==================== mvm_rr_arbiter
mvm_rr_arbiter/m3.png
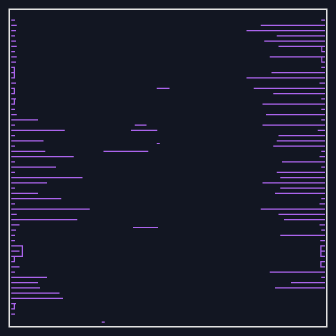

[src/rtl/mvm_rr_arbiter.sv]
// mvm_rr_arbiter
//
// Shares one layer engine (M x N matrix-vector with bias/ReLU) between two
// requesters.  Ownership is granted for a whole transaction: N input beats
// streamed from the owner into the engine, then M result beats streamed from
// the engine back to the owner.  Ties are broken by a round-robin pointer that
// always favours the requester that was not served last.
//
// Handshake rule used on every channel: a beat transfers on a rising clk edge
// where valid && ready are both high.  A valid that has been raised is held,
// along with its data, until that transfer.
//
// Ports
//   clk, reset            clock; synchronous active-high reset
//   s0_*/s1_*             requester input-vector beats (valid/ready/data)
//   m0_*/m1_*             result beats back to each requester (valid/ready/data)
//   e_s_valid/e_s_ready   input beats towards the engine, e_data_in
//   e_m_valid/e_m_ready   result beats from the engine, e_data_out
//   grant                 registered one-hot owner (bit0 = req 0), 00 when idle
//   busy                  high whenever the FSM is not idle
//   fsm_state             FSM state (0 idle, 1 load, 2 drain) for observation
module mvm_rr_arbiter #(
  parameter int WIDTH = 20,
  parameter int N     = 8,
  parameter int M     = 8
) (
  input  logic                    clk,
  input  logic                    reset,
  input  logic                    s0_valid,
  output logic                    s0_ready,
  input  logic signed [WIDTH-1:0] s0_data,
  input  logic                    s1_valid,
  output logic                    s1_ready,
  input  logic signed [WIDTH-1:0] s1_data,
  output logic                    m0_valid,
  input  logic                    m0_ready,
  output logic signed [WIDTH-1:0] m0_data,
  output logic                    m1_valid,
  input  logic                    m1_ready,
  output logic signed [WIDTH-1:0] m1_data,
  output logic                    e_s_valid,
  input  logic                    e_s_ready,
  output logic signed [WIDTH-1:0] e_data_in,
  input  logic                    e_m_valid,
  output logic                    e_m_ready,
  input  logic signed [WIDTH-1:0] e_data_out,
  output logic [1:0]              grant,
  output logic                    busy,
  output logic [1:0]              fsm_state
);

  localparam int IW = (N > 1) ? $clog2(N) : 1;
  localparam int OW = (M > 1) ? $clog2(M) : 1;

  typedef enum logic [1:0] {
    ST_IDLE  = 2'd0,
    ST_LOAD  = 2'd1,
    ST_DRAIN = 2'd2
  } state_t;

  state_t          state;
  logic            rr_ptr;   // requester preferred on the next tie
  logic [IW-1:0]   in_cnt;
  logic [OW-1:0]   out_cnt;
  logic            load;
  logic            drain;
  logic            sel1;     // owner is requester 1
  logic            in_fire;
  logic            out_fire;

  always_comb begin
    load     = (state == ST_LOAD);
    drain    = (state == ST_DRAIN);
    sel1     = grant[1];

    // Input path: only the owner is connected, and only while loading.
    e_s_valid = load && (sel1 ? s1_valid : s0_valid);
    s0_ready  = load && !sel1 && e_s_ready;
    s1_ready  = load &&  sel1 && e_s_ready;
    e_data_in = sel1 ? s1_data : s0_data;

    // Result path: engine results stay parked in the engine outside DRAIN.
    m0_valid  = drain && !sel1 && e_m_valid;
    m1_valid  = drain &&  sel1 && e_m_valid;
    e_m_ready = drain && (sel1 ? m1_ready : m0_ready);
    m0_data   = e_data_out;
    m1_data   = e_data_out;

    in_fire   = e_s_valid && e_s_ready;
    out_fire  = e_m_valid && e_m_ready;

    busy      = (state != ST_IDLE);
    fsm_state = state;
  end

  always_ff @(posedge clk) begin
    if (reset) begin
      state   <= ST_IDLE;
      grant   <= 2'b00;
      rr_ptr  <= 1'b0;
      in_cnt  <= '0;
      out_cnt <= '0;
    end else begin
      case (state)
        ST_IDLE: begin
          // The arbitration cycle consumes no beat; the winner is registered
          // into grant and streaming starts on the following cycle.
          if (s0_valid && s1_valid) begin
            grant <= rr_ptr ? 2'b10 : 2'b01;
            state <= ST_LOAD;
          end else if (s0_valid) begin
            grant <= 2'b01;
            state <= ST_LOAD;
          end else if (s1_valid) begin
            grant <= 2'b10;
            state <= ST_LOAD;
          end
        end
        ST_LOAD: begin
          if (in_fire) begin
            if (in_cnt == IW'(N - 1)) begin
              in_cnt <= '0;
              state  <= ST_DRAIN;
            end else begin
              in_cnt <= in_cnt + IW'(1);
            end
          end
        end
        ST_DRAIN: begin
          if (out_fire) begin
            if (out_cnt == OW'(M - 1)) begin
              out_cnt <= '0;
              grant   <= 2'b00;
              // Point at the requester that was not just served:
              // grant 01 -> prefer 1, grant 10 -> prefer 0.
              rr_ptr  <= grant[0];
              state   <= ST_IDLE;
            end else begin
              out_cnt <= out_cnt + OW'(1);
            end
          end
        end
        default: begin
          state <= ST_IDLE;
          grant <= 2'b00;
        end
      endcase
    end
  end

endmodule

[config.mk]
export PLATFORM = sky130hd
export DESIGN_NAME = mvm_rr_arbiter
export DESIGN_NICKNAME = d
export VERILOG_FILES = /design/src/rtl/mvm_rr_arbiter.sv
export SDC_FILE = /design/constraint.sdc
export NUM_CORES = 1
export LEC_CHECK = 0
export CAP_MARGIN = 20
export CORE_MARGIN = 8
export CORE_UTILIZATION = 27
export DETAILED_ROUTE_END_ITERATION = 12
export GPL_TIMING_DRIVEN = 1
export PLACE_DENSITY_LB_ADDON = 0.12
export SYNTH_ARGS = -nofsm -noshare
export SYNTH_HDL_FRONTEND = slang
export SYNTH_SLANG_ARGS = --single-unit
[constraint.sdc]
create_clock -name clk -period 1.6 [get_ports clk]
set_input_delay 0.24 -clock clk [delete_from_list [all_inputs] [get_ports clk]]
set_output_delay 0.24 -clock clk [all_outputs]
set_load 0.01 [all_outputs]
==================== id_ex_pipe_reg_flat
**config.mk**
```make
export PLATFORM = sky130hd
export DESIGN_NAME = id_ex_pipe_reg_flat
export DESIGN_NICKNAME = d
export VERILOG_FILES = /design/src/rtl/id_ex_pipe_reg_if.sv /design/src/rtl/id_ex_pipe_reg.sv /design/src/flat_wrapper.sv
export SDC_FILE = /design/constraint.sdc
export NUM_CORES = 1
export LEC_CHECK = 0
export CAP_MARGIN = 40
export CORE_AREA = 2 2 137 139
export DETAILED_ROUTE_END_ITERATION = 8
export DIE_AREA = 0 0 139 141
export GPL_ROUTABILITY_DRIVEN = 0
export PLACE_DENSITY = 0.88
export SLEW_MARGIN = 20
export SYNTH_ARGS = -nofsm -noshare
export SYNTH_HDL_FRONTEND = slang
export SYNTH_SLANG_ARGS = --single-unit
export TNS_END_PERCENT = 30
```
**constraint.sdc**
```tcl
create_clock -name clk -period 3.6 [get_ports clk]
set_clock_uncertainty 0.15 [all_clocks]
set_input_delay 0.72 -clock clk [delete_from_list [all_inputs] [get_ports clk]]
set_output_delay 0.72 -clock clk [all_outputs]
set_load 0.005 [all_outputs]
```
**src/rtl/id_ex_pipe_reg_if.sv**
```systemverilog
// id_ex_pipe_reg_if: ID-side inputs, hazard controls and EX-side outputs of the ID/EX register
interface id_ex_pipe_reg_if #(
   parameter int XLEN  = 32,
   parameter int CNT_W = 16
);
   logic             Ctrl, hold, flush, valid_ID;
   logic [XLEN-1:0]  pc_ID, rs1_data_ID, rs2_data_ID, imm_ID;
   logic [4:0]       rs1_ID, rs2_ID, rd_ID;
   logic [8:0]       ctrl_ID;
   logic [3:0]       funct_ID;
   logic             valid_EX;
   logic [XLEN-1:0]  pc_EX, rs1_data_EX, rs2_data_EX, imm_EX;
   logic [4:0]       rs1_EX, rs2_EX, rd_EX;
   logic             RegWrite_EX, MemRead_EX, MemWrite_EX, MemToReg_EX, ALUSrc_EX, Branch_EX, Jump_EX;
   logic [1:0]       ALUOp_EX;
   logic [3:0]       funct_EX;
   logic [CNT_W-1:0] bubble_cnt, flush_cnt;
   modport master (
      output Ctrl, hold, flush, valid_ID, pc_ID, rs1_data_ID, rs2_data_ID, imm_ID,
             rs1_ID, rs2_ID, rd_ID, ctrl_ID, funct_ID,
      input  valid_EX, pc_EX, rs1_data_EX, rs2_data_EX, imm_EX, rs1_EX, rs2_EX, rd_EX,
             RegWrite_EX, MemRead_EX, MemWrite_EX, MemToReg_EX, ALUSrc_EX, Branch_EX, Jump_EX,
             ALUOp_EX, funct_EX, bubble_cnt, flush_cnt
   );
   modport slave (
      input  Ctrl, hold, flush, valid_ID, pc_ID, rs1_data_ID, rs2_data_ID, imm_ID,
             rs1_ID, rs2_ID, rd_ID, ctrl_ID, funct_ID,
      output valid_EX, pc_EX, rs1_data_EX, rs2_data_EX, imm_EX, rs1_EX, rs2_EX, rd_EX,
             RegWrite_EX, MemRead_EX, MemWrite_EX, MemToReg_EX, ALUSrc_EX, Branch_EX, Jump_EX,
             ALUOp_EX, funct_EX, bubble_cnt, flush_cnt
   );
endinterface

```
**src/rtl/id_ex_pipe_reg.sv**
```systemverilog
// id_ex_pipe_reg: ID/EX pipeline register with bubble/hold/flush and saturating event counters
module id_ex_pipe_reg #(
   parameter int XLEN  = 32,
   parameter int CNT_W = 16
) (
   input logic           clk,
   input logic           rst_n,
   id_ex_pipe_reg_if.slave bus
);
   logic live, load, bump_b, bump_f;
   // live: the ID instruction survives into EX; load: the register advances this edge
   always_comb begin
      live   = bus.valid_ID & ~bus.flush & ~bus.Ctrl;
      load   = bus.flush | ~bus.hold;
      bump_b = ~bus.flush & ~bus.hold & bus.Ctrl & ~(&bus.bubble_cnt);
      bump_f = bus.flush & ~(&bus.flush_cnt);
   end
   // pipeline fields; killed slots zero control and rd_EX so the hazard unit never re-triggers on them
   always_ff @(posedge clk or negedge rst_n) begin
      if (!rst_n) begin
         bus.valid_EX    <= 1'b0;
         bus.pc_EX       <= '0;
         bus.rs1_data_EX <= '0;
         bus.rs2_data_EX <= '0;
         bus.imm_EX      <= '0;
         bus.rs1_EX      <= '0;
         bus.rs2_EX      <= '0;
         bus.rd_EX       <= '0;
         bus.funct_EX    <= '0;
         {bus.RegWrite_EX, bus.MemRead_EX, bus.MemWrite_EX, bus.MemToReg_EX,
          bus.ALUSrc_EX, bus.Branch_EX, bus.Jump_EX, bus.ALUOp_EX} <= '0;
      end else if (load) begin
         bus.valid_EX    <= live;
         bus.pc_EX       <= bus.pc_ID;
         bus.rs1_data_EX <= bus.rs1_data_ID;
         bus.rs2_data_EX <= bus.rs2_data_ID;
         bus.imm_EX      <= bus.imm_ID;
         bus.rs1_EX      <= bus.rs1_ID;
         bus.rs2_EX      <= bus.rs2_ID;
         bus.rd_EX       <= live ? bus.rd_ID : 5'd0;
         bus.funct_EX    <= bus.funct_ID;
         {bus.RegWrite_EX, bus.MemRead_EX, bus.MemWrite_EX, bus.MemToReg_EX,
          bus.ALUSrc_EX, bus.Branch_EX, bus.Jump_EX, bus.ALUOp_EX} <= live ? bus.ctrl_ID : 9'd0;
      end
   end
   // saturating debug counters; hold freezes the bubble counter, flush always counts
   always_ff @(posedge clk or negedge rst_n) begin
      if (!rst_n) begin
         bus.bubble_cnt <= '0;
         bus.flush_cnt  <= '0;
      end else begin
         if (bump_b) bus.bubble_cnt <= bus.bubble_cnt + CNT_W'(1);
         if (bump_f) bus.flush_cnt  <= bus.flush_cnt + CNT_W'(1);
      end
   end
endmodule

```
**src/flat_wrapper.sv**
```systemverilog
// flat-port wrapper written by rule: the top's interface ports become plain ports
module id_ex_pipe_reg_flat 
#(
   parameter int XLEN  = 32,
   parameter int CNT_W = 16
)
  (clk, rst_n, bus_Ctrl, bus_hold, bus_flush, bus_valid_ID, bus_pc_ID, bus_rs1_data_ID, bus_rs2_data_ID, bus_imm_ID, bus_rs1_ID, bus_rs2_ID, bus_rd_ID, bus_ctrl_ID, bus_funct_ID, bus_valid_EX, bus_pc_EX, bus_rs1_data_EX, bus_rs2_data_EX, bus_imm_EX, bus_rs1_EX, bus_rs2_EX, bus_rd_EX, bus_RegWrite_EX, bus_MemRead_EX, bus_MemWrite_EX, bus_MemToReg_EX, bus_ALUSrc_EX, bus_Branch_EX, bus_Jump_EX, bus_ALUOp_EX, bus_funct_EX, bus_bubble_cnt, bus_flush_cnt);
  id_ex_pipe_reg_if #(.XLEN(XLEN), .CNT_W(CNT_W)) bus_i ();
  input logic clk;
  input logic rst_n;
  input wire logic [$bits(bus_i.Ctrl)-1:0] bus_Ctrl;
  input wire logic [$bits(bus_i.hold)-1:0] bus_hold;
  input wire logic [$bits(bus_i.flush)-1:0] bus_flush;
  input wire logic [$bits(bus_i.valid_ID)-1:0] bus_valid_ID;
  input wire logic [$bits(bus_i.pc_ID)-1:0] bus_pc_ID;
  input wire logic [$bits(bus_i.rs1_data_ID)-1:0] bus_rs1_data_ID;
  input wire logic [$bits(bus_i.rs2_data_ID)-1:0] bus_rs2_data_ID;
  input wire logic [$bits(bus_i.imm_ID)-1:0] bus_imm_ID;
  input wire logic [$bits(bus_i.rs1_ID)-1:0] bus_rs1_ID;
  input wire logic [$bits(bus_i.rs2_ID)-1:0] bus_rs2_ID;
  input wire logic [$bits(bus_i.rd_ID)-1:0] bus_rd_ID;
  input wire logic [$bits(bus_i.ctrl_ID)-1:0] bus_ctrl_ID;
  input wire logic [$bits(bus_i.funct_ID)-1:0] bus_funct_ID;
  output wire logic [$bits(bus_i.valid_EX)-1:0] bus_valid_EX;
  output wire logic [$bits(bus_i.pc_EX)-1:0] bus_pc_EX;
  output wire logic [$bits(bus_i.rs1_data_EX)-1:0] bus_rs1_data_EX;
  output wire logic [$bits(bus_i.rs2_data_EX)-1:0] bus_rs2_data_EX;
  output wire logic [$bits(bus_i.imm_EX)-1:0] bus_imm_EX;
  output wire logic [$bits(bus_i.rs1_EX)-1:0] bus_rs1_EX;
  output wire logic [$bits(bus_i.rs2_EX)-1:0] bus_rs2_EX;
  output wire logic [$bits(bus_i.rd_EX)-1:0] bus_rd_EX;
  output wire logic [$bits(bus_i.RegWrite_EX)-1:0] bus_RegWrite_EX;
  output wire logic [$bits(bus_i.MemRead_EX)-1:0] bus_MemRead_EX;
  output wire logic [$bits(bus_i.MemWrite_EX)-1:0] bus_MemWrite_EX;
  output wire logic [$bits(bus_i.MemToReg_EX)-1:0] bus_MemToReg_EX;
  output wire logic [$bits(bus_i.ALUSrc_EX)-1:0] bus_ALUSrc_EX;
  output wire logic [$bits(bus_i.Branch_EX)-1:0] bus_Branch_EX;
  output wire logic [$bits(bus_i.Jump_EX)-1:0] bus_Jump_EX;
  output wire logic [$bits(bus_i.ALUOp_EX)-1:0] bus_ALUOp_EX;
  output wire logic [$bits(bus_i.funct_EX)-1:0] bus_funct_EX;
  output wire logic [$bits(bus_i.bubble_cnt)-1:0] bus_bubble_cnt;
  output wire logic [$bits(bus_i.flush_cnt)-1:0] bus_flush_cnt;
  assign bus_i.Ctrl = bus_Ctrl;
  assign bus_i.hold = bus_hold;
  assign bus_i.flush = bus_flush;
  assign bus_i.valid_ID = bus_valid_ID;
  assign bus_i.pc_ID = bus_pc_ID;
  assign bus_i.rs1_data_ID = bus_rs1_data_ID;
  assign bus_i.rs2_data_ID = bus_rs2_data_ID;
  assign bus_i.imm_ID = bus_imm_ID;
  assign bus_i.rs1_ID = bus_rs1_ID;
  assign bus_i.rs2_ID = bus_rs2_ID;
  assign bus_i.rd_ID = bus_rd_ID;
  assign bus_i.ctrl_ID = bus_ctrl_ID;
  assign bus_i.funct_ID = bus_funct_ID;
  assign bus_valid_EX = bus_i.valid_EX;
  assign bus_pc_EX = bus_i.pc_EX;
  assign bus_rs1_data_EX = bus_i.rs1_data_EX;
  assign bus_rs2_data_EX = bus_i.rs2_data_EX;
  assign bus_imm_EX = bus_i.imm_EX;
  assign bus_rs1_EX = bus_i.rs1_EX;
  assign bus_rs2_EX = bus_i.rs2_EX;
  assign bus_rd_EX = bus_i.rd_EX;
  assign bus_RegWrite_EX = bus_i.RegWrite_EX;
  assign bus_MemRead_EX = bus_i.MemRead_EX;
  assign bus_MemWrite_EX = bus_i.MemWrite_EX;
  assign bus_MemToReg_EX = bus_i.MemToReg_EX;
  assign bus_ALUSrc_EX = bus_i.ALUSrc_EX;
  assign bus_Branch_EX = bus_i.Branch_EX;
  assign bus_Jump_EX = bus_i.Jump_EX;
  assign bus_ALUOp_EX = bus_i.ALUOp_EX;
  assign bus_funct_EX = bus_i.funct_EX;
  assign bus_bubble_cnt = bus_i.bubble_cnt;
  assign bus_flush_cnt = bus_i.flush_cnt;
  id_ex_pipe_reg #(.XLEN(XLEN), .CNT_W(CNT_W)) u_core (.clk(clk), .rst_n(rst_n), .bus(bus_i));
endmodule
```

## Gallery

Wires at chosen ports, followed through buffers.
picture 1
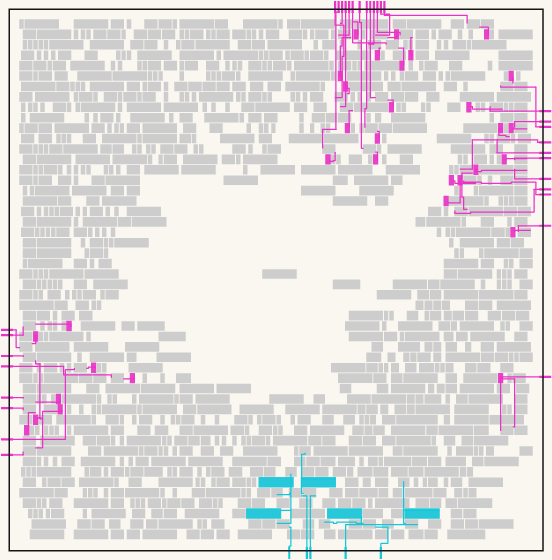
picture 2
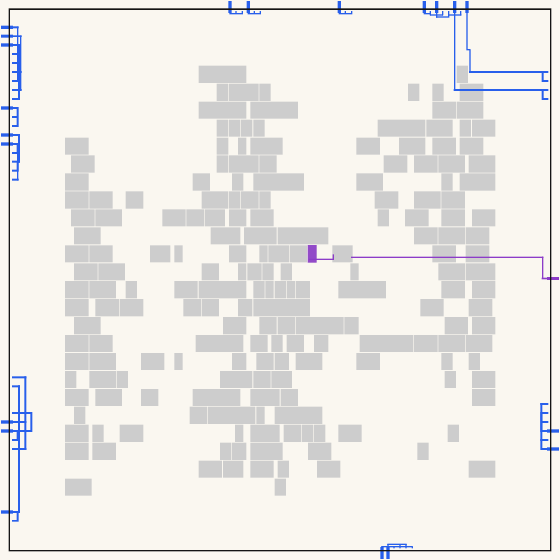
picture 1: id_ex_pipe_reg_flat
picture 2: mvm_rr_arbiter

Key to picture 1:
port	color	bits	direction	end cells	buffers	wire
bus_rd_EX	cyan	5	output	5	5	150 um
bus_rs1_data_ID	magenta	32	input	32	32	775 um

id_ex_pipe_reg_flat/route_heat.png
The die is cut into 28 by 28 equal tiles; black is low, pale yellow is high, scaled to the fullest tile. Values are wire area over tile area, all layers added.
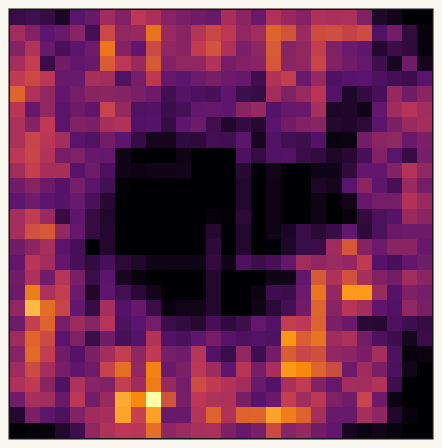
fullest tile	0.63
densest ninth of the die	south-west
tiles over half the peak	12%
mean over tiles	0.18
vias post-DR: 6478
aggregate global-route resource usage: 21.6%
post-detailed-routing wire length: 21.1 mm
wire per inst: 15.5 um

id_ex_pipe_reg_flat/placed.png
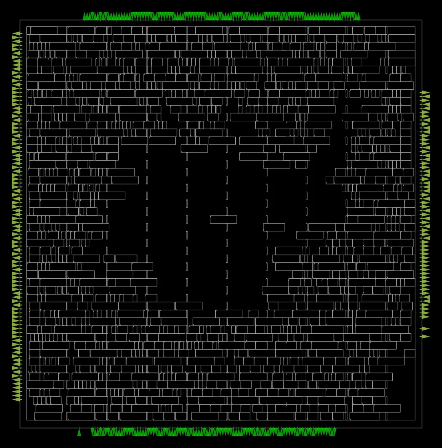
number of placement rows: 50
number of filler instances in the final layout: 1452
final core utilization: 64.6%
final standard cell count with taps included and fillers excluded: 1363

==> summary.rpt, id_ex_pipe_reg_flat <==
RUN METRICS
----------------------------------------------------
[Final timing]
  Fin. Hold Viols ........................ 0
  Rel. slew slack ........................ 47.1%
  Max Clk Rate ........................ 386 MHz

[Finish]
  Non-Clock Buffer Count ........................ 361
  Comb/total area ........................ 21.3%
  Post-route cell area ........................ 0.0118 mm2
  Signal buffers share of area ........................ 31.1%
  Proportion of layout cells with a drive suffix above 1 ........................ 4.96%
  Flops ........................ 189

[Setup path]
  CP startpoint kind ........................ input port
  Cell class contributing the biggest share of worst-path delay ........................ simple AND/OR/NAND/NOR gates
  Worst R2R Path Depth ........................ 4

[Status]
  Result of the run ........................ finished clean

[Synthesis]
  Register area share after synthesis ........................ 64.3%
  Number of synthesis warnings ........................ 0
  Syn_area_per_cell ........................ 9.57 um2
  Asr flop ratio synth ........................ 100%
  Cell type with the largest total area ........................ sky130_fd_sc_hd__dfrtp_1

[Die]
  Horizontal die dimension ........................ 139 um

[Clocking]
  Number of buffers inserted for hold repair after clock tree synthesis ........................ 0
  Post-CTS Repair Setup Buffers ........................ 0
  Reg clk slew, reported paths ........................ 70 ps

----------------------------------------------------
[id_ex_pipe_reg_flat: report_power, final]
group | total, mW | leakage [nW] | switching [mW] | internal, mW
combinational | 1.04 | 2.99 | 0.400 | 0.644
sequential | 2.51 | 2.32 | 0.185 | 2.33
clock | 1.88 | 0.288 | 0.880 | 1.00
[id_ex_pipe_reg_flat: worst register-to-register path: stages (launching register included)]
cell                      delay, ps
sky130_fd_sc_hd__dfrtp_1        440
sky130_fd_sc_hd__nand4_1        270
sky130_fd_sc_hd__nor4_2         590
sky130_fd_sc_hd__nor2_1         200
sky130_fd_sc_hd__mux2_1         340
[id_ex_pipe_reg_flat: how the worst max path moves through the flow]
stage | from | endpoint | slack, ps | depth (start not counted)
final | bus_hold | u_core.bus.bubble_cnt[12] | 1010 | 5
after global routing | bus_hold | u_core.bus.bubble_cnt[9] | 980 | 5
after CTS | bus_hold | u_core.bus.bubble_cnt[12] | 1030 | 5
after global placement | bus_hold | u_core.bus.bubble_cnt[12] | 590 | 5
after detailed placement | bus_hold | u_core.bus.bubble_cnt[12] | 570 | 5
after floorplan | bus_flush | u_core.bus.bubble_cnt[12] | 1210 | 4
mvm_rr_arbiter/placed.png
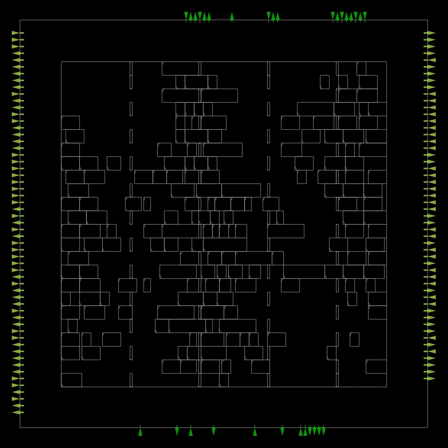
sequential cell area share: 12.3%
number of filler instances in the final layout: 413

mvm_rr_arbiter/route_heat.png
The die is cut into 16 by 16 equal tiles; black is low, pale yellow is high, scaled to the fullest tile. Values are wire area over tile area, all layers added.
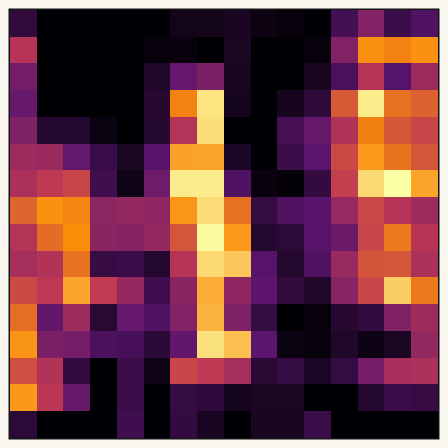
tiles over half the peak	25%
mean over tiles	0.11
fullest tile	0.36
nearly empty tiles	19%
emptiest ninth of the die	north-west
wire per inst: 17.3 um
aggregate global-route resource usage: 12.1%
vias post-DR: 1167
post-detailed-routing wire length: 4.18 mm

Notes on mvm_rr_arbiter/m3.png above:
longest straight run	20.0 um
share of all routed wire	17%
wire length on this layer	699 um
main direction	horizontal
nets with wire on the layer	89
global routing usage on met3: 5.80%

==> summary.rpt, mvm_rr_arbiter <==
RUN METRICS
----------------------------------------------------
[Synthesis]
  Share of synthesized area spent on multiplexers ........................ 23.9%
  Adder share ........................ 4.28%
  Register area share after synthesis ........................ 18.8%
  Yosys top cell by instances ........................ sky130_fd_sc_hd__buf_4
  Dominant non-sequential cell family after synthesis ........................ buffers and inverters
  Total cells reported by yosys after synthesis ........................ 135
  EDFF count, synth ........................ 0

[Placed design]
  Worst setup slack after placement ........................ -314 ps

[Clocking]
  Number of buffers on the longest clock path ........................ 2
  Clock latency on the worst-skew pair ........................ 250 ps

[Finish]
  Proportion of layout cells with a drive suffix above 1 ........................ 37.4%
  Post-layout net count ........................ 263
  Most frequently placed logic cell in the final layout ........................ sky130_fd_sc_hd__clkdlybuf4s50_1
  Logic area ........................ 632 um2
  Reg area ........................ 226 um2

[Global routing]
  Vias in the first global route ........................ 1251
  GRT busiest layer ........................ met2
  Pin count of the biggest net entering global routing ........................ 14
  Fraction of met2 tracks used by global routing ........................ 20.8%

[Final timing]
  Rel. slew slack ........................ 75.3%
  RSZ-0062 raised after global routing ........................ true
  Fraction of the cycle the final worst path needs ........................ 98.9%
  Total count of max-transition violations in the final report ........................ 0
  Final Critical Period ........................ 1580 ps
  Worst Clk Skew ........................ 2.77 ps

[Power]
  Maximum vdd drop ........................ 0.167 mV

[Setup path]
  Type of the setup path with the least slack ........................ register to output pin
  Minimum setup slack among reg-to-reg paths ........................ 30 ps
  CP startpoint kind ........................ register

[Status]
  Result of the run ........................ finished clean

[Routing]
  Met2 wire length ........................ 1.84 mm
  Total length of routed met3 wires ........................ 699 um

----------------------------------------------------
==> mvm_rr_arbiter: area by class of cell <==
| cell class | instances | area share [%] |
|---|---|---|
| multi-input combinational | 77 | 34.2 |
| inverter | 2 | 0.407 |
| timing repair buffer | 96 | 47.1 |
| sequential | 11 | 12.3 |
| tap | 52 | 3.53 |
| clock buffer | 4 | 2.44 |
==> mvm_rr_arbiter: worst max-delay path: stages (launching register included) <==
cell and delay, ps:
sky130_fd_sc_hd__dfxtp_4 380, sky130_fd_sc_hd__buf_12 150, sky130_fd_sc_hd__buf_12 110, sky130_fd_sc_hd__mux2_2 310
sky130_fd_sc_hd__buf_2 140
==> mvm_rr_arbiter: final timing paths <==
| path | to | from | cells after the start |
|---|---|---|---|
| max | e_data_in[15] | grant[1] | 4 |
| min reg2reg | in_cnt[1] | in_cnt[1] | 2 |
| min | in_cnt[1] | in_cnt[1] | 2 |
| max reg2reg | out_cnt[1] | grant[1] | 5 |
==> mvm_rr_arbiter: power breakdown <==
| group | total, mW | switching, mW | internal [mW] |
|---|---|---|---|
| clock network | 0.289 | 0.113 | 0.176 |
| logic | 0.358 | 0.126 | 0.231 |
| registers | 0.289 | 0.00861 | 0.281 |
| total | 0.936 | 0.248 | 0.688 |

==================== divu_sequencer
divu_sequencer/m3.png
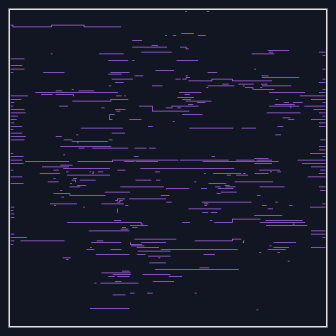

--- config.mk ---
export PLATFORM = sky130hd
export DESIGN_NAME = divu_sequencer
export DESIGN_NICKNAME = d
export VERILOG_FILES = /design/src/rtl/divu_pkg.sv /design/src/rtl/divu_step.sv /design/src/rtl/divu_sequencer.sv
export SDC_FILE = /design/constraint.sdc
export NUM_CORES = 1
export LEC_CHECK = 0
export ABC_AREA = 1
export CAP_MARGIN = 5
export CORE_UTILIZATION = 62
export CTS_BUF_LIST = sky130_fd_sc_hd__clkbuf_4
export DETAILED_ROUTE_END_ITERATION = 8
export GPL_ROUTABILITY_DRIVEN = 0
export PLACE_DENSITY = 0.89
export SLEW_MARGIN = 20
export SYNTH_ARGS = -nofsm -noshare
export SYNTH_HDL_FRONTEND = slang
export SYNTH_SLANG_ARGS = --single-unit
--- constraint.sdc ---
create_clock -name clk -period 4.9 [get_ports clk]
set_input_delay 0.735 -clock clk [delete_from_list [all_inputs] [get_ports clk]]
set_output_delay 0.735 -clock clk [all_outputs]
set_load 0.02 [all_outputs]
--- src/rtl/divu_pkg.sv ---
// divu_pkg: function codes, FSM state encoding and constants shared by the divider.
package divu_pkg;
   localparam int WIDTH = 32;
   localparam logic [5:0] DIVU = 6'b011011;
   localparam logic [5:0] DIV  = 6'b011010;
   localparam logic [WIDTH-1:0] DIV0_QUOT = '1;
   typedef enum logic [1:0] {
      IDLE = 2'd0,
      CALC = 2'd1,
      DONE = 2'd2
   } state_t;
endpackage

--- src/rtl/divu_step.sv ---
// divu_step: one radix-2 restoring shift-subtract iteration on {R,Q} against D.
module divu_step #(
   parameter int W = 32
) (
   input  logic [W:0]   r,
   input  logic [W-1:0] q,
   input  logic [W-1:0] d,
   output logic [W:0]   r_nxt,
   output logic [W-1:0] q_nxt
);
   logic [2*W:0] sh;
   logic [W:0]   trial;
   always_comb begin
      sh    = {r, q} << 1;
      trial = sh[2*W:W] - {1'b0, d};
      r_nxt = trial[W] ? sh[2*W:W] : trial;
      q_nxt = sh[W-1:0] | {{(W-1){1'b0}}, ~trial[W]};
   end
endmodule

--- src/rtl/divu_sequencer.sv ---
// divu_sequencer: multi-cycle unsigned divider producing {remainder, quotient} for HiLo.
// Defining DIVU_SIGNED_EN adds signed division started by DIV_CODE.
module divu_sequencer #(
   parameter int         WIDTH     = divu_pkg::WIDTH,
   parameter logic [5:0] DIVU_CODE = divu_pkg::DIVU,
   parameter logic [5:0] DIV_CODE  = divu_pkg::DIV
) (
   input  logic                 clk,
   input  logic                 reset,
   input  logic [WIDTH-1:0]     dataA,
   input  logic [WIDTH-1:0]     dataB,
   input  logic [5:0]           Signal,
   output logic [2*WIDTH-1:0]   dataOut,
   output logic                 busy,
   output logic                 done
);
   import divu_pkg::*;
   localparam int CW = $clog2(WIDTH);
`ifdef DIVU_SIGNED_EN
   localparam bit SIGNED_EN = 1'b1;
`else
   localparam bit SIGNED_EN = 1'b0;
`endif
   state_t               state_q, state_d;
   logic [WIDTH:0]       r_q, r_d, r_nxt;
   logic [WIDTH-1:0]     q_q, q_d, d_q, d_d, q_nxt;
   logic [WIDTH-1:0]     a_in, b_in, q_res, r_res;
   logic [CW-1:0]        cnt_q, cnt_d;
   logic [2*WIDTH-1:0]   out_q, out_d;
   logic                 is_div, start;
   assign is_div = SIGNED_EN && Signal == DIV_CODE;
   assign start  = state_q == IDLE && (Signal == DIVU_CODE || is_div);
   divu_step #(.W(WIDTH)) u_step (
      .r     (r_q),
      .q     (q_q),
      .d     (d_q),
      .r_nxt (r_nxt),
      .q_nxt (q_nxt)
   );
`ifdef DIVU_SIGNED_EN
   logic sq_q, sq_d, sr_q, sr_d;
   // The loop runs on magnitudes; signs are reapplied as the result is registered.
   always_comb begin
      a_in  = (is_div && dataA[WIDTH-1]) ? -dataA : dataA;
      b_in  = (is_div && dataB[WIDTH-1]) ? -dataB : dataB;
      sq_d  = start ? is_div && (dataA[WIDTH-1] ^ dataB[WIDTH-1]) : sq_q;
      sr_d  = start ? is_div && dataA[WIDTH-1] : sr_q;
      q_res = sq_q ? -q_nxt : q_nxt;
      r_res = sr_q ? -r_nxt[WIDTH-1:0] : r_nxt[WIDTH-1:0];
   end
   always_ff @(posedge clk) begin
      if (!reset) begin
         sq_q <= 1'b0;
         sr_q <= 1'b0;
      end else begin
         sq_q <= sq_d;
         sr_q <= sr_d;
      end
   end
`else
   assign a_in  = dataA;
   assign b_in  = dataB;
   assign q_res = q_nxt;
   assign r_res = r_nxt[WIDTH-1:0];
`endif
   always_comb begin
      state_d = state_q;
      r_d     = r_q;
      q_d     = q_q;
      d_d     = d_q;
      cnt_d   = cnt_q;
      out_d   = out_q;
      case (state_q)
         IDLE: if (start) begin
            r_d     = '0;
            q_d     = a_in;
            d_d     = b_in;
            cnt_d   = '0;
            state_d = b_in == '0 ? DONE : CALC;
            out_d   = b_in == '0 ? {dataA, DIV0_QUOT} : out_q;
         end
         CALC: begin
            r_d   = r_nxt;
            q_d   = q_nxt;
            cnt_d = cnt_q + 1'b1;
            if (cnt_q == CW'(WIDTH - 1)) begin
               state_d = DONE;
               out_d   = {r_res, q_res};
            end
         end
         default: state_d = IDLE;
      endcase
   end
   always_ff @(posedge clk) begin
      if (!reset) begin
         state_q <= IDLE;
         r_q     <= '0;
         q_q     <= '0;
         d_q     <= '0;
         cnt_q   <= '0;
         out_q   <= '0;
      end else begin
         state_q <= state_d;
         r_q     <= r_d;
         q_q     <= q_d;
         d_q     <= d_d;
         cnt_q   <= cnt_d;
         out_q   <= out_d;
      end
   end
   assign dataOut = out_q;
   assign busy    = state_q != IDLE;
   assign done    = state_q == DONE;
endmodule

==================== serial_addsub
--- config.mk ---
export PLATFORM = sky130hd
export DESIGN_NAME = serial_addsub
export DESIGN_NICKNAME = d
export VERILOG_FILES = /design/src/rtl/serial_addsub_pkg.sv /design/src/rtl/serial_addsub_full_adder.sv /design/src/rtl/serial_addsub.sv
export SDC_FILE = /design/constraint.sdc
export NUM_CORES = 1
export LEC_CHECK = 0
export CORE_UTILIZATION = 40
export DETAILED_ROUTE_END_ITERATION = 16
export HOLD_SLACK_MARGIN = 0.05
export PLACE_DENSITY = 0.66
export SYNTH_ARGS = -nofsm -noshare
export SYNTH_HDL_FRONTEND = slang
export SYNTH_SLANG_ARGS = --single-unit
--- constraint.sdc ---
create_clock -name CLOCK_50 -period 1.1 [get_ports CLOCK_50]
set_input_delay 0.22 -clock CLOCK_50 [delete_from_list [all_inputs] [get_ports CLOCK_50]]
set_output_delay 0.22 -clock CLOCK_50 [all_outputs]
set_load 0.02 [all_outputs]
--- src/rtl/serial_addsub_pkg.sv ---
// Shared encodings for the bit-serial add/subtract unit.
package serial_addsub_pkg;

    typedef enum logic {
        ST_IDLE = 1'b0,
        ST_CALC = 1'b1
    } state_t;

    localparam logic OP_ADD = 1'b0;
    localparam logic OP_SUB = 1'b1;

endpackage

--- src/rtl/serial_addsub_full_adder.sv ---
// One-bit full adder used as the serial arithmetic slice.
module full_adder (
    input  logic a,
    input  logic b,
    input  logic cin,
    output logic sum,
    output logic cout
);

    assign sum  = a ^ b ^ cin;
    assign cout = (a & b) | (a & cin) | (b & cin);

endmodule

--- src/rtl/serial_addsub.sv ---
// Bit-serial add/subtract: operands captured on a start rising edge, processed
// LSB-first one bit per clock; F/Cout/V are held until the next completion.
module serial_addsub
    import serial_addsub_pkg::*;
#(
    parameter int WIDTH = 4
) (
    input  logic             CLOCK_50,
    input  logic             RST,
    input  logic             start,
    input  logic [WIDTH-1:0] a0,
    input  logic [WIDTH-1:0] a1,
    input  logic             s,
    output logic             busy,
    output logic             valid,
    output logic [WIDTH-1:0] F,
    output logic             Cout,
    output logic             V,
    output state_t           dbg_state
);

    localparam int CNT_W = $clog2(WIDTH) + 1;

    // Request/response: a rising edge of start while idle launches one
    // operation (busy=1); exactly WIDTH clocks later busy falls and valid rises.
    // Edges seen while busy are dropped; valid stays up until the next launch.
    state_t             state, state_nxt;
    logic               start_q;
    logic               trigger;
    logic               last_bit;
    logic [WIDTH-1:0]   op_a, op_b, res;
    logic               carry;
    logic [CNT_W-1:0]   cnt;
    logic               fa_sum, fa_cout;

    full_adder u_fa (
        .a    (op_a[0]),
        .b    (op_b[0]),
        .cin  (carry),
        .sum  (fa_sum),
        .cout (fa_cout)
    );

    always_comb begin
        state_nxt = state;
        trigger   = start & ~start_q;
        last_bit  = (cnt == CNT_W'(WIDTH - 1));
        case (state)
            ST_IDLE: if (trigger)  state_nxt = ST_CALC;
            ST_CALC: if (last_bit) state_nxt = ST_IDLE;
            default:               state_nxt = ST_IDLE;
        endcase
    end

    always_ff @(posedge CLOCK_50) begin
        if (RST) begin
            state   <= ST_IDLE;
            start_q <= 1'b1;
            op_a    <= '0;
            op_b    <= '0;
            res     <= '0;
            carry   <= 1'b0;
            cnt     <= '0;
            F       <= '0;
            Cout    <= 1'b0;
            V       <= 1'b0;
            valid   <= 1'b0;
            busy    <= 1'b0;
        end else begin
            start_q <= start;
            state   <= state_nxt;
            case (state)
                ST_IDLE: begin
                    if (trigger) begin
                        // Subtract as a0 + ~a1 + 1: the +1 enters as carry-in.
                        op_a  <= a0;
                        op_b  <= (s == OP_SUB) ? ~a1 : a1;
                        carry <= s;
                        cnt   <= '0;
                        res   <= '0;
                        valid <= 1'b0;
                        busy  <= 1'b1;
                    end
                end
                ST_CALC: begin
                    op_a  <= op_a >> 1;
                    op_b  <= op_b >> 1;
                    carry <= fa_cout;
                    res   <= {fa_sum, res[WIDTH-1:1]};
                    cnt   <= cnt + CNT_W'(1);
                    if (last_bit) begin
                        // carry here is still the carry into the MSB.
                        F     <= {fa_sum, res[WIDTH-1:1]};
                        Cout  <= fa_cout;
                        V     <= carry ^ fa_cout;
                        valid <= 1'b1;
                        busy  <= 1'b0;
                    end
                end
                default: ;
            endcase
        end
    end

    assign dbg_state = state;

endmodule

==================== caliptra_fdm_ctrl
===== src/rtl/caliptra_fdm_ctrl.sv =====
// caliptra_fdm_ctrl
// Master sequencer for the fuse distribution module. On a start pulse it walks
// NUM_WORDS fuse words. For each word it asks the APB engine to read the word
// from the fuse map, then asks it to write the same data to the matching
// Caliptra fuse register. After the last word it writes 1 to the Caliptra
// fuse-write-done register.
//
// Ports
//   i_clk, i_reset         clock; synchronous active-high reset
//   i_start                start pulse, honoured only in IDLE
//   o_busy/o_done/o_error  status; done and error are sticky
//   o_err_code             1 = slave error, 2 = timeout, 0 = none
//   o_err_index            word index being processed when the error occurred
//   o_apb_en               one-cycle request pulse to the engine
//   o_apb_op               0 = fuse read, 1 = Caliptra write
//   o_src_addr/o_dst_addr  read / write addresses
//   o_apb_sm_wdata         write data
//   i_apb_done             engine completion pulse
//   i_apb_error            slave error, qualified by i_apb_done
//   i_apb_sm_rdata         read data, valid with i_apb_done on a read
//   o_dbg_state            current FSM state, for observation only
//
// Request handshake: o_apb_en is a single-cycle request. While the request is
// outstanding (any *_WAIT state), op, addresses and write data stay frozen and
// o_apb_en stays low. The request is retired by the first i_apb_done seen in
// the wait state. An i_apb_done seen in any other state is dropped.
module caliptra_fdm_ctrl #(
  parameter int                        APB_ADDR_WIDTH  = 32,
  parameter int                        APB_DATA_WIDTH  = 32,
  parameter int                        NUM_WORDS       = 8,
  parameter logic [APB_ADDR_WIDTH-1:0] FUSE_BASE_ADDR  = 32'h0000_0000,
  parameter logic [APB_ADDR_WIDTH-1:0] CPTRA_BASE_ADDR = 32'h0000_0200,
  parameter logic [APB_ADDR_WIDTH-1:0] CPTRA_DONE_ADDR = 32'h0000_02F0,
  parameter int                        TIMEOUT_CYCLES  = 256
) (
  input  logic                      i_clk,
  input  logic                      i_reset,
  input  logic                      i_start,
  output logic                      o_busy,
  output logic                      o_done,
  output logic                      o_error,
  output logic [1:0]                o_err_code,
  output logic [7:0]                o_err_index,
  output logic                      o_apb_en,
  output logic                      o_apb_op,
  output logic [APB_ADDR_WIDTH-1:0] o_src_addr,
  output logic [APB_ADDR_WIDTH-1:0] o_dst_addr,
  output logic [APB_DATA_WIDTH-1:0] o_apb_sm_wdata,
  input  logic                      i_apb_done,
  input  logic                      i_apb_error,
  input  logic [APB_DATA_WIDTH-1:0] i_apb_sm_rdata,
  output logic [3:0]                o_dbg_state
);

  localparam logic [3:0] S_IDLE    = 4'd0;
  localparam logic [3:0] S_RD_REQ  = 4'd1;
  localparam logic [3:0] S_RD_WAIT = 4'd2;
  localparam logic [3:0] S_WR_REQ  = 4'd3;
  localparam logic [3:0] S_WR_WAIT = 4'd4;
  localparam logic [3:0] S_DN_REQ  = 4'd5;
  localparam logic [3:0] S_DN_WAIT = 4'd6;
  localparam logic [3:0] S_FINISH  = 4'd7;
  localparam logic [3:0] S_ERROR   = 4'd8;

  localparam int               CNT_W    = $clog2(TIMEOUT_CYCLES + 1);
  localparam logic [CNT_W-1:0] CNT_LAST = CNT_W'(TIMEOUT_CYCLES - 1);
  localparam logic [7:0]       IDX_LAST = 8'(NUM_WORDS - 1);

  localparam logic [1:0] ERR_SLAVE   = 2'd1;
  localparam logic [1:0] ERR_TIMEOUT = 2'd2;

  logic [3:0]                state;
  logic [7:0]                idx;
  logic [APB_DATA_WIDTH-1:0] data_q;
  logic [CNT_W-1:0]          tmo_cnt;

  logic [7:0]                idx_inc;
  logic [APB_ADDR_WIDTH-1:0] off_cur;
  logic [APB_ADDR_WIDTH-1:0] off_nxt;
  logic                      in_wait;
  logic                      slv_err;
  logic                      tmo_hit;

  // Word byte offsets; idx*4 is zero-extended into the address width.
  assign idx_inc = idx + 8'd1;
  assign off_cur = APB_ADDR_WIDTH'({idx, 2'b00});
  assign off_nxt = APB_ADDR_WIDTH'({idx_inc, 2'b00});

  assign in_wait = (state == S_RD_WAIT) || (state == S_WR_WAIT) ||
                   (state == S_DN_WAIT);
  assign slv_err = in_wait && i_apb_done && i_apb_error;
  // A done on the last allowed wait cycle wins over the timeout.
  assign tmo_hit = in_wait && !i_apb_done && (tmo_cnt == CNT_LAST);

  assign o_dbg_state = state;

  always_ff @(posedge i_clk) begin
    if (i_reset) begin
      state          <= S_IDLE;
      idx            <= 8'd0;
      data_q         <= '0;
      tmo_cnt        <= '0;
      o_busy         <= 1'b0;
      o_done         <= 1'b0;
      o_error        <= 1'b0;
      o_err_code     <= 2'd0;
      o_err_index    <= 8'd0;
      o_apb_en       <= 1'b0;
      o_apb_op       <= 1'b0;
      o_src_addr     <= '0;
      o_dst_addr     <= '0;
      o_apb_sm_wdata <= '0;
    end else begin
      // Request strobe is a pulse; it is raised only on entry to a *_REQ state.
      o_apb_en <= 1'b0;
      if (in_wait) begin
        tmo_cnt <= tmo_cnt + 1'b1;
      end

      if (slv_err || tmo_hit) begin
        state       <= S_ERROR;
        o_busy      <= 1'b0;
        o_error     <= 1'b1;
        o_err_code  <= slv_err ? ERR_SLAVE : ERR_TIMEOUT;
        o_err_index <= idx;
      end else begin
        case (state)
          S_IDLE: begin
            if (i_start) begin
              o_done      <= 1'b0;
              o_error     <= 1'b0;
              o_err_code  <= 2'd0;
              o_err_index <= 8'd0;
              o_busy      <= 1'b1;
              idx         <= 8'd0;
              o_apb_en    <= 1'b1;
              o_apb_op    <= 1'b0;
              o_src_addr  <= FUSE_BASE_ADDR;
              tmo_cnt     <= '0;
              state       <= S_RD_REQ;
            end
          end
          S_RD_REQ: state <= S_RD_WAIT;
          S_RD_WAIT: begin
            if (i_apb_done) begin
              // Write data is loaded from the engine directly so it is already
              // valid during the write request cycle.
              data_q         <= i_apb_sm_rdata;
              o_apb_sm_wdata <= i_apb_sm_rdata;
              o_apb_en       <= 1'b1;
              o_apb_op       <= 1'b1;
              o_dst_addr     <= CPTRA_BASE_ADDR + off_cur;
              tmo_cnt        <= '0;
              state          <= S_WR_REQ;
            end
          end
          S_WR_REQ: state <= S_WR_WAIT;
          S_WR_WAIT: begin
            if (i_apb_done) begin
              o_apb_en <= 1'b1;
              tmo_cnt  <= '0;
              if (idx == IDX_LAST) begin
                o_apb_op       <= 1'b1;
                o_dst_addr     <= CPTRA_DONE_ADDR;
                o_apb_sm_wdata <= APB_DATA_WIDTH'(1);
                state          <= S_DN_REQ;
              end else begin
                idx        <= idx_inc;
                o_apb_op   <= 1'b0;
                o_src_addr <= FUSE_BASE_ADDR + off_nxt;
                state      <= S_RD_REQ;
              end
            end
          end
          S_DN_REQ: state <= S_DN_WAIT;
          S_DN_WAIT: begin
            if (i_apb_done) begin
              o_busy <= 1'b0;
              o_done <= 1'b1;
              state  <= S_FINISH;
            end
          end
          S_FINISH: state <= S_IDLE;
          S_ERROR:  state <= S_ERROR;
          default:  state <= S_IDLE;
        endcase
      end
    end
  end

endmodule


===== config.mk =====
export PLATFORM = sky130hd
export DESIGN_NAME = caliptra_fdm_ctrl
export DESIGN_NICKNAME = d
export VERILOG_FILES = /design/src/rtl/caliptra_fdm_ctrl.sv
export SDC_FILE = /design/constraint.sdc
export NUM_CORES = 1
export LEC_CHECK = 0
export ABC_AREA = 1
export CORE_MARGIN = 2
export CORE_UTILIZATION = 44
export DETAILED_ROUTE_END_ITERATION = 10
export GPL_TIMING_DRIVEN = 0
export PLACE_DENSITY = 0.87
export SYNTH_ARGS = -nofsm -noshare
export SYNTH_HDL_FRONTEND = slang
export SYNTH_SLANG_ARGS = --single-unit

===== constraint.sdc =====
create_clock -name i_clk -period 2.7 [get_ports i_clk]
set_input_delay 0.675 -clock i_clk [delete_from_list [all_inputs] [get_ports i_clk]]
set_output_delay 0.675 -clock i_clk [all_outputs]
set_load 0.02 [all_outputs]

==================== key_debounce_flat
--- src/rtl/key_debounce_if.sv ---
// Button-side bundle for key_debounce: raw key in, debounced level and strobes out.
// KEY_DEBOUNCE_RELEASE_PULSE_EN adds the release strobe.
interface key_debounce_if;
    logic key;
    logic key_pulse;
    logic key_state;
`ifdef KEY_DEBOUNCE_RELEASE_PULSE_EN
    logic key_release_pulse;

    modport slave  (input  key, output key_pulse, key_state, key_release_pulse);
    modport master (output key, input  key_pulse, key_state, key_release_pulse);
`else
    modport slave  (input  key, output key_pulse, key_state);
    modport master (output key, input  key_pulse, key_state);
`endif
endinterface

--- src/rtl/key_debounce.sv ---
// Push-button cleaner: 2-flop synchroniser, stability counter, one strobe per accepted press.
// Define KEY_DEBOUNCE_RELEASE_PULSE_EN to also strobe on accepted release.
module key_debounce #(
    parameter int DEBOUNCE_CYCLES = 1_000_000
) (
    input  logic          clk,
    input  logic          rst,
    key_debounce_if.slave kbus
);
    localparam int               CNT_W = $clog2(DEBOUNCE_CYCLES + 1);
    localparam logic [CNT_W-1:0] LAST  = CNT_W'(DEBOUNCE_CYCLES - 1);

    logic             r_sync1;
    logic             r_sync2;
    logic             r_state;
    logic             r_pulse;
    logic [CNT_W-1:0] r_cnt;
    logic             w_diff;
    logic             w_accept;

    assign w_diff   = (r_sync2 != r_state);
    assign w_accept = w_diff && (r_cnt == LAST);

    // Any sample matching the current level restarts the interval.
    always_ff @(posedge clk or posedge rst) begin
        if (rst) begin
            r_sync1 <= 1'b0;
            r_sync2 <= 1'b0;
            r_state <= 1'b0;
            r_pulse <= 1'b0;
            r_cnt   <= '0;
        end else begin
            r_sync1 <= kbus.key;
            r_sync2 <= r_sync1;
            r_pulse <= w_accept && r_sync2;
            if (!w_diff) begin
                r_cnt <= '0;
            end else if (w_accept) begin
                r_state <= r_sync2;
                r_cnt   <= '0;
            end else begin
                r_cnt <= r_cnt + CNT_W'(1);
            end
        end
    end

    assign kbus.key_pulse = r_pulse;
    assign kbus.key_state = r_state;

`ifdef KEY_DEBOUNCE_RELEASE_PULSE_EN
    logic r_rel_pulse;

    always_ff @(posedge clk or posedge rst) begin
        if (rst) r_rel_pulse <= 1'b0;
        else     r_rel_pulse <= w_accept && !r_sync2;
    end

    assign kbus.key_release_pulse = r_rel_pulse;
`endif
endmodule

--- src/flat_wrapper.sv ---
// flat-port wrapper written by rule: the top's interface ports become plain ports
module key_debounce_flat 
#(
    parameter int DEBOUNCE_CYCLES = 1_000_000
)
  (clk, rst, kbus_key, kbus_key_pulse, kbus_key_state);
  key_debounce_if kbus_i ();
  input  logic clk;
  input  logic rst;
  input wire logic [$bits(kbus_i.key)-1:0] kbus_key;
  output wire logic [$bits(kbus_i.key_pulse)-1:0] kbus_key_pulse;
  output wire logic [$bits(kbus_i.key_state)-1:0] kbus_key_state;
  assign kbus_i.key = kbus_key;
  assign kbus_key_pulse = kbus_i.key_pulse;
  assign kbus_key_state = kbus_i.key_state;
  key_debounce #(.DEBOUNCE_CYCLES(DEBOUNCE_CYCLES)) u_core (.clk(clk), .rst(rst), .kbus(kbus_i));
endmodule
--- config.mk ---
export PLATFORM = sky130hd
export DESIGN_NAME = key_debounce_flat
export DESIGN_NICKNAME = d
export VERILOG_FILES = /design/src/rtl/key_debounce_if.sv /design/src/rtl/key_debounce.sv /design/src/flat_wrapper.sv
export SDC_FILE = /design/constraint.sdc
export NUM_CORES = 1
export LEC_CHECK = 0
export CORE_MARGIN = 2
export CORE_UTILIZATION = 40
export CTS_BUF_LIST = sky130_fd_sc_hd__clkbuf_2 sky130_fd_sc_hd__clkbuf_4 sky130_fd_sc_hd__clkbuf_8
export DETAILED_ROUTE_END_ITERATION = 16
export GPL_TIMING_DRIVEN = 1
export PLACE_DENSITY_LB_ADDON = 0.1
export SYNTH_ARGS = -nofsm -noshare
export SYNTH_HDL_FRONTEND = slang
export SYNTH_SLANG_ARGS = --single-unit
--- constraint.sdc ---
create_clock -name clk -period 4.6 [get_ports clk]
set_input_delay 1.38 -clock clk [delete_from_list [all_inputs] [get_ports clk]]
set_output_delay 1.38 -clock clk [all_outputs]
set_load 0.01 [all_outputs]

==> layout pictures side by side <==
Wires at chosen ports, followed through buffers.
shot_01.png
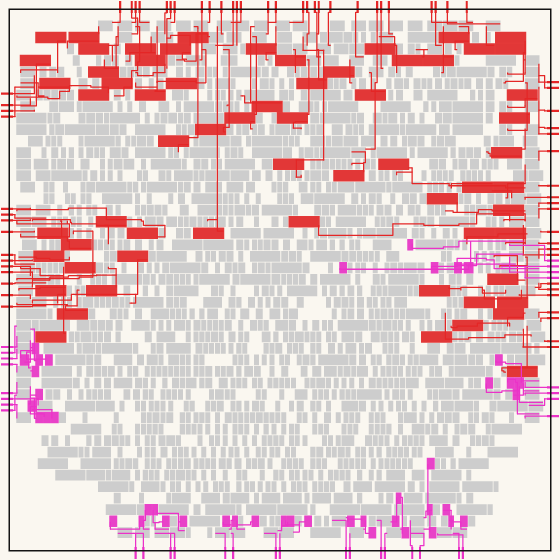
shot_02.png
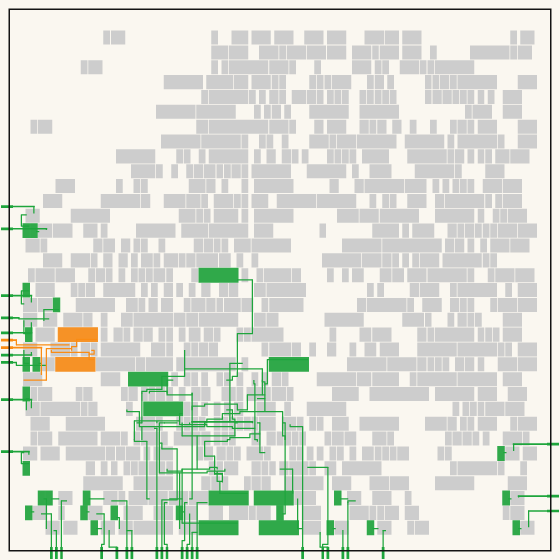
shot_03.png
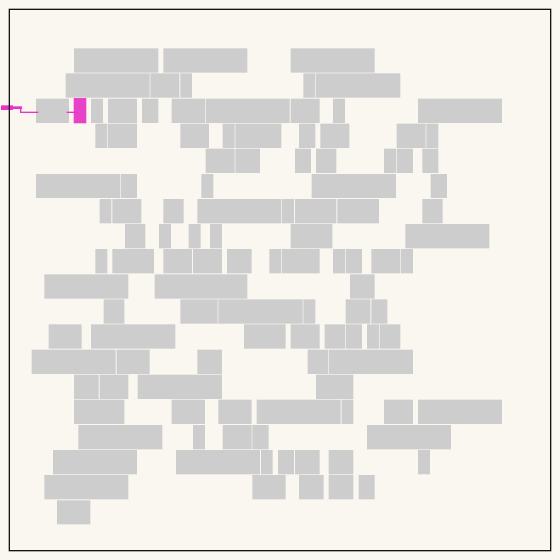
shot_04.png
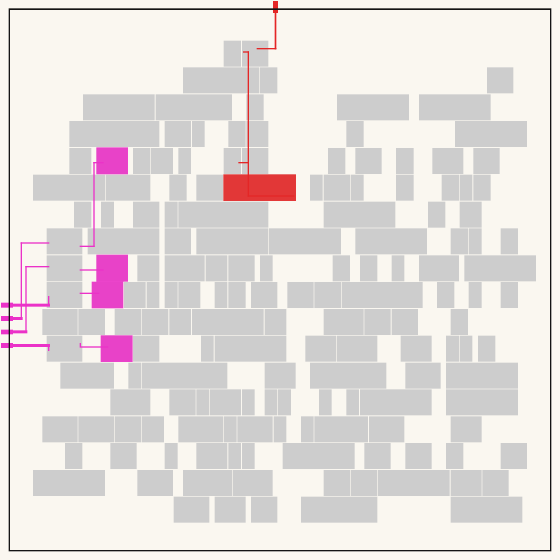
- fewest cells: shot_03.png
- most cells: shot_01.png
| from | picture |
|---|---|
| divu_sequencer | shot_01.png |
| serial_addsub | shot_04.png |
| key_debounce_flat | shot_03.png |
| caliptra_fdm_ctrl | shot_02.png |

Key to shot_03.png:
port	color	bits	direction	end cells	buffers	wire
rst	magenta	1	input	1	1	4.10 um

serial_addsub/m3.png
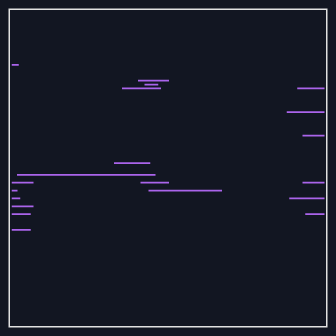
nets with wire on the layer	17
wire length on this layer	103 um
longest straight run	23.7 um
share of all routed wire	4.3%
main direction	horizontal
vias post-DR: 1000
post-detailed-routing wire length: 2.39 mm
global routing usage on met3: 5.00%

serial_addsub/placed.png
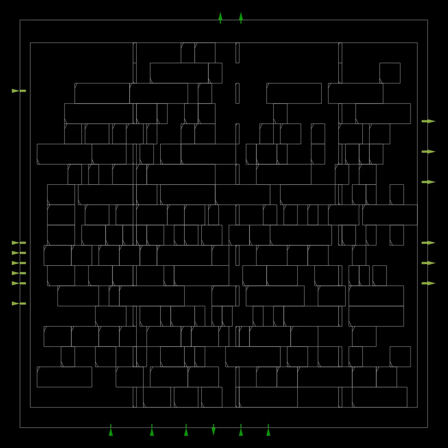
final core utilization: 60.8%
num tapcells: 30
number of placement rows: 18

==> summary.rpt, serial_addsub <==
RUN METRICS
----------------------------------------------------
[Synthesis]
  Register bit total from synthesis ........................ 25
  Total cell area reported by yosys after synthesis ........................ 0.00111 mm2
  Register area share after synthesis ........................ 45.0%
  Basic-gate share of the synthesized area counting and, or, nand and nor cells ........................ 24.2%

[Final timing]
  Worst Max-Slew Pin Slew ........................ 269 ps
  Minimum setup slack in the final design ........................ -68.1 ps
  Final setup violation count ........................ 3
  Max Clk Rate ........................ 856 MHz
  Total count of max-transition violations in the final report ........................ 0

[Routing]
  Per-cell via count in the routed design ........................ 5.21
  Post-route antenna net violation count ........................ 0
  Detailed-routing iteration count for the pre-antenna-repair pass ........................ 4

[Setup path]
  Data required time of the critical path ........................ 1320 ps
  Slowest stage cell, crit path ........................ sky130_fd_sc_hd__fa_2
  Endpoint of the most critical register-to-register path ........................ V
  Cell class contributing the biggest share of worst-path delay ........................ adder cells
  Critical path buffer and inverter count ........................ 0

[Power]
  Internal power ........................ 1.22 mW
  Sequential logic power ........................ 961 uW
  Relative contribution of combinational cells to total power ........................ 16.3%
  Proportion of power drawn by flip-flops and latches ........................ 58.7%
  Top pwr grp ........................ sequential cells
  Final Total Pwr ........................ 1.64 mW

[Status]
  Violations in the final reports ........................ setup timing
  Result of the run ........................ complete, but fails checks

[Finish]
  Final standard cell count with taps included and fillers excluded ........................ 192
  Multi-input combinational gate total ........................ 90
  Post-synthesis to final-layout area growth ........................ 39.0%

[Die]
  Die Size ........................ 0.00300 mm2

[Clocking]
  Sink Count ........................ 25

----------------------------------------------------
## serial_addsub: cell families (layout without fill, tap and decap cells)
group	Yosys count	count (layout)
xor gates and xnor gates	5	5
buffers and inverters	14	47
and+or+nand+nor	55	55
DFF	25	25
adders and majority gates	4	4
muxes	1	1
AOI/OAI and AO/OA	25	25
## serial_addsub: what timing repair did
item,CTS,global route
setup buffers,2,2
setup endpoints to repair,29,24
pin swaps,3,10
hold buffers,0,0
gates resized,45,21
cloned,0,1
endpoints found under the hold margin,0,0
## serial_addsub: per-layer routing
layer  wire length [um]  track usage [%]
met5                  0                0
met4                 36             5.13
met3                102             5.00
met2               1270             35.5
met1                975             18.7
## serial_addsub: state kept, by name (all words and copies together) (netlist names)
signal     count
F              4
op_a           4
op_b           4
cnt            3
res            3
Cout           1
V              1
busy           1
carry          1
dbg_state      1
start_q        1
valid          1
## serial_addsub: how the worst min path moves through the flow
stage	start	to	slack (ps)	depth (start not counted)
detailed placement	F[2]	F[2]	440	2
finish	start	start_q	310	2
global placement	F[1]	F[1]	430	2
floorplan	start	start_q	330	1
global route	start	start_q	310	2
CTS	start	start_q	280	2
caliptra_fdm_ctrl/m3.png
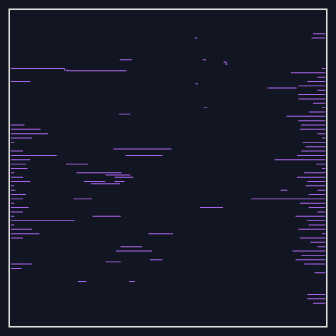
share of all routed wire	6.5%
main direction	horizontal
nets with wire on the layer	101
longest straight run	22.8 um

==> summary.rpt, caliptra_fdm_ctrl <==
RUN METRICS
----------------------------------------------------
[Routing]
  Residual DRC ........................ 0

[Final timing]
  Fraction of the cycle the final worst path needs ........................ 84.8%

[Global routing]
  GRT Residual Overflow ........................ 0
  Fraction of met2 tracks used by global routing ........................ 34.8%

[Finish]
  Post-layout net count ........................ 762
  Proportion of layout cells with a drive suffix above 1 ........................ 14.7%
  Signal buffers share of area ........................ 27.8%
  Clock Buffer Count ........................ 9
  Max FFs per register ........................ 32

[Clocking]
  Post-CTS sizing ........................ 0
  Number of buffers added by the clock tree synthesis step ........................ 9
  Number of buffers on the longest clock path ........................ 2

[Synthesis]
  Fraction of post-synthesis cell area in the top cell type by area ........................ 38.9%
  Top cells by area in the synthesized netlist ........................ sky130_fd_sc_hd__dfxtp_1 39%, sky130_fd_sc_hd__nor2_1 13%, sky130_fd_sc_hd__buf_4 9.1%
  Syn_area_per_cell ........................ 7.06 um2

[Status]
  Result of the run ........................ finished clean

[Setup path]
  Minimum setup slack among reg-to-reg paths ........................ 410 ps

[Placed design]
  Port bufs ........................ 104

----------------------------------------------------
caliptra_fdm_ctrl: power by group through the flow:
stage	Combinational [mW]	Clock, mW	Sequential, mW
finish	2.39	1.16	1.57
global route	2.61	1.23	1.60
CTS	2.40	1.17	1.56
detailed placement	2.39	0	1.59
global placement	2.33	0	1.58
floorplan	1.29	0	1.86
caliptra_fdm_ctrl: final timing paths:
| kind | from | to |
|---|---|---|
| worst max-delay path | tmo_cnt[0] | o_apb_en |
| worst min-delay path | o_err_index[4] | o_err_index[4] |
| worst max register to register | tmo_cnt[0] | o_apb_en |
| worst min register to register | o_err_index[4] | o_err_index[4] |
caliptra_fdm_ctrl: logic make-up after synthesis:
logic type / count (synthesis) / synth area share, %
XOR/XNOR: 6 / 1.33
multiplexers: 1 / 0.253
AND-OR/OR-AND: 73 / 10.3
flip-flops: 77 / 38.9
buffers and inverters: 120 / 17.8
AND/OR/NAND/NOR: 280 / 30.3
adder cells (fa/ha/maj): 3 / 0.948
other: 1 / 0.0947
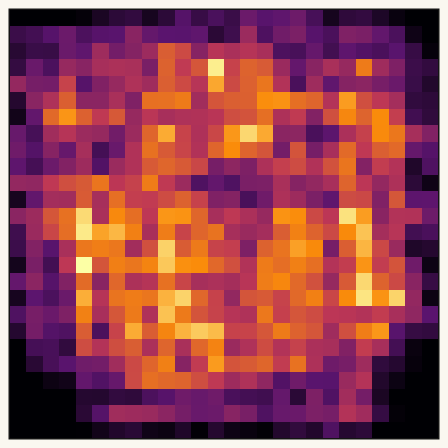
divu_sequencer/route_heat.png
The die is cut into 26 by 26 equal tiles; black is low, pale yellow is high, scaled to the fullest tile. Values are wire area over tile area, all layers added.
tiles over half the peak	36%
densest ninth of the die	center
mean over tiles	0.28
vias post-DR: 10545
aggregate global-route resource usage: 33.8%
post-detailed-routing wire length: 27.0 mm

divu_sequencer/ff_map.png
Other sequential cells in the stronger gray, the rest of the logic in the fainter gray.
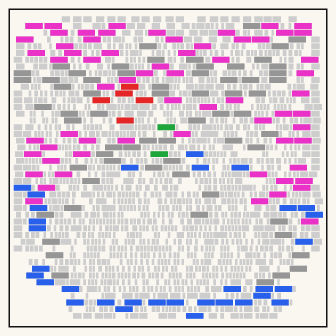
signal	color	placed flops
state_q	green	2
dataOut	magenta	64
d_q	blue	32
cnt_q	red	5
not colored	64

About divu_sequencer/m3.png:
nets with wire on the layer	212
main direction	horizontal
global routing usage on met3: 5.28%

==> summary.rpt, divu_sequencer <==
RUN METRICS
----------------------------------------------------
[Status]
  Result of the run ........................ complete, but fails checks
  Violations in the final reports ........................ DRC

[Setup path]
  Slowest stage cell, crit path ........................ sky130_fd_sc_hd__nand2_1
  Endpoint of the most critical register-to-register path ........................ r_q[12]
  Startpoint of the lowest-slack register-to-register path ........................ q_q[31]

[Global routing]
  GRT Residual Overflow ........................ 0
  GRT busiest layer ........................ met2
  Global-route wire length before repair ........................ 44.2 mm

[Clocking]
  Number of buffers added by the clock tree synthesis step ........................ 17
  Clock latency on the worst-skew pair ........................ 580 ps

[Finish]
  Logic area ........................ 0.00509 mm2
  Antenna Cells ........................ 2
  Final standard cell count with taps included and fillers excluded ........................ 1934
  Multi-input combinational gate total ........................ 1090
  Proportion of layout cells with a drive suffix above 1 ........................ 2.91%
  Most frequent cells in the layout ........................ 456 x sky130_fd_sc_hd__nand2_1, 280 x sky130_fd_sc_hd__inv_1, 172 x sky130_fd_sc_hd__nor2_1, 167 x sky130_fd_sc_hd__dfxtp_1, 159 x sky130_fd_sc_hd__nand3_1

[Power]
  Sequential logic power ........................ 1.53 mW
  Top pwr grp ........................ combinational logic

[Synthesis]
  Count of unique library cells instantiated by Yosys ........................ 30
  Asr flop ratio synth ........................ 0%

[Die]
  Starting density of the core ........................ 63.8%
  IO Count ........................ 138

[Routing]
  Post-Route M1 WL ........................ 11.5 mm
  Residual DRC ........................ 2
  Uppermost routed layer ........................ met4
  Post-route antenna net violation count ........................ 0

[Final timing]
  Fin. Hold Viols ........................ 0
  Total count of max-transition violations in the final report ........................ 0
  Total Neg Setup Slack ........................ 0 ps

----------------------------------------------------
==> divu_sequencer: synth_stat cells, drive strengths merged, types with 9 or more instances <==
cell	instances	share of area, %
ha	34	4.4
nand2	457	18
nor3	9	0.46
xor2	14	1.3
o21ai	97	5.0
nand4	9	0.58
clkbuf	53	2.0
nor2	174	6.7
buf	16	0.82
a21oi	86	4.4
dfxtp	167	34
a31oi	32	2.0
nand3	159	8.1
inv	283	11
==> divu_sequencer: stage by stage <==
step | hold WS [ps] | util (%)
after global placement | 446 | 73.2
after CTS | 472 | 75.1
after detailed placement | 453 | 73.2
after floorplan | 433 | -
final | 467 | 75.1
after global routing | 490 | 75.1
==> divu_sequencer: how the worst max path moves through the flow <==
| stage | start | end | slack, ps | depth (start not counted) |
|---|---|---|---|---|
| floorplan | q_q[31] | dataOut[0] | 2650 | 18 |
| global placement | q_q[31] | r_q[10] | 1570 | 18 |
| detailed placement | q_q[31] | dataOut[51] | 1480 | 18 |
| CTS | q_q[31] | dataOut[51] | 1450 | 18 |
| global route | q_q[31] | r_q[11] | 1460 | 19 |
| finish | q_q[31] | r_q[12] | 1640 | 19 |
key_debounce_flat/route_heat.png
The die is cut into 12 by 12 equal tiles; black is low, pale yellow is high, scaled to the fullest tile. Values are wire area over tile area, all layers added.
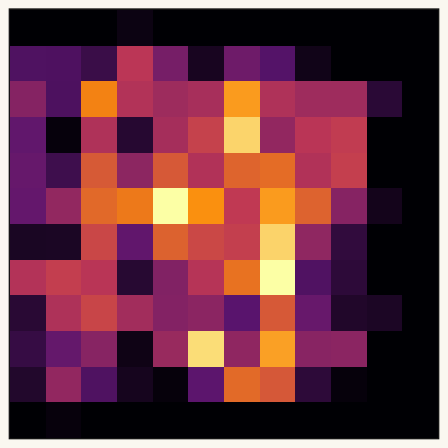
densest ninth of the die	center
mean over tiles	0.093
nearly empty tiles	31%
aggregate global-route resource usage: 14.4%
post-detailed-routing wire length: 2.10 mm

==> summary.rpt, key_debounce_flat <==
RUN METRICS
----------------------------------------------------
[Synthesis]
  Total cell area reported by yosys after synthesis ........................ 0.00119 mm2
  XOR Share, Synth ........................ 10.3%
  Basic-gate share of the synthesized area counting and, or, nand and nor cells ........................ 27.7%
  Syn_area_per_cell ........................ 11.0 um2
  Yosys top cell by instances ........................ sky130_fd_sc_hd__dfrtp_1
  Register bit total from synthesis ........................ 24
  Cell Area, Synth ........................ 0.00119 mm2

[Routing]
  Uppermost routed layer ........................ met4
  Residual DRC ........................ 0
  Total length of routed met3 wires ........................ 45 um

[Placed design]
  Port bufs ........................ 4
  Final weighted congestion of routability-driven global placement ........................ 0.712

[Power]
  Proportion of power drawn by flip-flops and latches ........................ 63.2%
  Final Total Pwr ........................ 343 uW
  Portion of total power attributed to the clock network ........................ 32.8%

[Global routing]
  GRT Residual Overflow ........................ 0
  Vias in the first global route ........................ 838
  Number of antenna violations at the first check in global routing ........................ 0

[Status]
  Result of the run ........................ finished clean

[Finish]
  Antenna Cells ........................ 0
  Multi-input combinational gate total ........................ 80
  Final clock-cell share ........................ 2.80%

[Setup path]
  Worst-path cell chain ........................ clkdlybuf4s50_1
  Critical Path Start ........................ u_core.kbus.key_state
  Worst endpoint data arrival time ........................ 1300 ps

[Final timing]
  Rel. slew slack ........................ 33.0%
  Final setup violation count ........................ 0

[Die]
  Horizontal die dimension ........................ 58.5 um

[Clocking]
  Number of buffers on the longest clock path ........................ 2
  Clock tree from TritonCTS ........................ done
  Number of buffers added by the clock tree synthesis step ........................ 3

----------------------------------------------------
[key_debounce_flat: cell usage in the layout, fill, tap and decap left out, drive strengths merged]
cell type | netlist | routed
mux2 | 1 | 1
o21ai | 1 | 1
o31ai | 3 | 3
mux2i | 1 | 1
or2 | 1 | 1
xnor2 | 7 | 7
and3 | 3 | 3
nor4bb | 1 | 1
or3 | 2 | 2
a21oi | 5 | 5
nor3 | 2 | 2
nand4 | 4 | 4
or4 | 4 | 4
xor2 | 7 | 7
clkbuf | 0 | 4
nor4 | 3 | 3
nand3 | 7 | 7
nor2 | 16 | 16
and4 | 2 | 2
o41ai | 1 | 1
nand4bb | 1 | 1
clkdlybuf4s50 | 0 | 4
ha | 1 | 1
nand2 | 6 | 6
nor3b | 1 | 1
dfrtp | 24 | 24
inv | 3 | 3
[key_debounce_flat: registers in the layout (all words and copies together) (netlist names)]
name,count
u_core.kbus.key_pulse,1
u_core.r_cnt,20
u_core.r_sync2,1
u_core.kbus.key_state,1
u_core.r_sync1,1

==================== mac_result_drain_flat
mac_result_drain_flat/m3.png
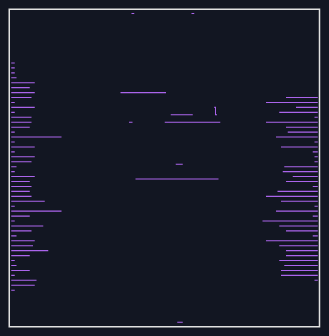

$ cat src/rtl/mac_result_drain_if.sv
// Snapshot/stream bundle between the MAC array, the drain block and the output path.
// The slave modport is the drain block; the master modport is its environment.
interface mac_result_drain_if #(
  parameter int NUM_MACS     = 4,
  parameter int IN_WIDTH     = 32,
  parameter int OUTPUT_WIDTH = 8
);
  localparam int IDX_W = $clog2(NUM_MACS);

  logic                         capture_valid;
  logic                         capture_ready;
  logic [NUM_MACS*IN_WIDTH-1:0] mac_values;
  logic                         out_valid;
  logic                         out_ready;
  logic [OUTPUT_WIDTH-1:0]      out_data;
  logic [IDX_W-1:0]             out_index;
  logic                         out_last;
  logic                         busy;

  modport slave (
    input  capture_valid, mac_values, out_ready,
    output capture_ready, out_valid, out_data, out_index, out_last, busy
  );

  modport master (
    output capture_valid, mac_values, out_ready,
    input  capture_ready, out_valid, out_data, out_index, out_last, busy
  );
endinterface

$ cat src/rtl/mac_result_drain.sv
// Captures NUM_MACS accumulator results in one cycle, requantizes them (shift, ReLU, saturate)
// and streams them out one per valid/ready beat, with no bubble between back-to-back snapshots.
module mac_result_drain #(
  parameter int NUM_MACS     = 4,
  parameter int IN_WIDTH     = 32,
  parameter int OUTPUT_WIDTH = 8,
  parameter int OUTPUT_SCALE = 0,
  parameter int RELU_EN      = 1
) (
  input  logic              clk,
  input  logic              rst_in,
  mac_result_drain_if.slave bus
);
  localparam int IDX_W = $clog2(NUM_MACS);
  localparam logic [IDX_W-1:0] LAST_IDX = IDX_W'(NUM_MACS - 1);
  localparam logic signed [IN_WIDTH-1:0] SAT_MAX =
    {{(IN_WIDTH-OUTPUT_WIDTH+1){1'b0}}, {(OUTPUT_WIDTH-1){1'b1}}};
  localparam logic signed [IN_WIDTH-1:0] SAT_MIN =
    {{(IN_WIDTH-OUTPUT_WIDTH+1){1'b1}}, {(OUTPUT_WIDTH-1){1'b0}}};

  typedef enum logic [0:0] {
    ST_IDLE  = 1'b0,
    ST_DRAIN = 1'b1
  } state_e;

  state_e                  state_q, state_d;
  logic [IDX_W-1:0]        idx_q, idx_d;
  logic [OUTPUT_WIDTH-1:0] buf_q [NUM_MACS];
  logic [OUTPUT_WIDTH-1:0] buf_d [NUM_MACS];
  logic                    last_s, cap_ready_s, cap_fire_s, beat_fire_s;

  // Comparisons stay at full IN_WIDTH so large accumulators saturate instead of wrapping.
  function automatic logic [OUTPUT_WIDTH-1:0] requant(input logic signed [IN_WIDTH-1:0] v);
    logic signed [IN_WIDTH-1:0] s;
    s = v >>> OUTPUT_SCALE;
    if ((RELU_EN != 0) && s[IN_WIDTH-1]) begin
      s = '0;
    end else begin
      s = s;
    end
    if (s > SAT_MAX) begin
      requant = SAT_MAX[OUTPUT_WIDTH-1:0];
    end else if (s < SAT_MIN) begin
      requant = SAT_MIN[OUTPUT_WIDTH-1:0];
    end else begin
      requant = s[OUTPUT_WIDTH-1:0];
    end
  endfunction

  assign last_s      = (state_q == ST_DRAIN) && (idx_q == LAST_IDX);
  assign cap_ready_s = (state_q == ST_IDLE) || (last_s && bus.out_ready);
  assign cap_fire_s  = bus.capture_valid && cap_ready_s;
  assign beat_fire_s = (state_q == ST_DRAIN) && bus.out_ready;

  // State register
  always_ff @(posedge clk) begin
    if (rst_in) begin
      state_q <= ST_IDLE;
    end else begin
      state_q <= state_d;
    end
  end

  // Next state, index and snapshot buffer
  always_comb begin
    state_d = state_q;
    idx_d   = idx_q;
    buf_d   = buf_q;
    case (state_q)
      ST_IDLE: begin
        if (cap_fire_s) begin
          state_d = ST_DRAIN;
        end else begin
          state_d = ST_IDLE;
        end
      end
      ST_DRAIN: begin
        if (beat_fire_s && last_s && !cap_fire_s) begin
          state_d = ST_IDLE;
        end else begin
          state_d = ST_DRAIN;
        end
      end
      default: state_d = ST_IDLE;
    endcase
    if (cap_fire_s) begin
      idx_d = '0;
      for (int i = 0; i < NUM_MACS; i++) begin
        buf_d[i] = requant($signed(bus.mac_values[i*IN_WIDTH +: IN_WIDTH]));
      end
    end else if (beat_fire_s) begin
      if (last_s) begin
        idx_d = '0;
      end else begin
        idx_d = idx_q + IDX_W'(1);
      end
    end else begin
      idx_d = idx_q;
    end
  end

  // Datapath registers; reset clears the buffer so idle output reads zero
  always_ff @(posedge clk) begin
    if (rst_in) begin
      idx_q <= '0;
      for (int i = 0; i < NUM_MACS; i++) begin
        buf_q[i] <= '0;
      end
    end else begin
      idx_q <= idx_d;
      buf_q <= buf_d;
    end
  end

  // Outputs decoded from state; out_data is a mux of registered buffer entries
  always_comb begin
    bus.out_valid     = (state_q == ST_DRAIN);
    bus.busy          = (state_q == ST_DRAIN);
    bus.out_data      = buf_q[idx_q];
    bus.out_index     = idx_q;
    bus.out_last      = last_s;
    bus.capture_ready = cap_ready_s;
  end
endmodule

$ cat src/flat_wrapper.sv
// flat-port wrapper written by rule: the top's interface ports become plain ports
module mac_result_drain_flat 
#(
  parameter int NUM_MACS     = 4,
  parameter int IN_WIDTH     = 32,
  parameter int OUTPUT_WIDTH = 8,
  parameter int OUTPUT_SCALE = 0,
  parameter int RELU_EN      = 1
)
  (clk, rst_in, bus_capture_valid, bus_mac_values, bus_out_ready, bus_capture_ready, bus_out_valid, bus_out_data, bus_out_index, bus_out_last, bus_busy);
  mac_result_drain_if #(.NUM_MACS(NUM_MACS), .IN_WIDTH(IN_WIDTH), .OUTPUT_WIDTH(OUTPUT_WIDTH)) bus_i ();
  input  logic clk;
  input  logic rst_in;
  input wire logic [$bits(bus_i.capture_valid)-1:0] bus_capture_valid;
  input wire logic [$bits(bus_i.mac_values)-1:0] bus_mac_values;
  input wire logic [$bits(bus_i.out_ready)-1:0] bus_out_ready;
  output wire logic [$bits(bus_i.capture_ready)-1:0] bus_capture_ready;
  output wire logic [$bits(bus_i.out_valid)-1:0] bus_out_valid;
  output wire logic [$bits(bus_i.out_data)-1:0] bus_out_data;
  output wire logic [$bits(bus_i.out_index)-1:0] bus_out_index;
  output wire logic [$bits(bus_i.out_last)-1:0] bus_out_last;
  output wire logic [$bits(bus_i.busy)-1:0] bus_busy;
  assign bus_i.capture_valid = bus_capture_valid;
  assign bus_i.mac_values = bus_mac_values;
  assign bus_i.out_ready = bus_out_ready;
  assign bus_capture_ready = bus_i.capture_ready;
  assign bus_out_valid = bus_i.out_valid;
  assign bus_out_data = bus_i.out_data;
  assign bus_out_index = bus_i.out_index;
  assign bus_out_last = bus_i.out_last;
  assign bus_busy = bus_i.busy;
  mac_result_drain #(.NUM_MACS(NUM_MACS), .IN_WIDTH(IN_WIDTH), .OUTPUT_WIDTH(OUTPUT_WIDTH), .OUTPUT_SCALE(OUTPUT_SCALE), .RELU_EN(RELU_EN)) u_core (.clk(clk), .rst_in(rst_in), .bus(bus_i));
endmodule
$ cat config.mk
export PLATFORM = sky130hd
export DESIGN_NAME = mac_result_drain_flat
export DESIGN_NICKNAME = d
export VERILOG_FILES = /design/src/rtl/mac_result_drain_if.sv /design/src/rtl/mac_result_drain.sv /design/src/flat_wrapper.sv
export SDC_FILE = /design/constraint.sdc
export NUM_CORES = 1
export LEC_CHECK = 0
export ABC_CLOCK_PERIOD_IN_PS = 2300
export CORE_AREA = 5 5 80 82
export CTS_BUF_LIST = sky130_fd_sc_hd__clkbuf_4
export CTS_CLUSTER_SIZE = 10
export DETAILED_ROUTE_END_ITERATION = 16
export DIE_AREA = 0 0 85 87
export PLACE_DENSITY = 0.91
export SYNTH_ARGS = -nofsm -noshare
export SYNTH_HDL_FRONTEND = slang
export SYNTH_SLANG_ARGS = --single-unit
export TNS_END_PERCENT = 100
$ cat constraint.sdc
create_clock -name clk -period 2.3 [get_ports clk]
set_clock_uncertainty 0.2 [all_clocks]
set_input_delay 0.575 -clock clk [delete_from_list [all_inputs] [get_ports clk]]
set_output_delay 0.575 -clock clk [all_outputs]
set_load 0.01 [all_outputs]
==================== skew_buffer
**src/rtl/skew_buffer.sv**
```systemverilog
// Operand skew stage for a systolic-array edge: lane i is delayed by exactly i
// cycles, and cycles without valid input become zero bubbles on every lane.
module skew_buffer #(
    parameter int N_SIZE    = 4,
    parameter int DATAWIDTH = 8
) (
    input  logic                 clk,
    input  logic                 rst_n,
    input  logic                 valid_in,
    input  logic [DATAWIDTH-1:0] in_A [N_SIZE],
    output logic [DATAWIDTH-1:0] out  [N_SIZE]
);

    logic [DATAWIDTH-1:0] masked [N_SIZE];

    // Invalid cycles must reach the PEs as zeros, whatever in_A carries.
    always_comb begin
        for (int i = 0; i < N_SIZE; i++) begin
            masked[i] = valid_in ? in_A[i] : '0;
        end
    end

    assign out[0] = rst_n ? masked[0] : '0;

    for (genvar i = 1; i < N_SIZE; i++) begin : g_lane
        logic [DATAWIDTH-1:0] stage_q [i];
        logic [DATAWIDTH-1:0] stage_d [i];

        always_comb begin
            stage_d[0] = masked[i];
            for (int k = 1; k < i; k++) begin
                stage_d[k] = stage_q[k-1];
            end
        end

        // Free-running shift: there is no stall, so reset is the only way to flush.
        always_ff @(posedge clk) begin
            if (!rst_n) begin
                for (int k = 0; k < i; k++) begin
                    stage_q[k] <= '0;
                end
            end else begin
                stage_q <= stage_d;
            end
        end

        assign out[i] = stage_q[i-1];
    end

endmodule

```
**config.mk**
```make
export PLATFORM = sky130hd
export DESIGN_NAME = skew_buffer
export DESIGN_NICKNAME = d
export VERILOG_FILES = /design/src/rtl/skew_buffer.sv
export SDC_FILE = /design/constraint.sdc
export NUM_CORES = 1
export LEC_CHECK = 0
export CAP_MARGIN = 20
export CORE_ASPECT_RATIO = 0.5
export CORE_UTILIZATION = 39
export DETAILED_ROUTE_END_ITERATION = 10
export HOLD_SLACK_MARGIN = 0.08
export PLACE_DENSITY = 0.89
export SLEW_MARGIN = 0
export SYNTH_ARGS = -nofsm -noshare
export SYNTH_HDL_FRONTEND = slang
export SYNTH_SLANG_ARGS = --single-unit
```
**constraint.sdc**
```tcl
create_clock -name clk -period 0.8 [get_ports clk]
set_input_delay 0.08 -clock clk [delete_from_list [all_inputs] [get_ports clk]]
set_output_delay 0.08 -clock clk [all_outputs]
set_load 0.03 [all_outputs]
```
==================== lsu_dmem_if
$ cat src/rtl/lsu_dmem_if.sv
// -----------------------------------------------------------------------------
// lsu_dmem_if
//
// Memory-side initiator of the load/store unit. It takes one load or store per
// cycle from the execute stage, drives the data-SRAM port, and returns one
// registered writeback response per request, two cycles after acceptance.
//
// The SRAM registers the request on the posedge that ends the accept cycle and
// returns read data combinationally in the following cycle.
//
// Pipeline:
//   cycle N   : request accepted, dat_* driven combinationally from it
//   cycle N+1 : S1 holds the access context, dat_rd is aligned and extended
//   cycle N+2 : response register (S2) presents the result
//
// Ports:
//   clk, rst            clock, synchronous active-high reset
//   lsu_req_*           request from execute (vld/rdy handshake, we, funct3,
//                       byte address, store data, load destination)
//   lsu_flush           kills every in-flight response, blocks acceptance
//   lsu_rsp_*           writeback response (vld, err, dest reg, data)
//   dat_a/we/wd/re/rd   data-SRAM port (byte address, byte enables, data)
//
// Optional feature (macro LSU_MISALIGN_SPLIT_EN):
//   undefined : any non-naturally aligned halfword/word access is an error
//   defined   : accesses inside one word are done directly; word-crossing
//               accesses are split over two cycles (FSM state SPLIT2) and
//               merged into a single response one cycle later than usual.
// -----------------------------------------------------------------------------
module lsu_dmem_if #(
  parameter int ADDR_W = 16
) (
  input  logic              clk,
  input  logic              rst,
  input  logic              lsu_req_vld,
  output logic              lsu_req_rdy,
  input  logic              lsu_req_we,
  input  logic [2:0]        lsu_req_f3,
  input  logic [31:0]       lsu_req_a,
  input  logic [31:0]       lsu_req_wd,
  input  logic [4:0]        lsu_req_rd_a,
  input  logic              lsu_flush,
  output logic              lsu_rsp_vld,
  output logic              lsu_rsp_err,
  output logic [4:0]        lsu_rsp_rd_a,
  output logic [31:0]       lsu_rsp_d,
  output logic [ADDR_W-1:0] dat_a,
  output logic [3:0]        dat_we,
  output logic [31:0]       dat_wd,
  output logic [3:0]        dat_re,
  input  logic [31:0]       dat_rd
);

  typedef enum logic [0:0] {
    ST_IDLE   = 1'b0,
    ST_SPLIT2 = 1'b1
  } state_t;

  state_t state_r;
  state_t state_s;

  // Request decode
  logic        rdy_s;
  logic [1:0]  off_s;
  logic [3:0]  mask_s;
  logic [3:0]  lanes_s;
  logic [31:0] wd_sh_s;
  logic [31:0] hi_bits_s;
  logic        f3_err_s;
  logic        range_err_s;
  logic        align_err_s;
  logic        req_err_s;
  logic        accept_s;
  logic        access_s;

  // S1: context of the access whose read data arrives this cycle
  logic        s1_vld_r;
  logic        s1_load_r;
  logic [2:0]  s1_f3_r;
  logic [1:0]  s1_off_r;
  logic [4:0]  s1_rd_a_r;
  logic        s1_err_r;
  logic        s1_rsp_s;
  logic [31:0] aligned_s;
  logic [31:0] ext_s;

  // S2: registered response
  logic        rsp_vld_r;
  logic        rsp_err_r;
  logic [4:0]  rsp_rd_a_r;
  logic [31:0] rsp_d_r;

`ifdef LSU_MISALIGN_SPLIT_EN
  logic [7:0]        lanes8_s;
  logic [63:0]       wd64_s;
  logic              cross_s;
  logic              split_s;
  logic [ADDR_W-3:0] hold_word_r;
  logic [3:0]        hold_lanes_r;
  logic [31:0]       hold_wd_r;
  logic              s1_split_lo_r;
  logic              s1_split_hi_r;
  logic [31:0]       merge_r;
  logic [63:0]       rd64_s;
`else
  logic              is_half_s;
  logic              is_word_s;
`endif

  // Align-extend a right-justified read word according to the load funct3.
  function automatic logic [31:0] load_ext(input logic [2:0] f3, input logic [31:0] raw);
    logic [31:0] res;
    case (f3)
      3'd0:    res = {{24{raw[7]}}, raw[7:0]};
      3'd1:    res = {{16{raw[15]}}, raw[15:0]};
      3'd2:    res = raw;
      3'd4:    res = {24'h000000, raw[7:0]};
      3'd5:    res = {16'h0000, raw[15:0]};
      default: res = 32'h0000_0000;
    endcase
    return res;
  endfunction

  // Request decode: lane mask, shifted store data, error classification.
  always_comb begin
    rdy_s  = (state_r == ST_IDLE) && !rst && !lsu_flush;
    off_s  = lsu_req_a[1:0];
    case (lsu_req_f3[1:0])
      2'd0:    mask_s = 4'b0001;
      2'd1:    mask_s = 4'b0011;
      2'd2:    mask_s = 4'b1111;
      default: mask_s = 4'b0000;
    endcase
    // funct3 3 and 7 are never legal; 6 is not a load, 4/5 are not stores
    f3_err_s = (lsu_req_f3[1:0] == 2'd3) ||
               (lsu_req_f3[2] && (lsu_req_we || lsu_req_f3[1]));
    // any address bit above the SRAM window makes the access out of range
    hi_bits_s   = lsu_req_a >> ADDR_W;
    range_err_s = |hi_bits_s;
`ifdef LSU_MISALIGN_SPLIT_EN
    lanes8_s    = {4'b0000, mask_s} << off_s;
    wd64_s      = {32'h0000_0000, lsu_req_wd} << {off_s, 3'b000};
    lanes_s     = lanes8_s[3:0];
    wd_sh_s     = wd64_s[31:0];
    cross_s     = |lanes8_s[7:4];
    // a crossing access in the last word would wrap to address 0
    align_err_s = cross_s && (&lsu_req_a[ADDR_W-1:2]);
`else
    is_half_s   = (lsu_req_f3[1:0] == 2'd1);
    is_word_s   = (lsu_req_f3[1:0] == 2'd2);
    lanes_s     = mask_s << off_s;
    wd_sh_s     = lsu_req_wd << {off_s, 3'b000};
    align_err_s = (is_half_s && off_s[0]) || (is_word_s && (off_s != 2'b00));
`endif
    req_err_s = f3_err_s || range_err_s || align_err_s;
    accept_s  = lsu_req_vld && rdy_s;
    access_s  = accept_s && !req_err_s;
`ifdef LSU_MISALIGN_SPLIT_EN
    split_s   = access_s && cross_s;
`endif
  end

  // Next-state logic: a word-crossing access spends one extra cycle in SPLIT2.
  always_comb begin
    state_s = state_r;
    case (state_r)
      ST_IDLE: begin
`ifdef LSU_MISALIGN_SPLIT_EN
        if (split_s) begin
          state_s = ST_SPLIT2;
        end else begin
          state_s = ST_IDLE;
        end
`else
        state_s = ST_IDLE;
`endif
      end
      ST_SPLIT2: state_s = ST_IDLE;
      default:   state_s = ST_IDLE;
    endcase
  end

  // State register.
  always_ff @(posedge clk) begin
    if (rst) begin
      state_r <= ST_IDLE;
    end else begin
      state_r <= state_s;
    end
  end

  // SRAM port drive: first (or only) part in IDLE, high part in SPLIT2.
  always_comb begin
    dat_a  = {ADDR_W{1'b0}};
    dat_we = 4'b0000;
    dat_re = 4'b0000;
    dat_wd = 32'h0000_0000;
    if (state_r == ST_IDLE) begin
      if (access_s) begin
        dat_a  = lsu_req_a[ADDR_W-1:0];
        dat_wd = wd_sh_s;
        if (lsu_req_we) begin
          dat_we = lanes_s;
        end else begin
          dat_re = lanes_s;
        end
      end else begin
        dat_a = {ADDR_W{1'b0}};
      end
    end else begin
`ifdef LSU_MISALIGN_SPLIT_EN
      // flush or reset in SPLIT2 abandons the second half
      if (!rst && !lsu_flush) begin
        dat_a  = {hold_word_r, 2'b00};
        dat_wd = hold_wd_r;
        if (s1_load_r) begin
          dat_re = hold_lanes_r;
        end else begin
          dat_we = hold_lanes_r;
        end
      end else begin
        dat_a = {ADDR_W{1'b0}};
      end
`else
      dat_a = {ADDR_W{1'b0}};
`endif
    end
  end

`ifdef LSU_MISALIGN_SPLIT_EN
  // Second-half request captured when a crossing access is accepted.
  always_ff @(posedge clk) begin
    if (rst) begin
      hold_word_r  <= {(ADDR_W-2){1'b0}};
      hold_lanes_r <= 4'b0000;
      hold_wd_r    <= 32'h0000_0000;
    end else if (split_s) begin
      hold_word_r  <= lsu_req_a[ADDR_W-1:2] + {{(ADDR_W-3){1'b0}}, 1'b1};
      hold_lanes_r <= lanes8_s[7:4];
      hold_wd_r    <= wd64_s[63:32];
    end else begin
      hold_word_r  <= hold_word_r;
      hold_lanes_r <= hold_lanes_r;
      hold_wd_r    <= hold_wd_r;
    end
  end

  // Low word of a split load, merged with the high word one cycle later.
  always_ff @(posedge clk) begin
    if (rst) begin
      merge_r <= 32'h0000_0000;
    end else if (s1_vld_r && s1_split_lo_r) begin
      merge_r <= dat_rd;
    end else begin
      merge_r <= merge_r;
    end
  end
`endif

  // S1 register: context of the access issued in the previous cycle.
  always_ff @(posedge clk) begin
    if (rst) begin
      s1_vld_r      <= 1'b0;
      s1_load_r     <= 1'b0;
      s1_f3_r       <= 3'd0;
      s1_off_r      <= 2'd0;
      s1_rd_a_r     <= 5'd0;
      s1_err_r      <= 1'b0;
`ifdef LSU_MISALIGN_SPLIT_EN
      s1_split_lo_r <= 1'b0;
      s1_split_hi_r <= 1'b0;
`endif
    end else if (lsu_flush) begin
      s1_vld_r      <= 1'b0;
    end else if (accept_s) begin
      s1_vld_r      <= 1'b1;
      s1_load_r     <= !lsu_req_we;
      s1_f3_r       <= lsu_req_f3;
      s1_off_r      <= off_s;
      s1_rd_a_r     <= lsu_req_rd_a;
      s1_err_r      <= req_err_s;
`ifdef LSU_MISALIGN_SPLIT_EN
      s1_split_lo_r <= split_s;
      s1_split_hi_r <= 1'b0;
    end else if (state_r == ST_SPLIT2) begin
      // same access context, now waiting for the high word
      s1_vld_r      <= 1'b1;
      s1_split_lo_r <= 1'b0;
      s1_split_hi_r <= 1'b1;
`endif
    end else begin
      s1_vld_r      <= 1'b0;
    end
  end

  // Read-data alignment for the access in S1.
  always_comb begin
`ifdef LSU_MISALIGN_SPLIT_EN
    s1_rsp_s  = s1_vld_r && !s1_split_lo_r;
    if (s1_split_hi_r) begin
      rd64_s = {dat_rd, merge_r};
    end else begin
      rd64_s = {32'h0000_0000, dat_rd};
    end
    aligned_s = 32'(rd64_s >> {s1_off_r, 3'b000});
`else
    s1_rsp_s  = s1_vld_r;
    aligned_s = dat_rd >> {s1_off_r, 3'b000};
`endif
    ext_s = load_ext(s1_f3_r, aligned_s);
  end

  // S2 response register: loads return data, stores and errors return zero.
  always_ff @(posedge clk) begin
    if (rst) begin
      rsp_vld_r  <= 1'b0;
      rsp_err_r  <= 1'b0;
      rsp_rd_a_r <= 5'd0;
      rsp_d_r    <= 32'h0000_0000;
    end else if (lsu_flush) begin
      rsp_vld_r  <= 1'b0;
      rsp_err_r  <= 1'b0;
      rsp_rd_a_r <= 5'd0;
      rsp_d_r    <= 32'h0000_0000;
    end else if (s1_rsp_s) begin
      rsp_vld_r  <= 1'b1;
      rsp_err_r  <= s1_err_r;
      if (s1_load_r && !s1_err_r) begin
        rsp_rd_a_r <= s1_rd_a_r;
        rsp_d_r    <= ext_s;
      end else begin
        rsp_rd_a_r <= 5'd0;
        rsp_d_r    <= 32'h0000_0000;
      end
    end else begin
      rsp_vld_r  <= 1'b0;
      rsp_err_r  <= 1'b0;
      rsp_rd_a_r <= 5'd0;
      rsp_d_r    <= 32'h0000_0000;
    end
  end

  assign lsu_req_rdy  = rdy_s;
  // A response sitting in S2 while flush is raised belongs to the killed
  // window as well, so it is suppressed rather than handed to writeback.
  assign lsu_rsp_vld  = rsp_vld_r && !lsu_flush;
  assign lsu_rsp_err  = rsp_err_r;
  assign lsu_rsp_rd_a = rsp_rd_a_r;
  assign lsu_rsp_d    = rsp_d_r;

endmodule

$ cat config.mk
export PLATFORM = sky130hd
export DESIGN_NAME = lsu_dmem_if
export DESIGN_NICKNAME = d
export VERILOG_FILES = /design/src/rtl/lsu_dmem_if.sv
export SDC_FILE = /design/constraint.sdc
export NUM_CORES = 1
export LEC_CHECK = 0
export ABC_AREA = 1
export CORE_UTILIZATION = 40
export DETAILED_ROUTE_END_ITERATION = 7
export GPL_ROUTABILITY_DRIVEN = 1
export PLACE_DENSITY = 0.86
export SLEW_MARGIN = 20
export SYNTH_ARGS = -nofsm -noshare
export SYNTH_HDL_FRONTEND = slang
export SYNTH_SLANG_ARGS = --single-unit
$ cat constraint.sdc
create_clock -name clk -period 2.6 [get_ports clk]
set_clock_uncertainty 0.1 [all_clocks]
set_input_delay 0.26 -clock clk [delete_from_list [all_inputs] [get_ports clk]]
set_output_delay 0.26 -clock clk [all_outputs]
set_load 0.005 [all_outputs]
lsu_dmem_if/m3.png
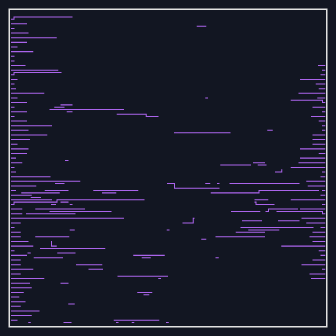
longest straight run	32.9 um
wire length on this layer	1030 um
main direction	horizontal
share of all routed wire	8.4%
nets with wire on the layer	162

lsu_dmem_if/route_heat.png
The die is cut into 19 by 19 equal tiles; black is low, pale yellow is high, scaled to the fullest tile. Values are wire area over tile area, all layers added.
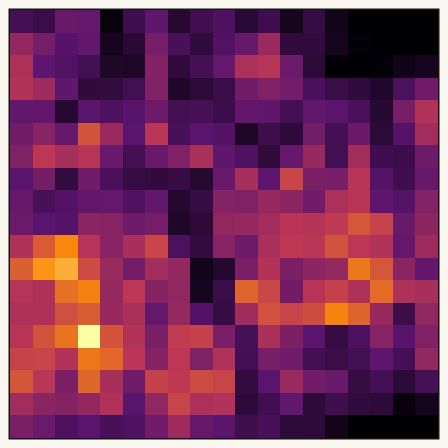
mean over tiles	0.24
nearly empty tiles	4.4%
densest ninth of the die	south-west
emptiest ninth of the die	north-east
tiles over half the peak	13%
fullest tile	0.76
wire per inst: 13.8 um
post-detailed-routing wire length: 12.2 mm
aggregate global-route resource usage: 27.6%
vias post-DR: 4416

==> summary.rpt, lsu_dmem_if <==
RUN METRICS
----------------------------------------------------
[Status]
  Result of the run ........................ finished clean

[Clocking]
  Number of buffers on the longest clock path ........................ 2
  Reg clk slew, reported paths ........................ 100 ps
  Sink Count ........................ 52

[Synthesis]
  Adder share ........................ 1.52%
  Cell type with the largest total area ........................ sky130_fd_sc_hd__dfxtp_1
  Total cell area reported by yosys after synthesis ........................ 0.00330 mm2
  Register bit total from synthesis ........................ 52
  Syn_area_per_cell ........................ 5.74 um2
  Total cells reported by yosys after synthesis ........................ 575
  Register area share after synthesis ........................ 31.6%

[Global routing]
  Global-route wire length before repair ........................ 19.1 mm
  Pin count of the biggest net entering global routing ........................ 41

[Finish]
  Post-synthesis to final-layout area growth ........................ 74.5%
  Flops ........................ 52
  Final clock-cell share ........................ 1.67%
  Clock Buffer Count ........................ 5

[Die]
  Die Size ........................ 0.00861 mm2
  Number of placement rows ........................ 32
  Die height ........................ 92.8 um

[Placed design]
  Port bufs ........................ 204
  Dpl cell area ........................ 0.00550 mm2

[Final timing]
  Worst Max-Slew Pin Slew ........................ 701 ps
  Fin. Hold Viols ........................ 0

[Setup path]
  Endpoint of the most critical register-to-register path ........................ lsu_rsp_d[18]
  Largest driver fanout on the critical path ........................ 6

----------------------------------------------------
-- lsu_dmem_if: Yosys cell counts, drive strengths merged --
master and instances:
ha 4, dfxtp 52, o21ai 43, nand3 88
nor2 86, a32oi 1, nor3 1, buf 21
clkbuf 14, nand2 163, inv 86, a21oi 16
-- lsu_dmem_if: flip-flops by register name (all words and copies together), names as in the netlist, 2 cells and up --
register,cells
lsu_rsp_d,32
lsu_rsp_rd_a,5
s1_f3_r,3
s1_off_r,2
s1_rd_a_r,5
-- lsu_dmem_if: per-layer routing --
layer  vias up  routed length, um
met5         -                  0
met4         0                323
met3        32               1030
met2       224               6420
met1      1977               4460
li1       2183                  -
-- lsu_dmem_if: layout by cell type, fill, tap and decap left out, drive strengths merged, types with 2 or more instances in the layout --
cell,instances
clkdlybuf4s50,167
nand2,164
nand3,88
inv,86
nor2,86
dfxtp,52
o21ai,43
buf,28
dlymetal6s2s,25
a21oi,16
dlygate4sd2,12
clkbuf,5
ha,4
clkinvlp,2
-- lsu_dmem_if: report_power, final --
part	total, mW	leakage [nW]	internal [mW]	switching, mW
registers	0.816	0.421	0.808	0.00852
logic	0.469	2.75	0.239	0.230
clock network	0.485	0.0463	0.198	0.287
mac_result_drain_flat/route_heat.png
The die is cut into 17 by 17 equal tiles; black is low, pale yellow is high, scaled to the fullest tile. Values are wire area over tile area, all layers added.
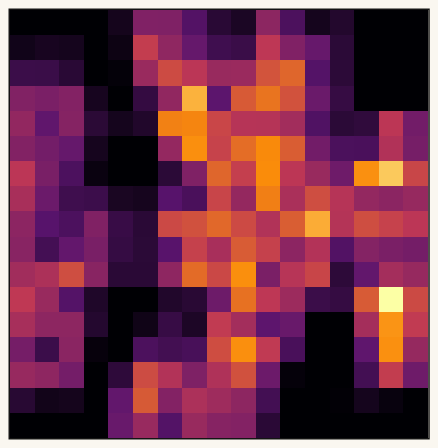
mean over tiles	0.14
tiles over half the peak	20%
fullest tile	0.47
emptiest ninth of the die	north-west
nearly empty tiles	18%
aggregate global-route resource usage: 16.0%
vias post-DR: 2062
wire per inst: 15.0 um
post-detailed-routing wire length: 6.17 mm

mac_result_drain_flat/port_trees.png
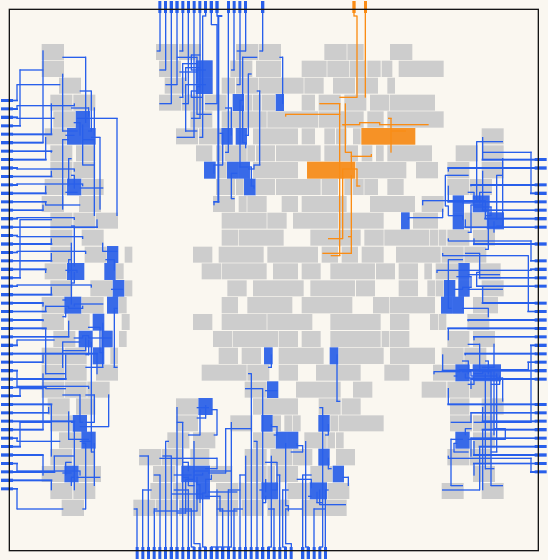
port	color	bits	direction	end cells	buffers	wire
bus_out_index	orange	2	output	2	4	144 um
bus_mac_values	blue	128	input	56	128	2530 um

## Picture notes: mac_result_drain_flat/m3.png
main direction	horizontal
wire length on this layer	555 um
share of all routed wire	9.0%
longest straight run	22.5 um
nets with wire on the layer	90

==> summary.rpt, mac_result_drain_flat <==
RUN METRICS
----------------------------------------------------
[Synthesis]
  Syn Inst Count ........................ 195
  Net Count, Synth ........................ 328
  Register bit total from synthesis ........................ 35
  Cell types with the highest counts after synthesis ........................ 35 x sky130_fd_sc_hd__dfxtp_1, 30 x sky130_fd_sc_hd__nand2_1, 29 x sky130_fd_sc_hd__nor3_1

[Power]
  Top pwr grp ........................ sequential cells
  Pwr Density ........................ 393 mW/mm2

[Finish]
  Most frequent cells in the layout ........................ 135 x sky130_fd_sc_hd__clkdlybuf4s50_1, 33 x sky130_fd_sc_hd__dfxtp_1, 30 x sky130_fd_sc_hd__nand2_1, 29 x sky130_fd_sc_hd__nor3_1, 28 x sky130_fd_sc_hd__a22o_1
  Number of filler instances in the final layout ........................ 494
  Antenna Cells ........................ 0

[Clocking]
  Number of buffers on the longest clock path ........................ 2
  Sink Count ........................ 35
  Post-CTS Repair Setup Buffers ........................ 0
  Number of H-tree branching levels ........................ 2

[Final timing]
  Rel. slew slack ........................ 69.0%
  RSZ-0062 raised after global routing ........................ true

[Placed design]
  Port bufs ........................ 145
  Dpl cell area ........................ 0.00331 mm2

[Setup path]
  Endpoint of the most critical register-to-register path ........................ u_core.buf_q[17]
  Kind of capture point of the worst setup path ........................ output pin

[Status]
  Result of the run ........................ finished clean

[Die]
  Die height ........................ 87 um

[Global routing]
  Global routing usage on met3 ........................ 5.01%
  Fraction of met2 tracks used by global routing ........................ 29.9%

[Routing]
  Residual DRC ........................ 0

----------------------------------------------------
-- mac_result_drain_flat: critical path: stages (launching register included) --
cell and delay (ps):
sky130_fd_sc_hd__dfxtp_4 380, sky130_fd_sc_hd__buf_12 120, sky130_fd_sc_hd__mux4_2 530, sky130_fd_sc_hd__buf_6 140
-- mac_result_drain_flat: repair_timing --
action	CTS	global route
resized	36	13
endpoints found under the setup margin	10	10
cloned	0	1
-- mac_result_drain_flat: sequential cells by signal (all words and copies together) (netlist names) --
name / cells
u_core.bus.busy: 1
u_core.bus.out_index: 2
u_core.buf_q: 32
-- mac_result_drain_flat: cells by family (layout without fill, tap and decap cells) --
family	count (synthesis)	count (layout)
muxes	8	8
and+or+nand+nor	99	99
DFF	35	35
AOI/OAI and AO/OA	33	33
adders and majority gates	1	1
buffers and inverters	19	161
-- mac_result_drain_flat: final cells by class --
| type | count | area (um2) | share of cell area, % |
|---|---|---|---|
| clock buffers | 6 | 45.0 | 1.32 |
| flip-flops and latches | 35 | 706 | 20.8 |
| well taps | 75 | 93.8 | 2.76 |
| multi-input cells | 141 | 995 | 29.2 |
| repair buffers | 152 | 1550 | 45.6 |
| inverters | 1 | 3.75 | 0.110 |
| clock inverters | 2 | 7.51 | 0.221 |
skew_buffer/blocks.png
Scale bar: 20 um. Other sequential cells in the stronger gray, the rest of the logic in the fainter gray.
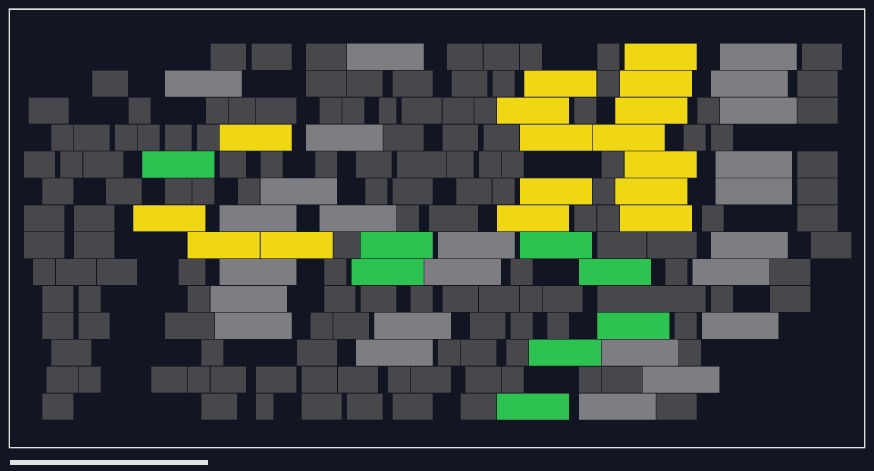
scope	color	placed flops
g_lane[3]	yellow	16
g_lane[2]	green	8
not colored	24
final standard cell count with taps included and fillers excluded: 234
Die Size: 0.00382 mm2

==> summary.rpt, skew_buffer <==
RUN METRICS
----------------------------------------------------
[Finish]
  Most frequently placed logic cell in the final layout ........................ sky130_fd_sc_hd__buf_6
  Comb/total area ........................ 15.8%
  Proportion of layout cells with a drive suffix above 1 ........................ 40.9%
  Antenna Cells ........................ 0
  Final clock-cell share ........................ 5.06%
  Final core utilization ........................ 71.4%
  Signal buffers share of area ........................ 32.9%

[Power]
  Pwr Density ........................ 2070 mW/mm2

[Global routing]
  Number of antenna violations at the first check in global routing ........................ 0
  Global routing usage on met3 ........................ 6.53%

[Clocking]
  Number of buffers on the longest clock path ........................ 2

[Status]
  Result of the run ........................ complete, but fails checks
  Violations in the final reports ........................ setup timing

[Final timing]
  Final setup violation count ........................ 24
  Worst Clk Skew ........................ 4.55 ps
  Worst Max-Slew Pin Slew ........................ 170 ps
  Minimum setup slack in the final design ........................ -29.4 ps
  Max Clk Rate ........................ 1210 MHz

[Synthesis]
  Register area share after synthesis ........................ 69.3%
  Register bit total from synthesis ........................ 48
  Cell Area, Synth ........................ 0.00139 mm2
  Net Count, Synth ........................ 148
  EDFF count, synth ........................ 0
  Adder share ........................ 0%

[Setup path]
  CP startpoint kind ........................ register
  Kind of capture point of the worst setup path ........................ output pin
  Largest driver fanout on the critical path ........................ 1

[Routing]
  Number of violations reported at the end of detailed-routing iteration 0 ........................ 29

[Job]
  Number of max-cap violations ........................ 0
  Number of warnings in the stage logs ........................ 28

----------------------------------------------------
skew_buffer: power by group through the flow:
stage	sequential, mW	combinational [mW]	clock, mW
after global placement	2.53	0.460	0
after global routing	2.50	0.538	1.89
final	2.49	0.503	1.72
after floorplan	2.60	0.153	0
after CTS	2.49	0.507	1.75
after detailed placement	2.54	0.469	0
skew_buffer: worst paths after layout:
kind              slack [ps]            startpoint               endpoint  depth (start not counted)
setup / recovery         -30  g_lane[1].stage_q[0]                out[16]                          1
hold / removal           160              valid_in  g_lane[3].stage_d[15]                          2
setup reg to reg         240  g_lane[3].stage_d[4]                 out[4]                          1
hold reg to reg          440  g_lane[3].stage_d[5]                 out[5]                          1
skew_buffer: stage by stage:
step	TNS [ps]	power (mW)	worst slack, ps
after floorplan	0	2.75	105
after global placement	-17420	2.99	-354
after detailed placement	-18510	3.01	-394
after CTS	-787	4.75	-45.5
after global routing	-1380	4.92	-70.9
final	-536	4.71	-29.4
skew_buffer: repair_timing:
item | CTS | global route
resized | 76 | 2
pin swaps | 8 | 0
gates cloned | 1 | 0
buffers inserted | 1 | 0
endpoints found under the setup margin | 62 | 32

==================== fetch_unit
fetch_unit/placed.png
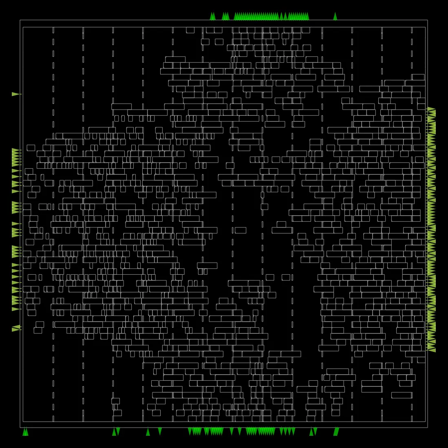
fetch_unit/route_heat.png
The die is cut into 38 by 38 equal tiles; black is low, pale yellow is high, scaled to the fullest tile. Values are wire area over tile area, all layers added.
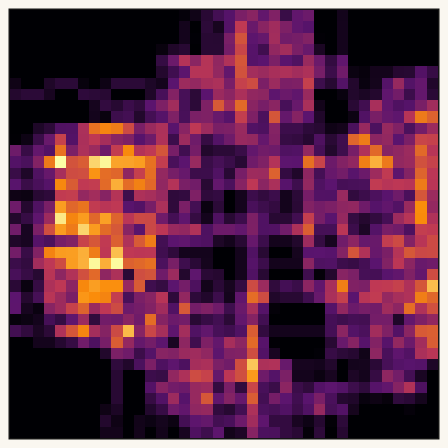
`src/rtl/fetch_unit_pkg.sv`:
```
// ---------------------------------------------------------------------------
// fetch_unit_pkg
// Shared definitions for the instruction fetch stage and its neighbours:
//   - address-register select codes driven by the control FSM
//   - fetch FSM state encoding
//   - canonical NOP word, also used by the decoder
//   - word alignment helper for fetch targets
// ---------------------------------------------------------------------------
package fetch_unit_pkg;

    localparam logic [1:0] ADDRESS_SELECT_ALU = 2'b00;
    localparam logic [1:0] ADDRESS_SELECT_PC  = 2'b01;
    localparam logic [1:0] ADDRESS_SELECT_INC = 2'b10;

    localparam logic [31:0] NOP_WORD = 32'hE1A0_0000;

    typedef enum logic [1:0] {
        FETCH_IDLE = 2'b00,
        FETCH_REQ  = 2'b01,
        FETCH_DROP = 2'b10
    } fetch_state_t;

    // Clear the byte offset so every fetch address is word aligned.
    function automatic logic [31:0] word_align(input logic [31:0] addr);
        return {addr[31:2], 2'b00};
    endfunction

endpackage

```
`src/rtl/fetch_queue.sv`:
```
// ---------------------------------------------------------------------------
// fetch_queue
// DEPTH-entry FIFO holding {instruction, address} pairs returned by memory.
// Clear has priority over push/pop. Pop on empty and push on full are ignored.
// Ports:
//   clk, reset          clock, asynchronous active-high reset
//   push, push_data     write one entry
//   pop                 remove the head entry
//   clear               flush all entries
//   head                current head entry (reset value until first push)
//   count               number of valid entries (0..DEPTH)
//   empty, full         occupancy flags
// ---------------------------------------------------------------------------
module fetch_queue #(
    parameter int               DEPTH       = 2,
    parameter int               WIDTH       = 64,
    parameter logic [WIDTH-1:0] RESET_VALUE = '0,
    localparam int              AW          = $clog2(DEPTH),
    localparam int              CW          = AW + 1
) (
    input  logic             clk,
    input  logic             reset,
    input  logic             push,
    input  logic [WIDTH-1:0] push_data,
    input  logic             pop,
    input  logic             clear,
    output logic [WIDTH-1:0] head,
    output logic [CW-1:0]    count,
    output logic             empty,
    output logic             full
);

    logic [WIDTH-1:0] mem_r [DEPTH];
    logic [AW-1:0]    wr_ptr_r;
    logic [AW-1:0]    rd_ptr_r;
    logic [CW-1:0]    count_r;
    logic             do_push_s;
    logic             do_pop_s;

    // Qualify push/pop against occupancy so the pointers never corrupt.
    always_comb begin
        do_push_s = push && !full;
        do_pop_s  = pop && !empty;
    end

    // Storage, pointers and occupancy; pointers wrap since DEPTH is a power of 2.
    always_ff @(posedge clk or posedge reset) begin
        if (reset) begin
            for (int i = 0; i < DEPTH; i++) begin
                mem_r[i] <= RESET_VALUE;
            end
            wr_ptr_r <= '0;
            rd_ptr_r <= '0;
            count_r  <= '0;
        end else if (clear) begin
            wr_ptr_r <= '0;
            rd_ptr_r <= '0;
            count_r  <= '0;
        end else begin
            if (do_push_s) begin
                mem_r[wr_ptr_r] <= push_data;
                wr_ptr_r        <= wr_ptr_r + {{(AW-1){1'b0}}, 1'b1};
            end
            if (do_pop_s) begin
                rd_ptr_r <= rd_ptr_r + {{(AW-1){1'b0}}, 1'b1};
            end
            case ({do_push_s, do_pop_s})
                2'b10:   count_r <= count_r + {{(CW-1){1'b0}}, 1'b1};
                2'b01:   count_r <= count_r - {{(CW-1){1'b0}}, 1'b1};
                default: count_r <= count_r;
            endcase
        end
    end

    // Head view and flags derived from registered state.
    always_comb begin
        head  = mem_r[rd_ptr_r];
        count = count_r;
        empty = (count_r == {CW{1'b0}});
        full  = (count_r == CW'(DEPTH));
    end

endmodule

```
`src/rtl/fetch_unit.sv`:
```
// ---------------------------------------------------------------------------
// fetch_unit
// Instruction fetch stage: owns the fetch address, issues word reads over a
// req/ack handshake, buffers returned words in fetch_queue and presents them
// with valid/ready. A redirect (update_address with ALU select) flushes the
// queue; an already-issued request is never withdrawn, its data is dropped.
// Optional build macro: FETCH_STATS_EN adds stat_fetched / stat_flushes.
// Ports:
//   clk, reset                      clock, asynchronous active-high reset
//   update_address, address_reg_sel control FSM address update (ALU = redirect)
//   alu_result                      redirect target
//   mem_req, mem_addr               registered read request / word address
//   mem_ack, mem_rdata              one-cycle completion with data
//   instr_out, instr_pc             queue head word and its address
//   instr_pc_plus8                  instr_pc + 8
//   instr_valid, instr_ready        head handshake
//   stat_fetched, stat_flushes      (FETCH_STATS_EN) accepted words / redirects
// ---------------------------------------------------------------------------
module fetch_unit
    import fetch_unit_pkg::*;
#(
    parameter int          DEPTH        = 2,
    parameter logic [31:0] RESET_VECTOR = 32'h0000_0000
) (
    input  logic        clk,
    input  logic        reset,
    input  logic        update_address,
    input  logic [1:0]  address_reg_sel,
    input  logic [31:0] alu_result,
    output logic        mem_req,
    output logic [31:0] mem_addr,
    input  logic        mem_ack,
    input  logic [31:0] mem_rdata,
    output logic [31:0] instr_out,
    output logic [31:0] instr_pc,
    output logic [31:0] instr_pc_plus8,
    output logic        instr_valid,
`ifdef FETCH_STATS_EN
    input  logic        instr_ready,
    output logic [31:0] stat_fetched,
    output logic [15:0] stat_flushes
`else
    input  logic        instr_ready
`endif
);

    localparam int CW = $clog2(DEPTH) + 1;

    fetch_state_t  state_r;
    fetch_state_t  state_s;
    logic [31:0]   fetch_addr_r;
    logic [31:0]   fetch_addr_s;
    logic          mem_req_s;
    logic [31:0]   mem_addr_s;
    logic          redirect_s;
    logic [31:0]   target_s;
    logic          pop_s;
    logic          push_s;
    logic [CW:0]   count_after_push_s;
    logic [63:0]   q_head;
    logic [CW-1:0] q_count;
    logic          q_empty;
    logic          q_full;

    // Only the ALU select redirects; PC/INC updates are consumed via instr_ready.
    always_comb begin
        target_s = word_align(alu_result);
        case (address_reg_sel)
            ADDRESS_SELECT_ALU: redirect_s = update_address;
            ADDRESS_SELECT_PC:  redirect_s = 1'b0;
            ADDRESS_SELECT_INC: redirect_s = 1'b0;
            default:            redirect_s = 1'b0;
        endcase
    end

    // A pop coinciding with a redirect is void because the queue is being cleared.
    always_comb begin
        pop_s              = instr_valid && instr_ready && !redirect_s;
        count_after_push_s = {1'b0, q_count} + {{CW{1'b0}}, 1'b1}
                           - {{CW{1'b0}}, pop_s};
    end

    // Fetch FSM next state, next request and next fetch address.
    always_comb begin
        state_s      = state_r;
        fetch_addr_s = fetch_addr_r;
        mem_req_s    = mem_req;
        mem_addr_s   = mem_addr;
        push_s       = 1'b0;
        case (state_r)
            FETCH_IDLE: begin
                if (redirect_s) begin
                    // New target is requested once the queue clear has landed.
                    fetch_addr_s = target_s;
                end else if ({1'b0, q_count} < (CW+1)'(DEPTH)) begin
                    mem_req_s  = 1'b1;
                    mem_addr_s = fetch_addr_r;
                    state_s    = FETCH_REQ;
                end else begin
                    state_s = FETCH_IDLE;
                end
            end
            FETCH_REQ: begin
                if (mem_ack) begin
                    if (redirect_s) begin
                        fetch_addr_s = target_s;
                        mem_req_s    = 1'b0;
                        state_s      = FETCH_IDLE;
                    end else begin
                        push_s       = 1'b1;
                        fetch_addr_s = fetch_addr_r + 32'd4;
                        if (count_after_push_s < (CW+1)'(DEPTH)) begin
                            // Room for another word: keep the request back-to-back.
                            mem_addr_s = fetch_addr_r + 32'd4;
                        end else begin
                            mem_req_s = 1'b0;
                            state_s   = FETCH_IDLE;
                        end
                    end
                end else if (redirect_s) begin
                    // Request stays on the bus; its data is discarded in DROP.
                    fetch_addr_s = target_s;
                    state_s      = FETCH_DROP;
                end else begin
                    state_s = FETCH_REQ;
                end
            end
            FETCH_DROP: begin
                if (redirect_s) begin
                    fetch_addr_s = target_s;
                end else begin
                    fetch_addr_s = fetch_addr_r;
                end
                if (mem_ack) begin
                    mem_req_s = 1'b0;
                    state_s   = FETCH_IDLE;
                end else begin
                    state_s = FETCH_DROP;
                end
            end
            default: begin
                mem_req_s = 1'b0;
                state_s   = FETCH_IDLE;
            end
        endcase
    end

    // FSM state, fetch address and the registered memory request.
    always_ff @(posedge clk or posedge reset) begin
        if (reset) begin
            state_r      <= FETCH_IDLE;
            fetch_addr_r <= RESET_VECTOR;
            mem_req      <= 1'b0;
            mem_addr     <= RESET_VECTOR;
        end else begin
            state_r      <= state_s;
            fetch_addr_r <= fetch_addr_s;
            mem_req      <= mem_req_s;
            mem_addr     <= mem_addr_s;
        end
    end

    fetch_queue #(
        .DEPTH       (DEPTH),
        .WIDTH       (64),
        .RESET_VALUE ({32'h0000_0000, RESET_VECTOR})
    ) u_queue (
        .clk       (clk),
        .reset     (reset),
        .push      (push_s),
        .push_data ({mem_rdata, mem_addr}),
        .pop       (pop_s),
        .clear     (redirect_s),
        .head      (q_head),
        .count     (q_count),
        .empty     (q_empty),
        .full      (q_full)
    );

    // Head presentation; R15 reads as the instruction address plus 8.
    always_comb begin
        instr_out      = q_head[63:32];
        instr_pc       = q_head[31:0];
        instr_pc_plus8 = q_head[31:0] + 32'd8;
        instr_valid    = !q_empty;
    end

`ifdef FETCH_STATS_EN
    // Free-running statistics; both wrap at their maximum.
    always_ff @(posedge clk or posedge reset) begin
        if (reset) begin
            stat_fetched <= 32'd0;
            stat_flushes <= 16'd0;
        end else begin
            if (push_s) begin
                stat_fetched <= stat_fetched + 32'd1;
            end else begin
                stat_fetched <= stat_fetched;
            end
            if (redirect_s) begin
                stat_flushes <= stat_flushes + 16'd1;
            end else begin
                stat_flushes <= stat_flushes;
            end
        end
    end
`endif

    logic unused_s;
    // The full flag is not needed here: issue accounting already prevents overflow.
    always_comb begin
        unused_s = q_full;
    end

endmodule

```
`config.mk`:
```
export PLATFORM = sky130hd
export DESIGN_NAME = fetch_unit
export DESIGN_NICKNAME = d
export VERILOG_FILES = /design/src/rtl/fetch_unit_pkg.sv /design/src/rtl/fetch_queue.sv /design/src/rtl/fetch_unit.sv
export SDC_FILE = /design/constraint.sdc
export NUM_CORES = 1
export LEC_CHECK = 0
export CAP_MARGIN = 20
export CORE_UTILIZATION = 30
export CTS_BUF_LIST = sky130_fd_sc_hd__clkbuf_2 sky130_fd_sc_hd__clkbuf_4 sky130_fd_sc_hd__clkbuf_8
export DETAILED_ROUTE_END_ITERATION = 10
export PLACE_DENSITY = 0.58
export SETUP_SLACK_MARGIN = 0.4
export SYNTH_ARGS = -nofsm -noshare
export SYNTH_HDL_FRONTEND = slang
export SYNTH_HIERARCHICAL = 1
export SYNTH_SLANG_ARGS = --single-unit
```
`constraint.sdc`:
```
create_clock -name clk -period 11.25 [get_ports clk]
set_input_delay 1.125 -clock clk [delete_from_list [all_inputs] [get_ports clk]]
set_output_delay 1.125 -clock clk [all_outputs]
set_load 0.01 [all_outputs]
```
==> summary.rpt <==
RUN METRICS
----------------------------------------------------
[Setup path]
  Largest driver fanout on the critical path ........................ 65
  Worst endpoint data arrival time ........................ 4350 ps
  Worst-path cell chain ........................ buf_4 > mux2_2 > nand4_1 > or3_1 > nor3_1 > nand4_1 > xnor2_1 > clkdlybuf4s50_1
  Cell seen most often among critical-path stages ........................ sky130_fd_sc_hd__nand4_1
  Minimum setup slack among reg-to-reg paths ........................ 7740 ps
  Stages on the worst setup path ........................ 8
  Slowest stage cell, crit path ........................ sky130_fd_sc_hd__buf_4
  Max incr delay on CP ........................ 720 ps
  Critical path buffer and inverter count ........................ 2

[Synthesis]
  Syn Inst Count ........................ 895
  Fraction of post-synthesis cell area in the top cell type by area ........................ 47.8%
  Cell Area, Synth ........................ 0.0104 mm2
  Yosys top cell by instances ........................ sky130_fd_sc_hd__dfrtp_1
  Asr flop ratio synth ........................ 100%
  Register bit total from synthesis ........................ 199
  Total cell area reported by yosys after synthesis ........................ 0.0104 mm2
  Count of unique library cells instantiated by Yosys ........................ 68
  Top cells by area in the synthesized netlist ........................ sky130_fd_sc_hd__dfrtp_1 48%, sky130_fd_sc_hd__mux2_2 14%, sky130_fd_sc_hd__mux2_4 8.7%
  Register area share after synthesis ........................ 47.8%

[Routing]
  Detailed-routing iteration count for the pre-antenna-repair pass ........................ 5
  Post-Route M1 WL ........................ 13.7 mm
  Post-detailed-routing wire length ........................ 28.0 mm
  Total length of routed met3 wires ........................ 1.50 mm
  Uppermost routed layer ........................ met4
  Met2 wire length ........................ 12.4 mm

[Worst hold path]
  Hold Path Depth ........................ 1

[Clocking]
  Post-CTS sizing ........................ 0
  Number of buffers inserted for hold repair after clock tree synthesis ........................ 0
  Sink Count ........................ 199
  Clock latency on the worst-skew pair ........................ 490 ps
  Number of buffers on the longest clock path ........................ 2
  Cell chosen for the clock root ........................ sky130_fd_sc_hd__clkbuf_8

[Finish]
  Comb/total area ........................ 38.4%
  Number of non-clock inverters ........................ 12
  Final clock-cell share ........................ 3.10%
  Post-synthesis to final-layout area growth ........................ 26.3%
  Antenna Cells ........................ 0

[Global routing]
  Global routing usage on met3 ........................ 3.05%
  Vias in the first global route ........................ 7365
  Pin count of the biggest net entering global routing ........................ 78
  Number of antenna violations at the first check in global routing ........................ 0
  Global-route wire length before repair ........................ 44.3 mm

[Final timing]
  Total Neg Setup Slack ........................ 0 ps
  RSZ-0062 raised after global routing ........................ false
  Rel. slew slack ........................ 29.6%
  Final Critical Period ........................ 5480 ps
  Fin. Hold Viols ........................ 0
  Final setup violation count ........................ 0
  Minimum setup slack in the final design ........................ 5770 ps
  Worst Clk Skew ........................ 19.0 ps

[Placed design]
  Worst setup slack after placement ........................ 6200 ps
  Port bufs ........................ 198
  Final weighted congestion of routability-driven global placement ........................ 0.833
  Dpl cell area ........................ 0.0127 mm2

[Power]
  Pwr Density ........................ 286 mW/mm2
  Maximum vdd drop ........................ 0.120 mV

[Die]
  Horizontal die dimension ........................ 188 um
  Number of placement rows ........................ 67
  Die height ........................ 188 um
  Starting density of the core ........................ 30.7%

[Status]
  Result of the run ........................ finished clean

[Job]
  Number of warnings in the stage logs ........................ 28
  Number of max-cap violations ........................ 0

----------------------------------------------------
About fetch_unit/placed.png:
final standard cell count with taps included and fillers excluded: 1528
core area: 0.0339 mm2
num tapcells: 448
Flops: 199

About fetch_unit/route_heat.png:
mean over tiles	0.12
nearly empty tiles	22%
emptiest ninth of the die	north-west

worst paths after layout:
path	startpoint	endpoint
max	u_queue/rd_ptr_r	instr_pc_plus8[26]
min	fetch_addr_r[1]	fetch_addr_r[1]
max reg2reg	state_r[0]	u_queue/mem_r[37]
min reg2reg	fetch_addr_r[1]	fetch_addr_r[1]
max in group asynchronous	reset	u_queue/mem_r[37]
min in group asynchronous	reset	u_queue/mem_r[66]
flip-flops by register name, indices dropped and copies added, names as in the netlist:
signal and cells:
u_queue/mem_r 128, fetch_addr_r 32, mem_addr 32, state_r 2
u_queue/count 2, mem_req 1, u_queue/rd_ptr_r 1, u_queue/wr_ptr_r 1
cell families after synthesis:
logic type	count (synthesis)	share of synthesized area, %
xor+xnor	60	5.05
buf+inv	70	3.85
compound gates	122	7.28
fa+ha+maj	2	0.240
mux	194	23.2
simple gates	248	12.6
flops	199	47.8
where the power goes:
group | internal (mW) | switching, mW | leakage (nW)
Clock | 0.201 | 0.283 | 0.205
Sequential | 1.04 | 0.267 | 2.34
Combinational | 1.13 | 0.838 | 2.82
Total | 2.37 | 1.39 | 5.36


==> layout pictures side by side <==
Wires at chosen ports, followed through buffers.
image #1
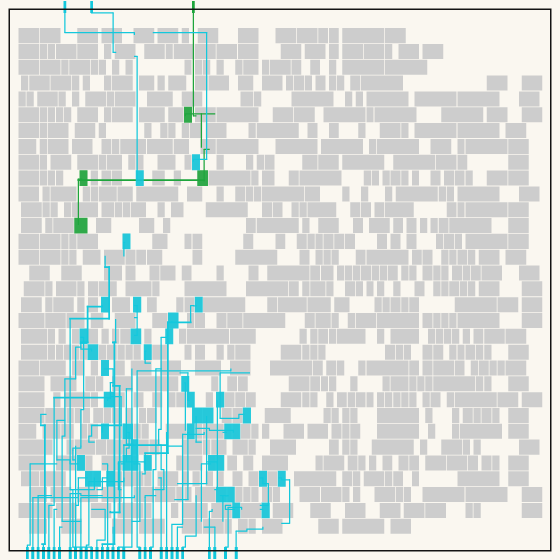
image #2
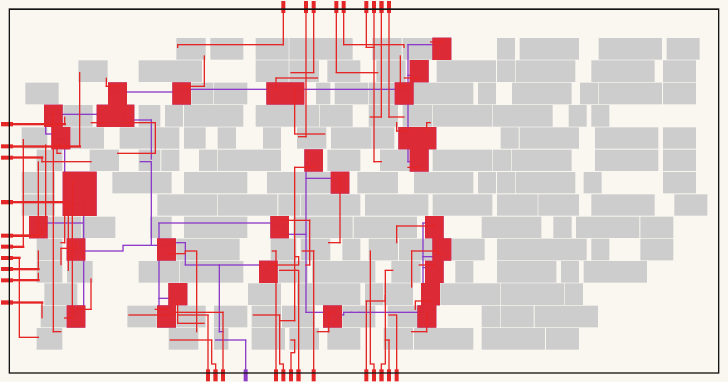
image #3
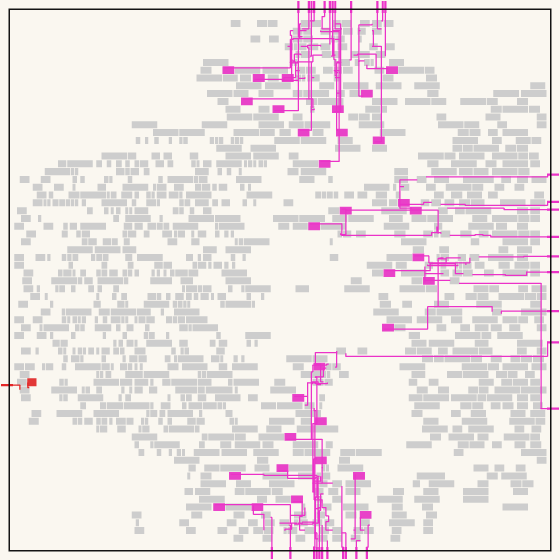
Image #2 is skew_buffer.
Image #3 is fetch_unit.
Image #1 is lsu_dmem_if.
- fewest cells: image #2
- most cells: image #3


==> gallery <==
The metal 3 layer.
(a)
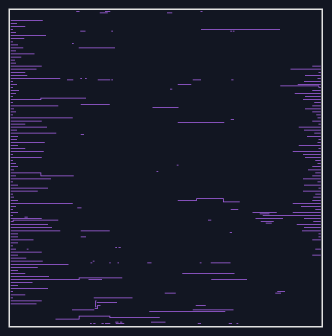
(b)
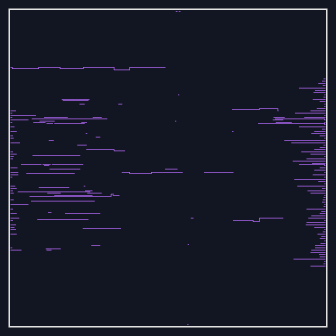
(c)
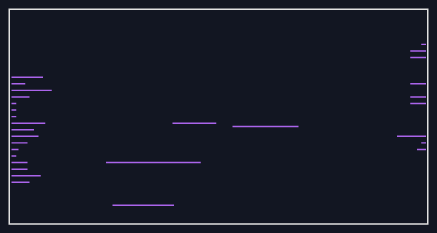
(c) -> skew_buffer
(b) -> fetch_unit
(a) -> id_ex_pipe_reg_flat

Key to (c):
share of all routed wire	5.0%
longest straight run	19.3 um
main direction	horizontal
wire length on this layer	136 um
nets with wire on the layer	28

Power figures rest on the tool's default switching activity, not on a simulated workload.
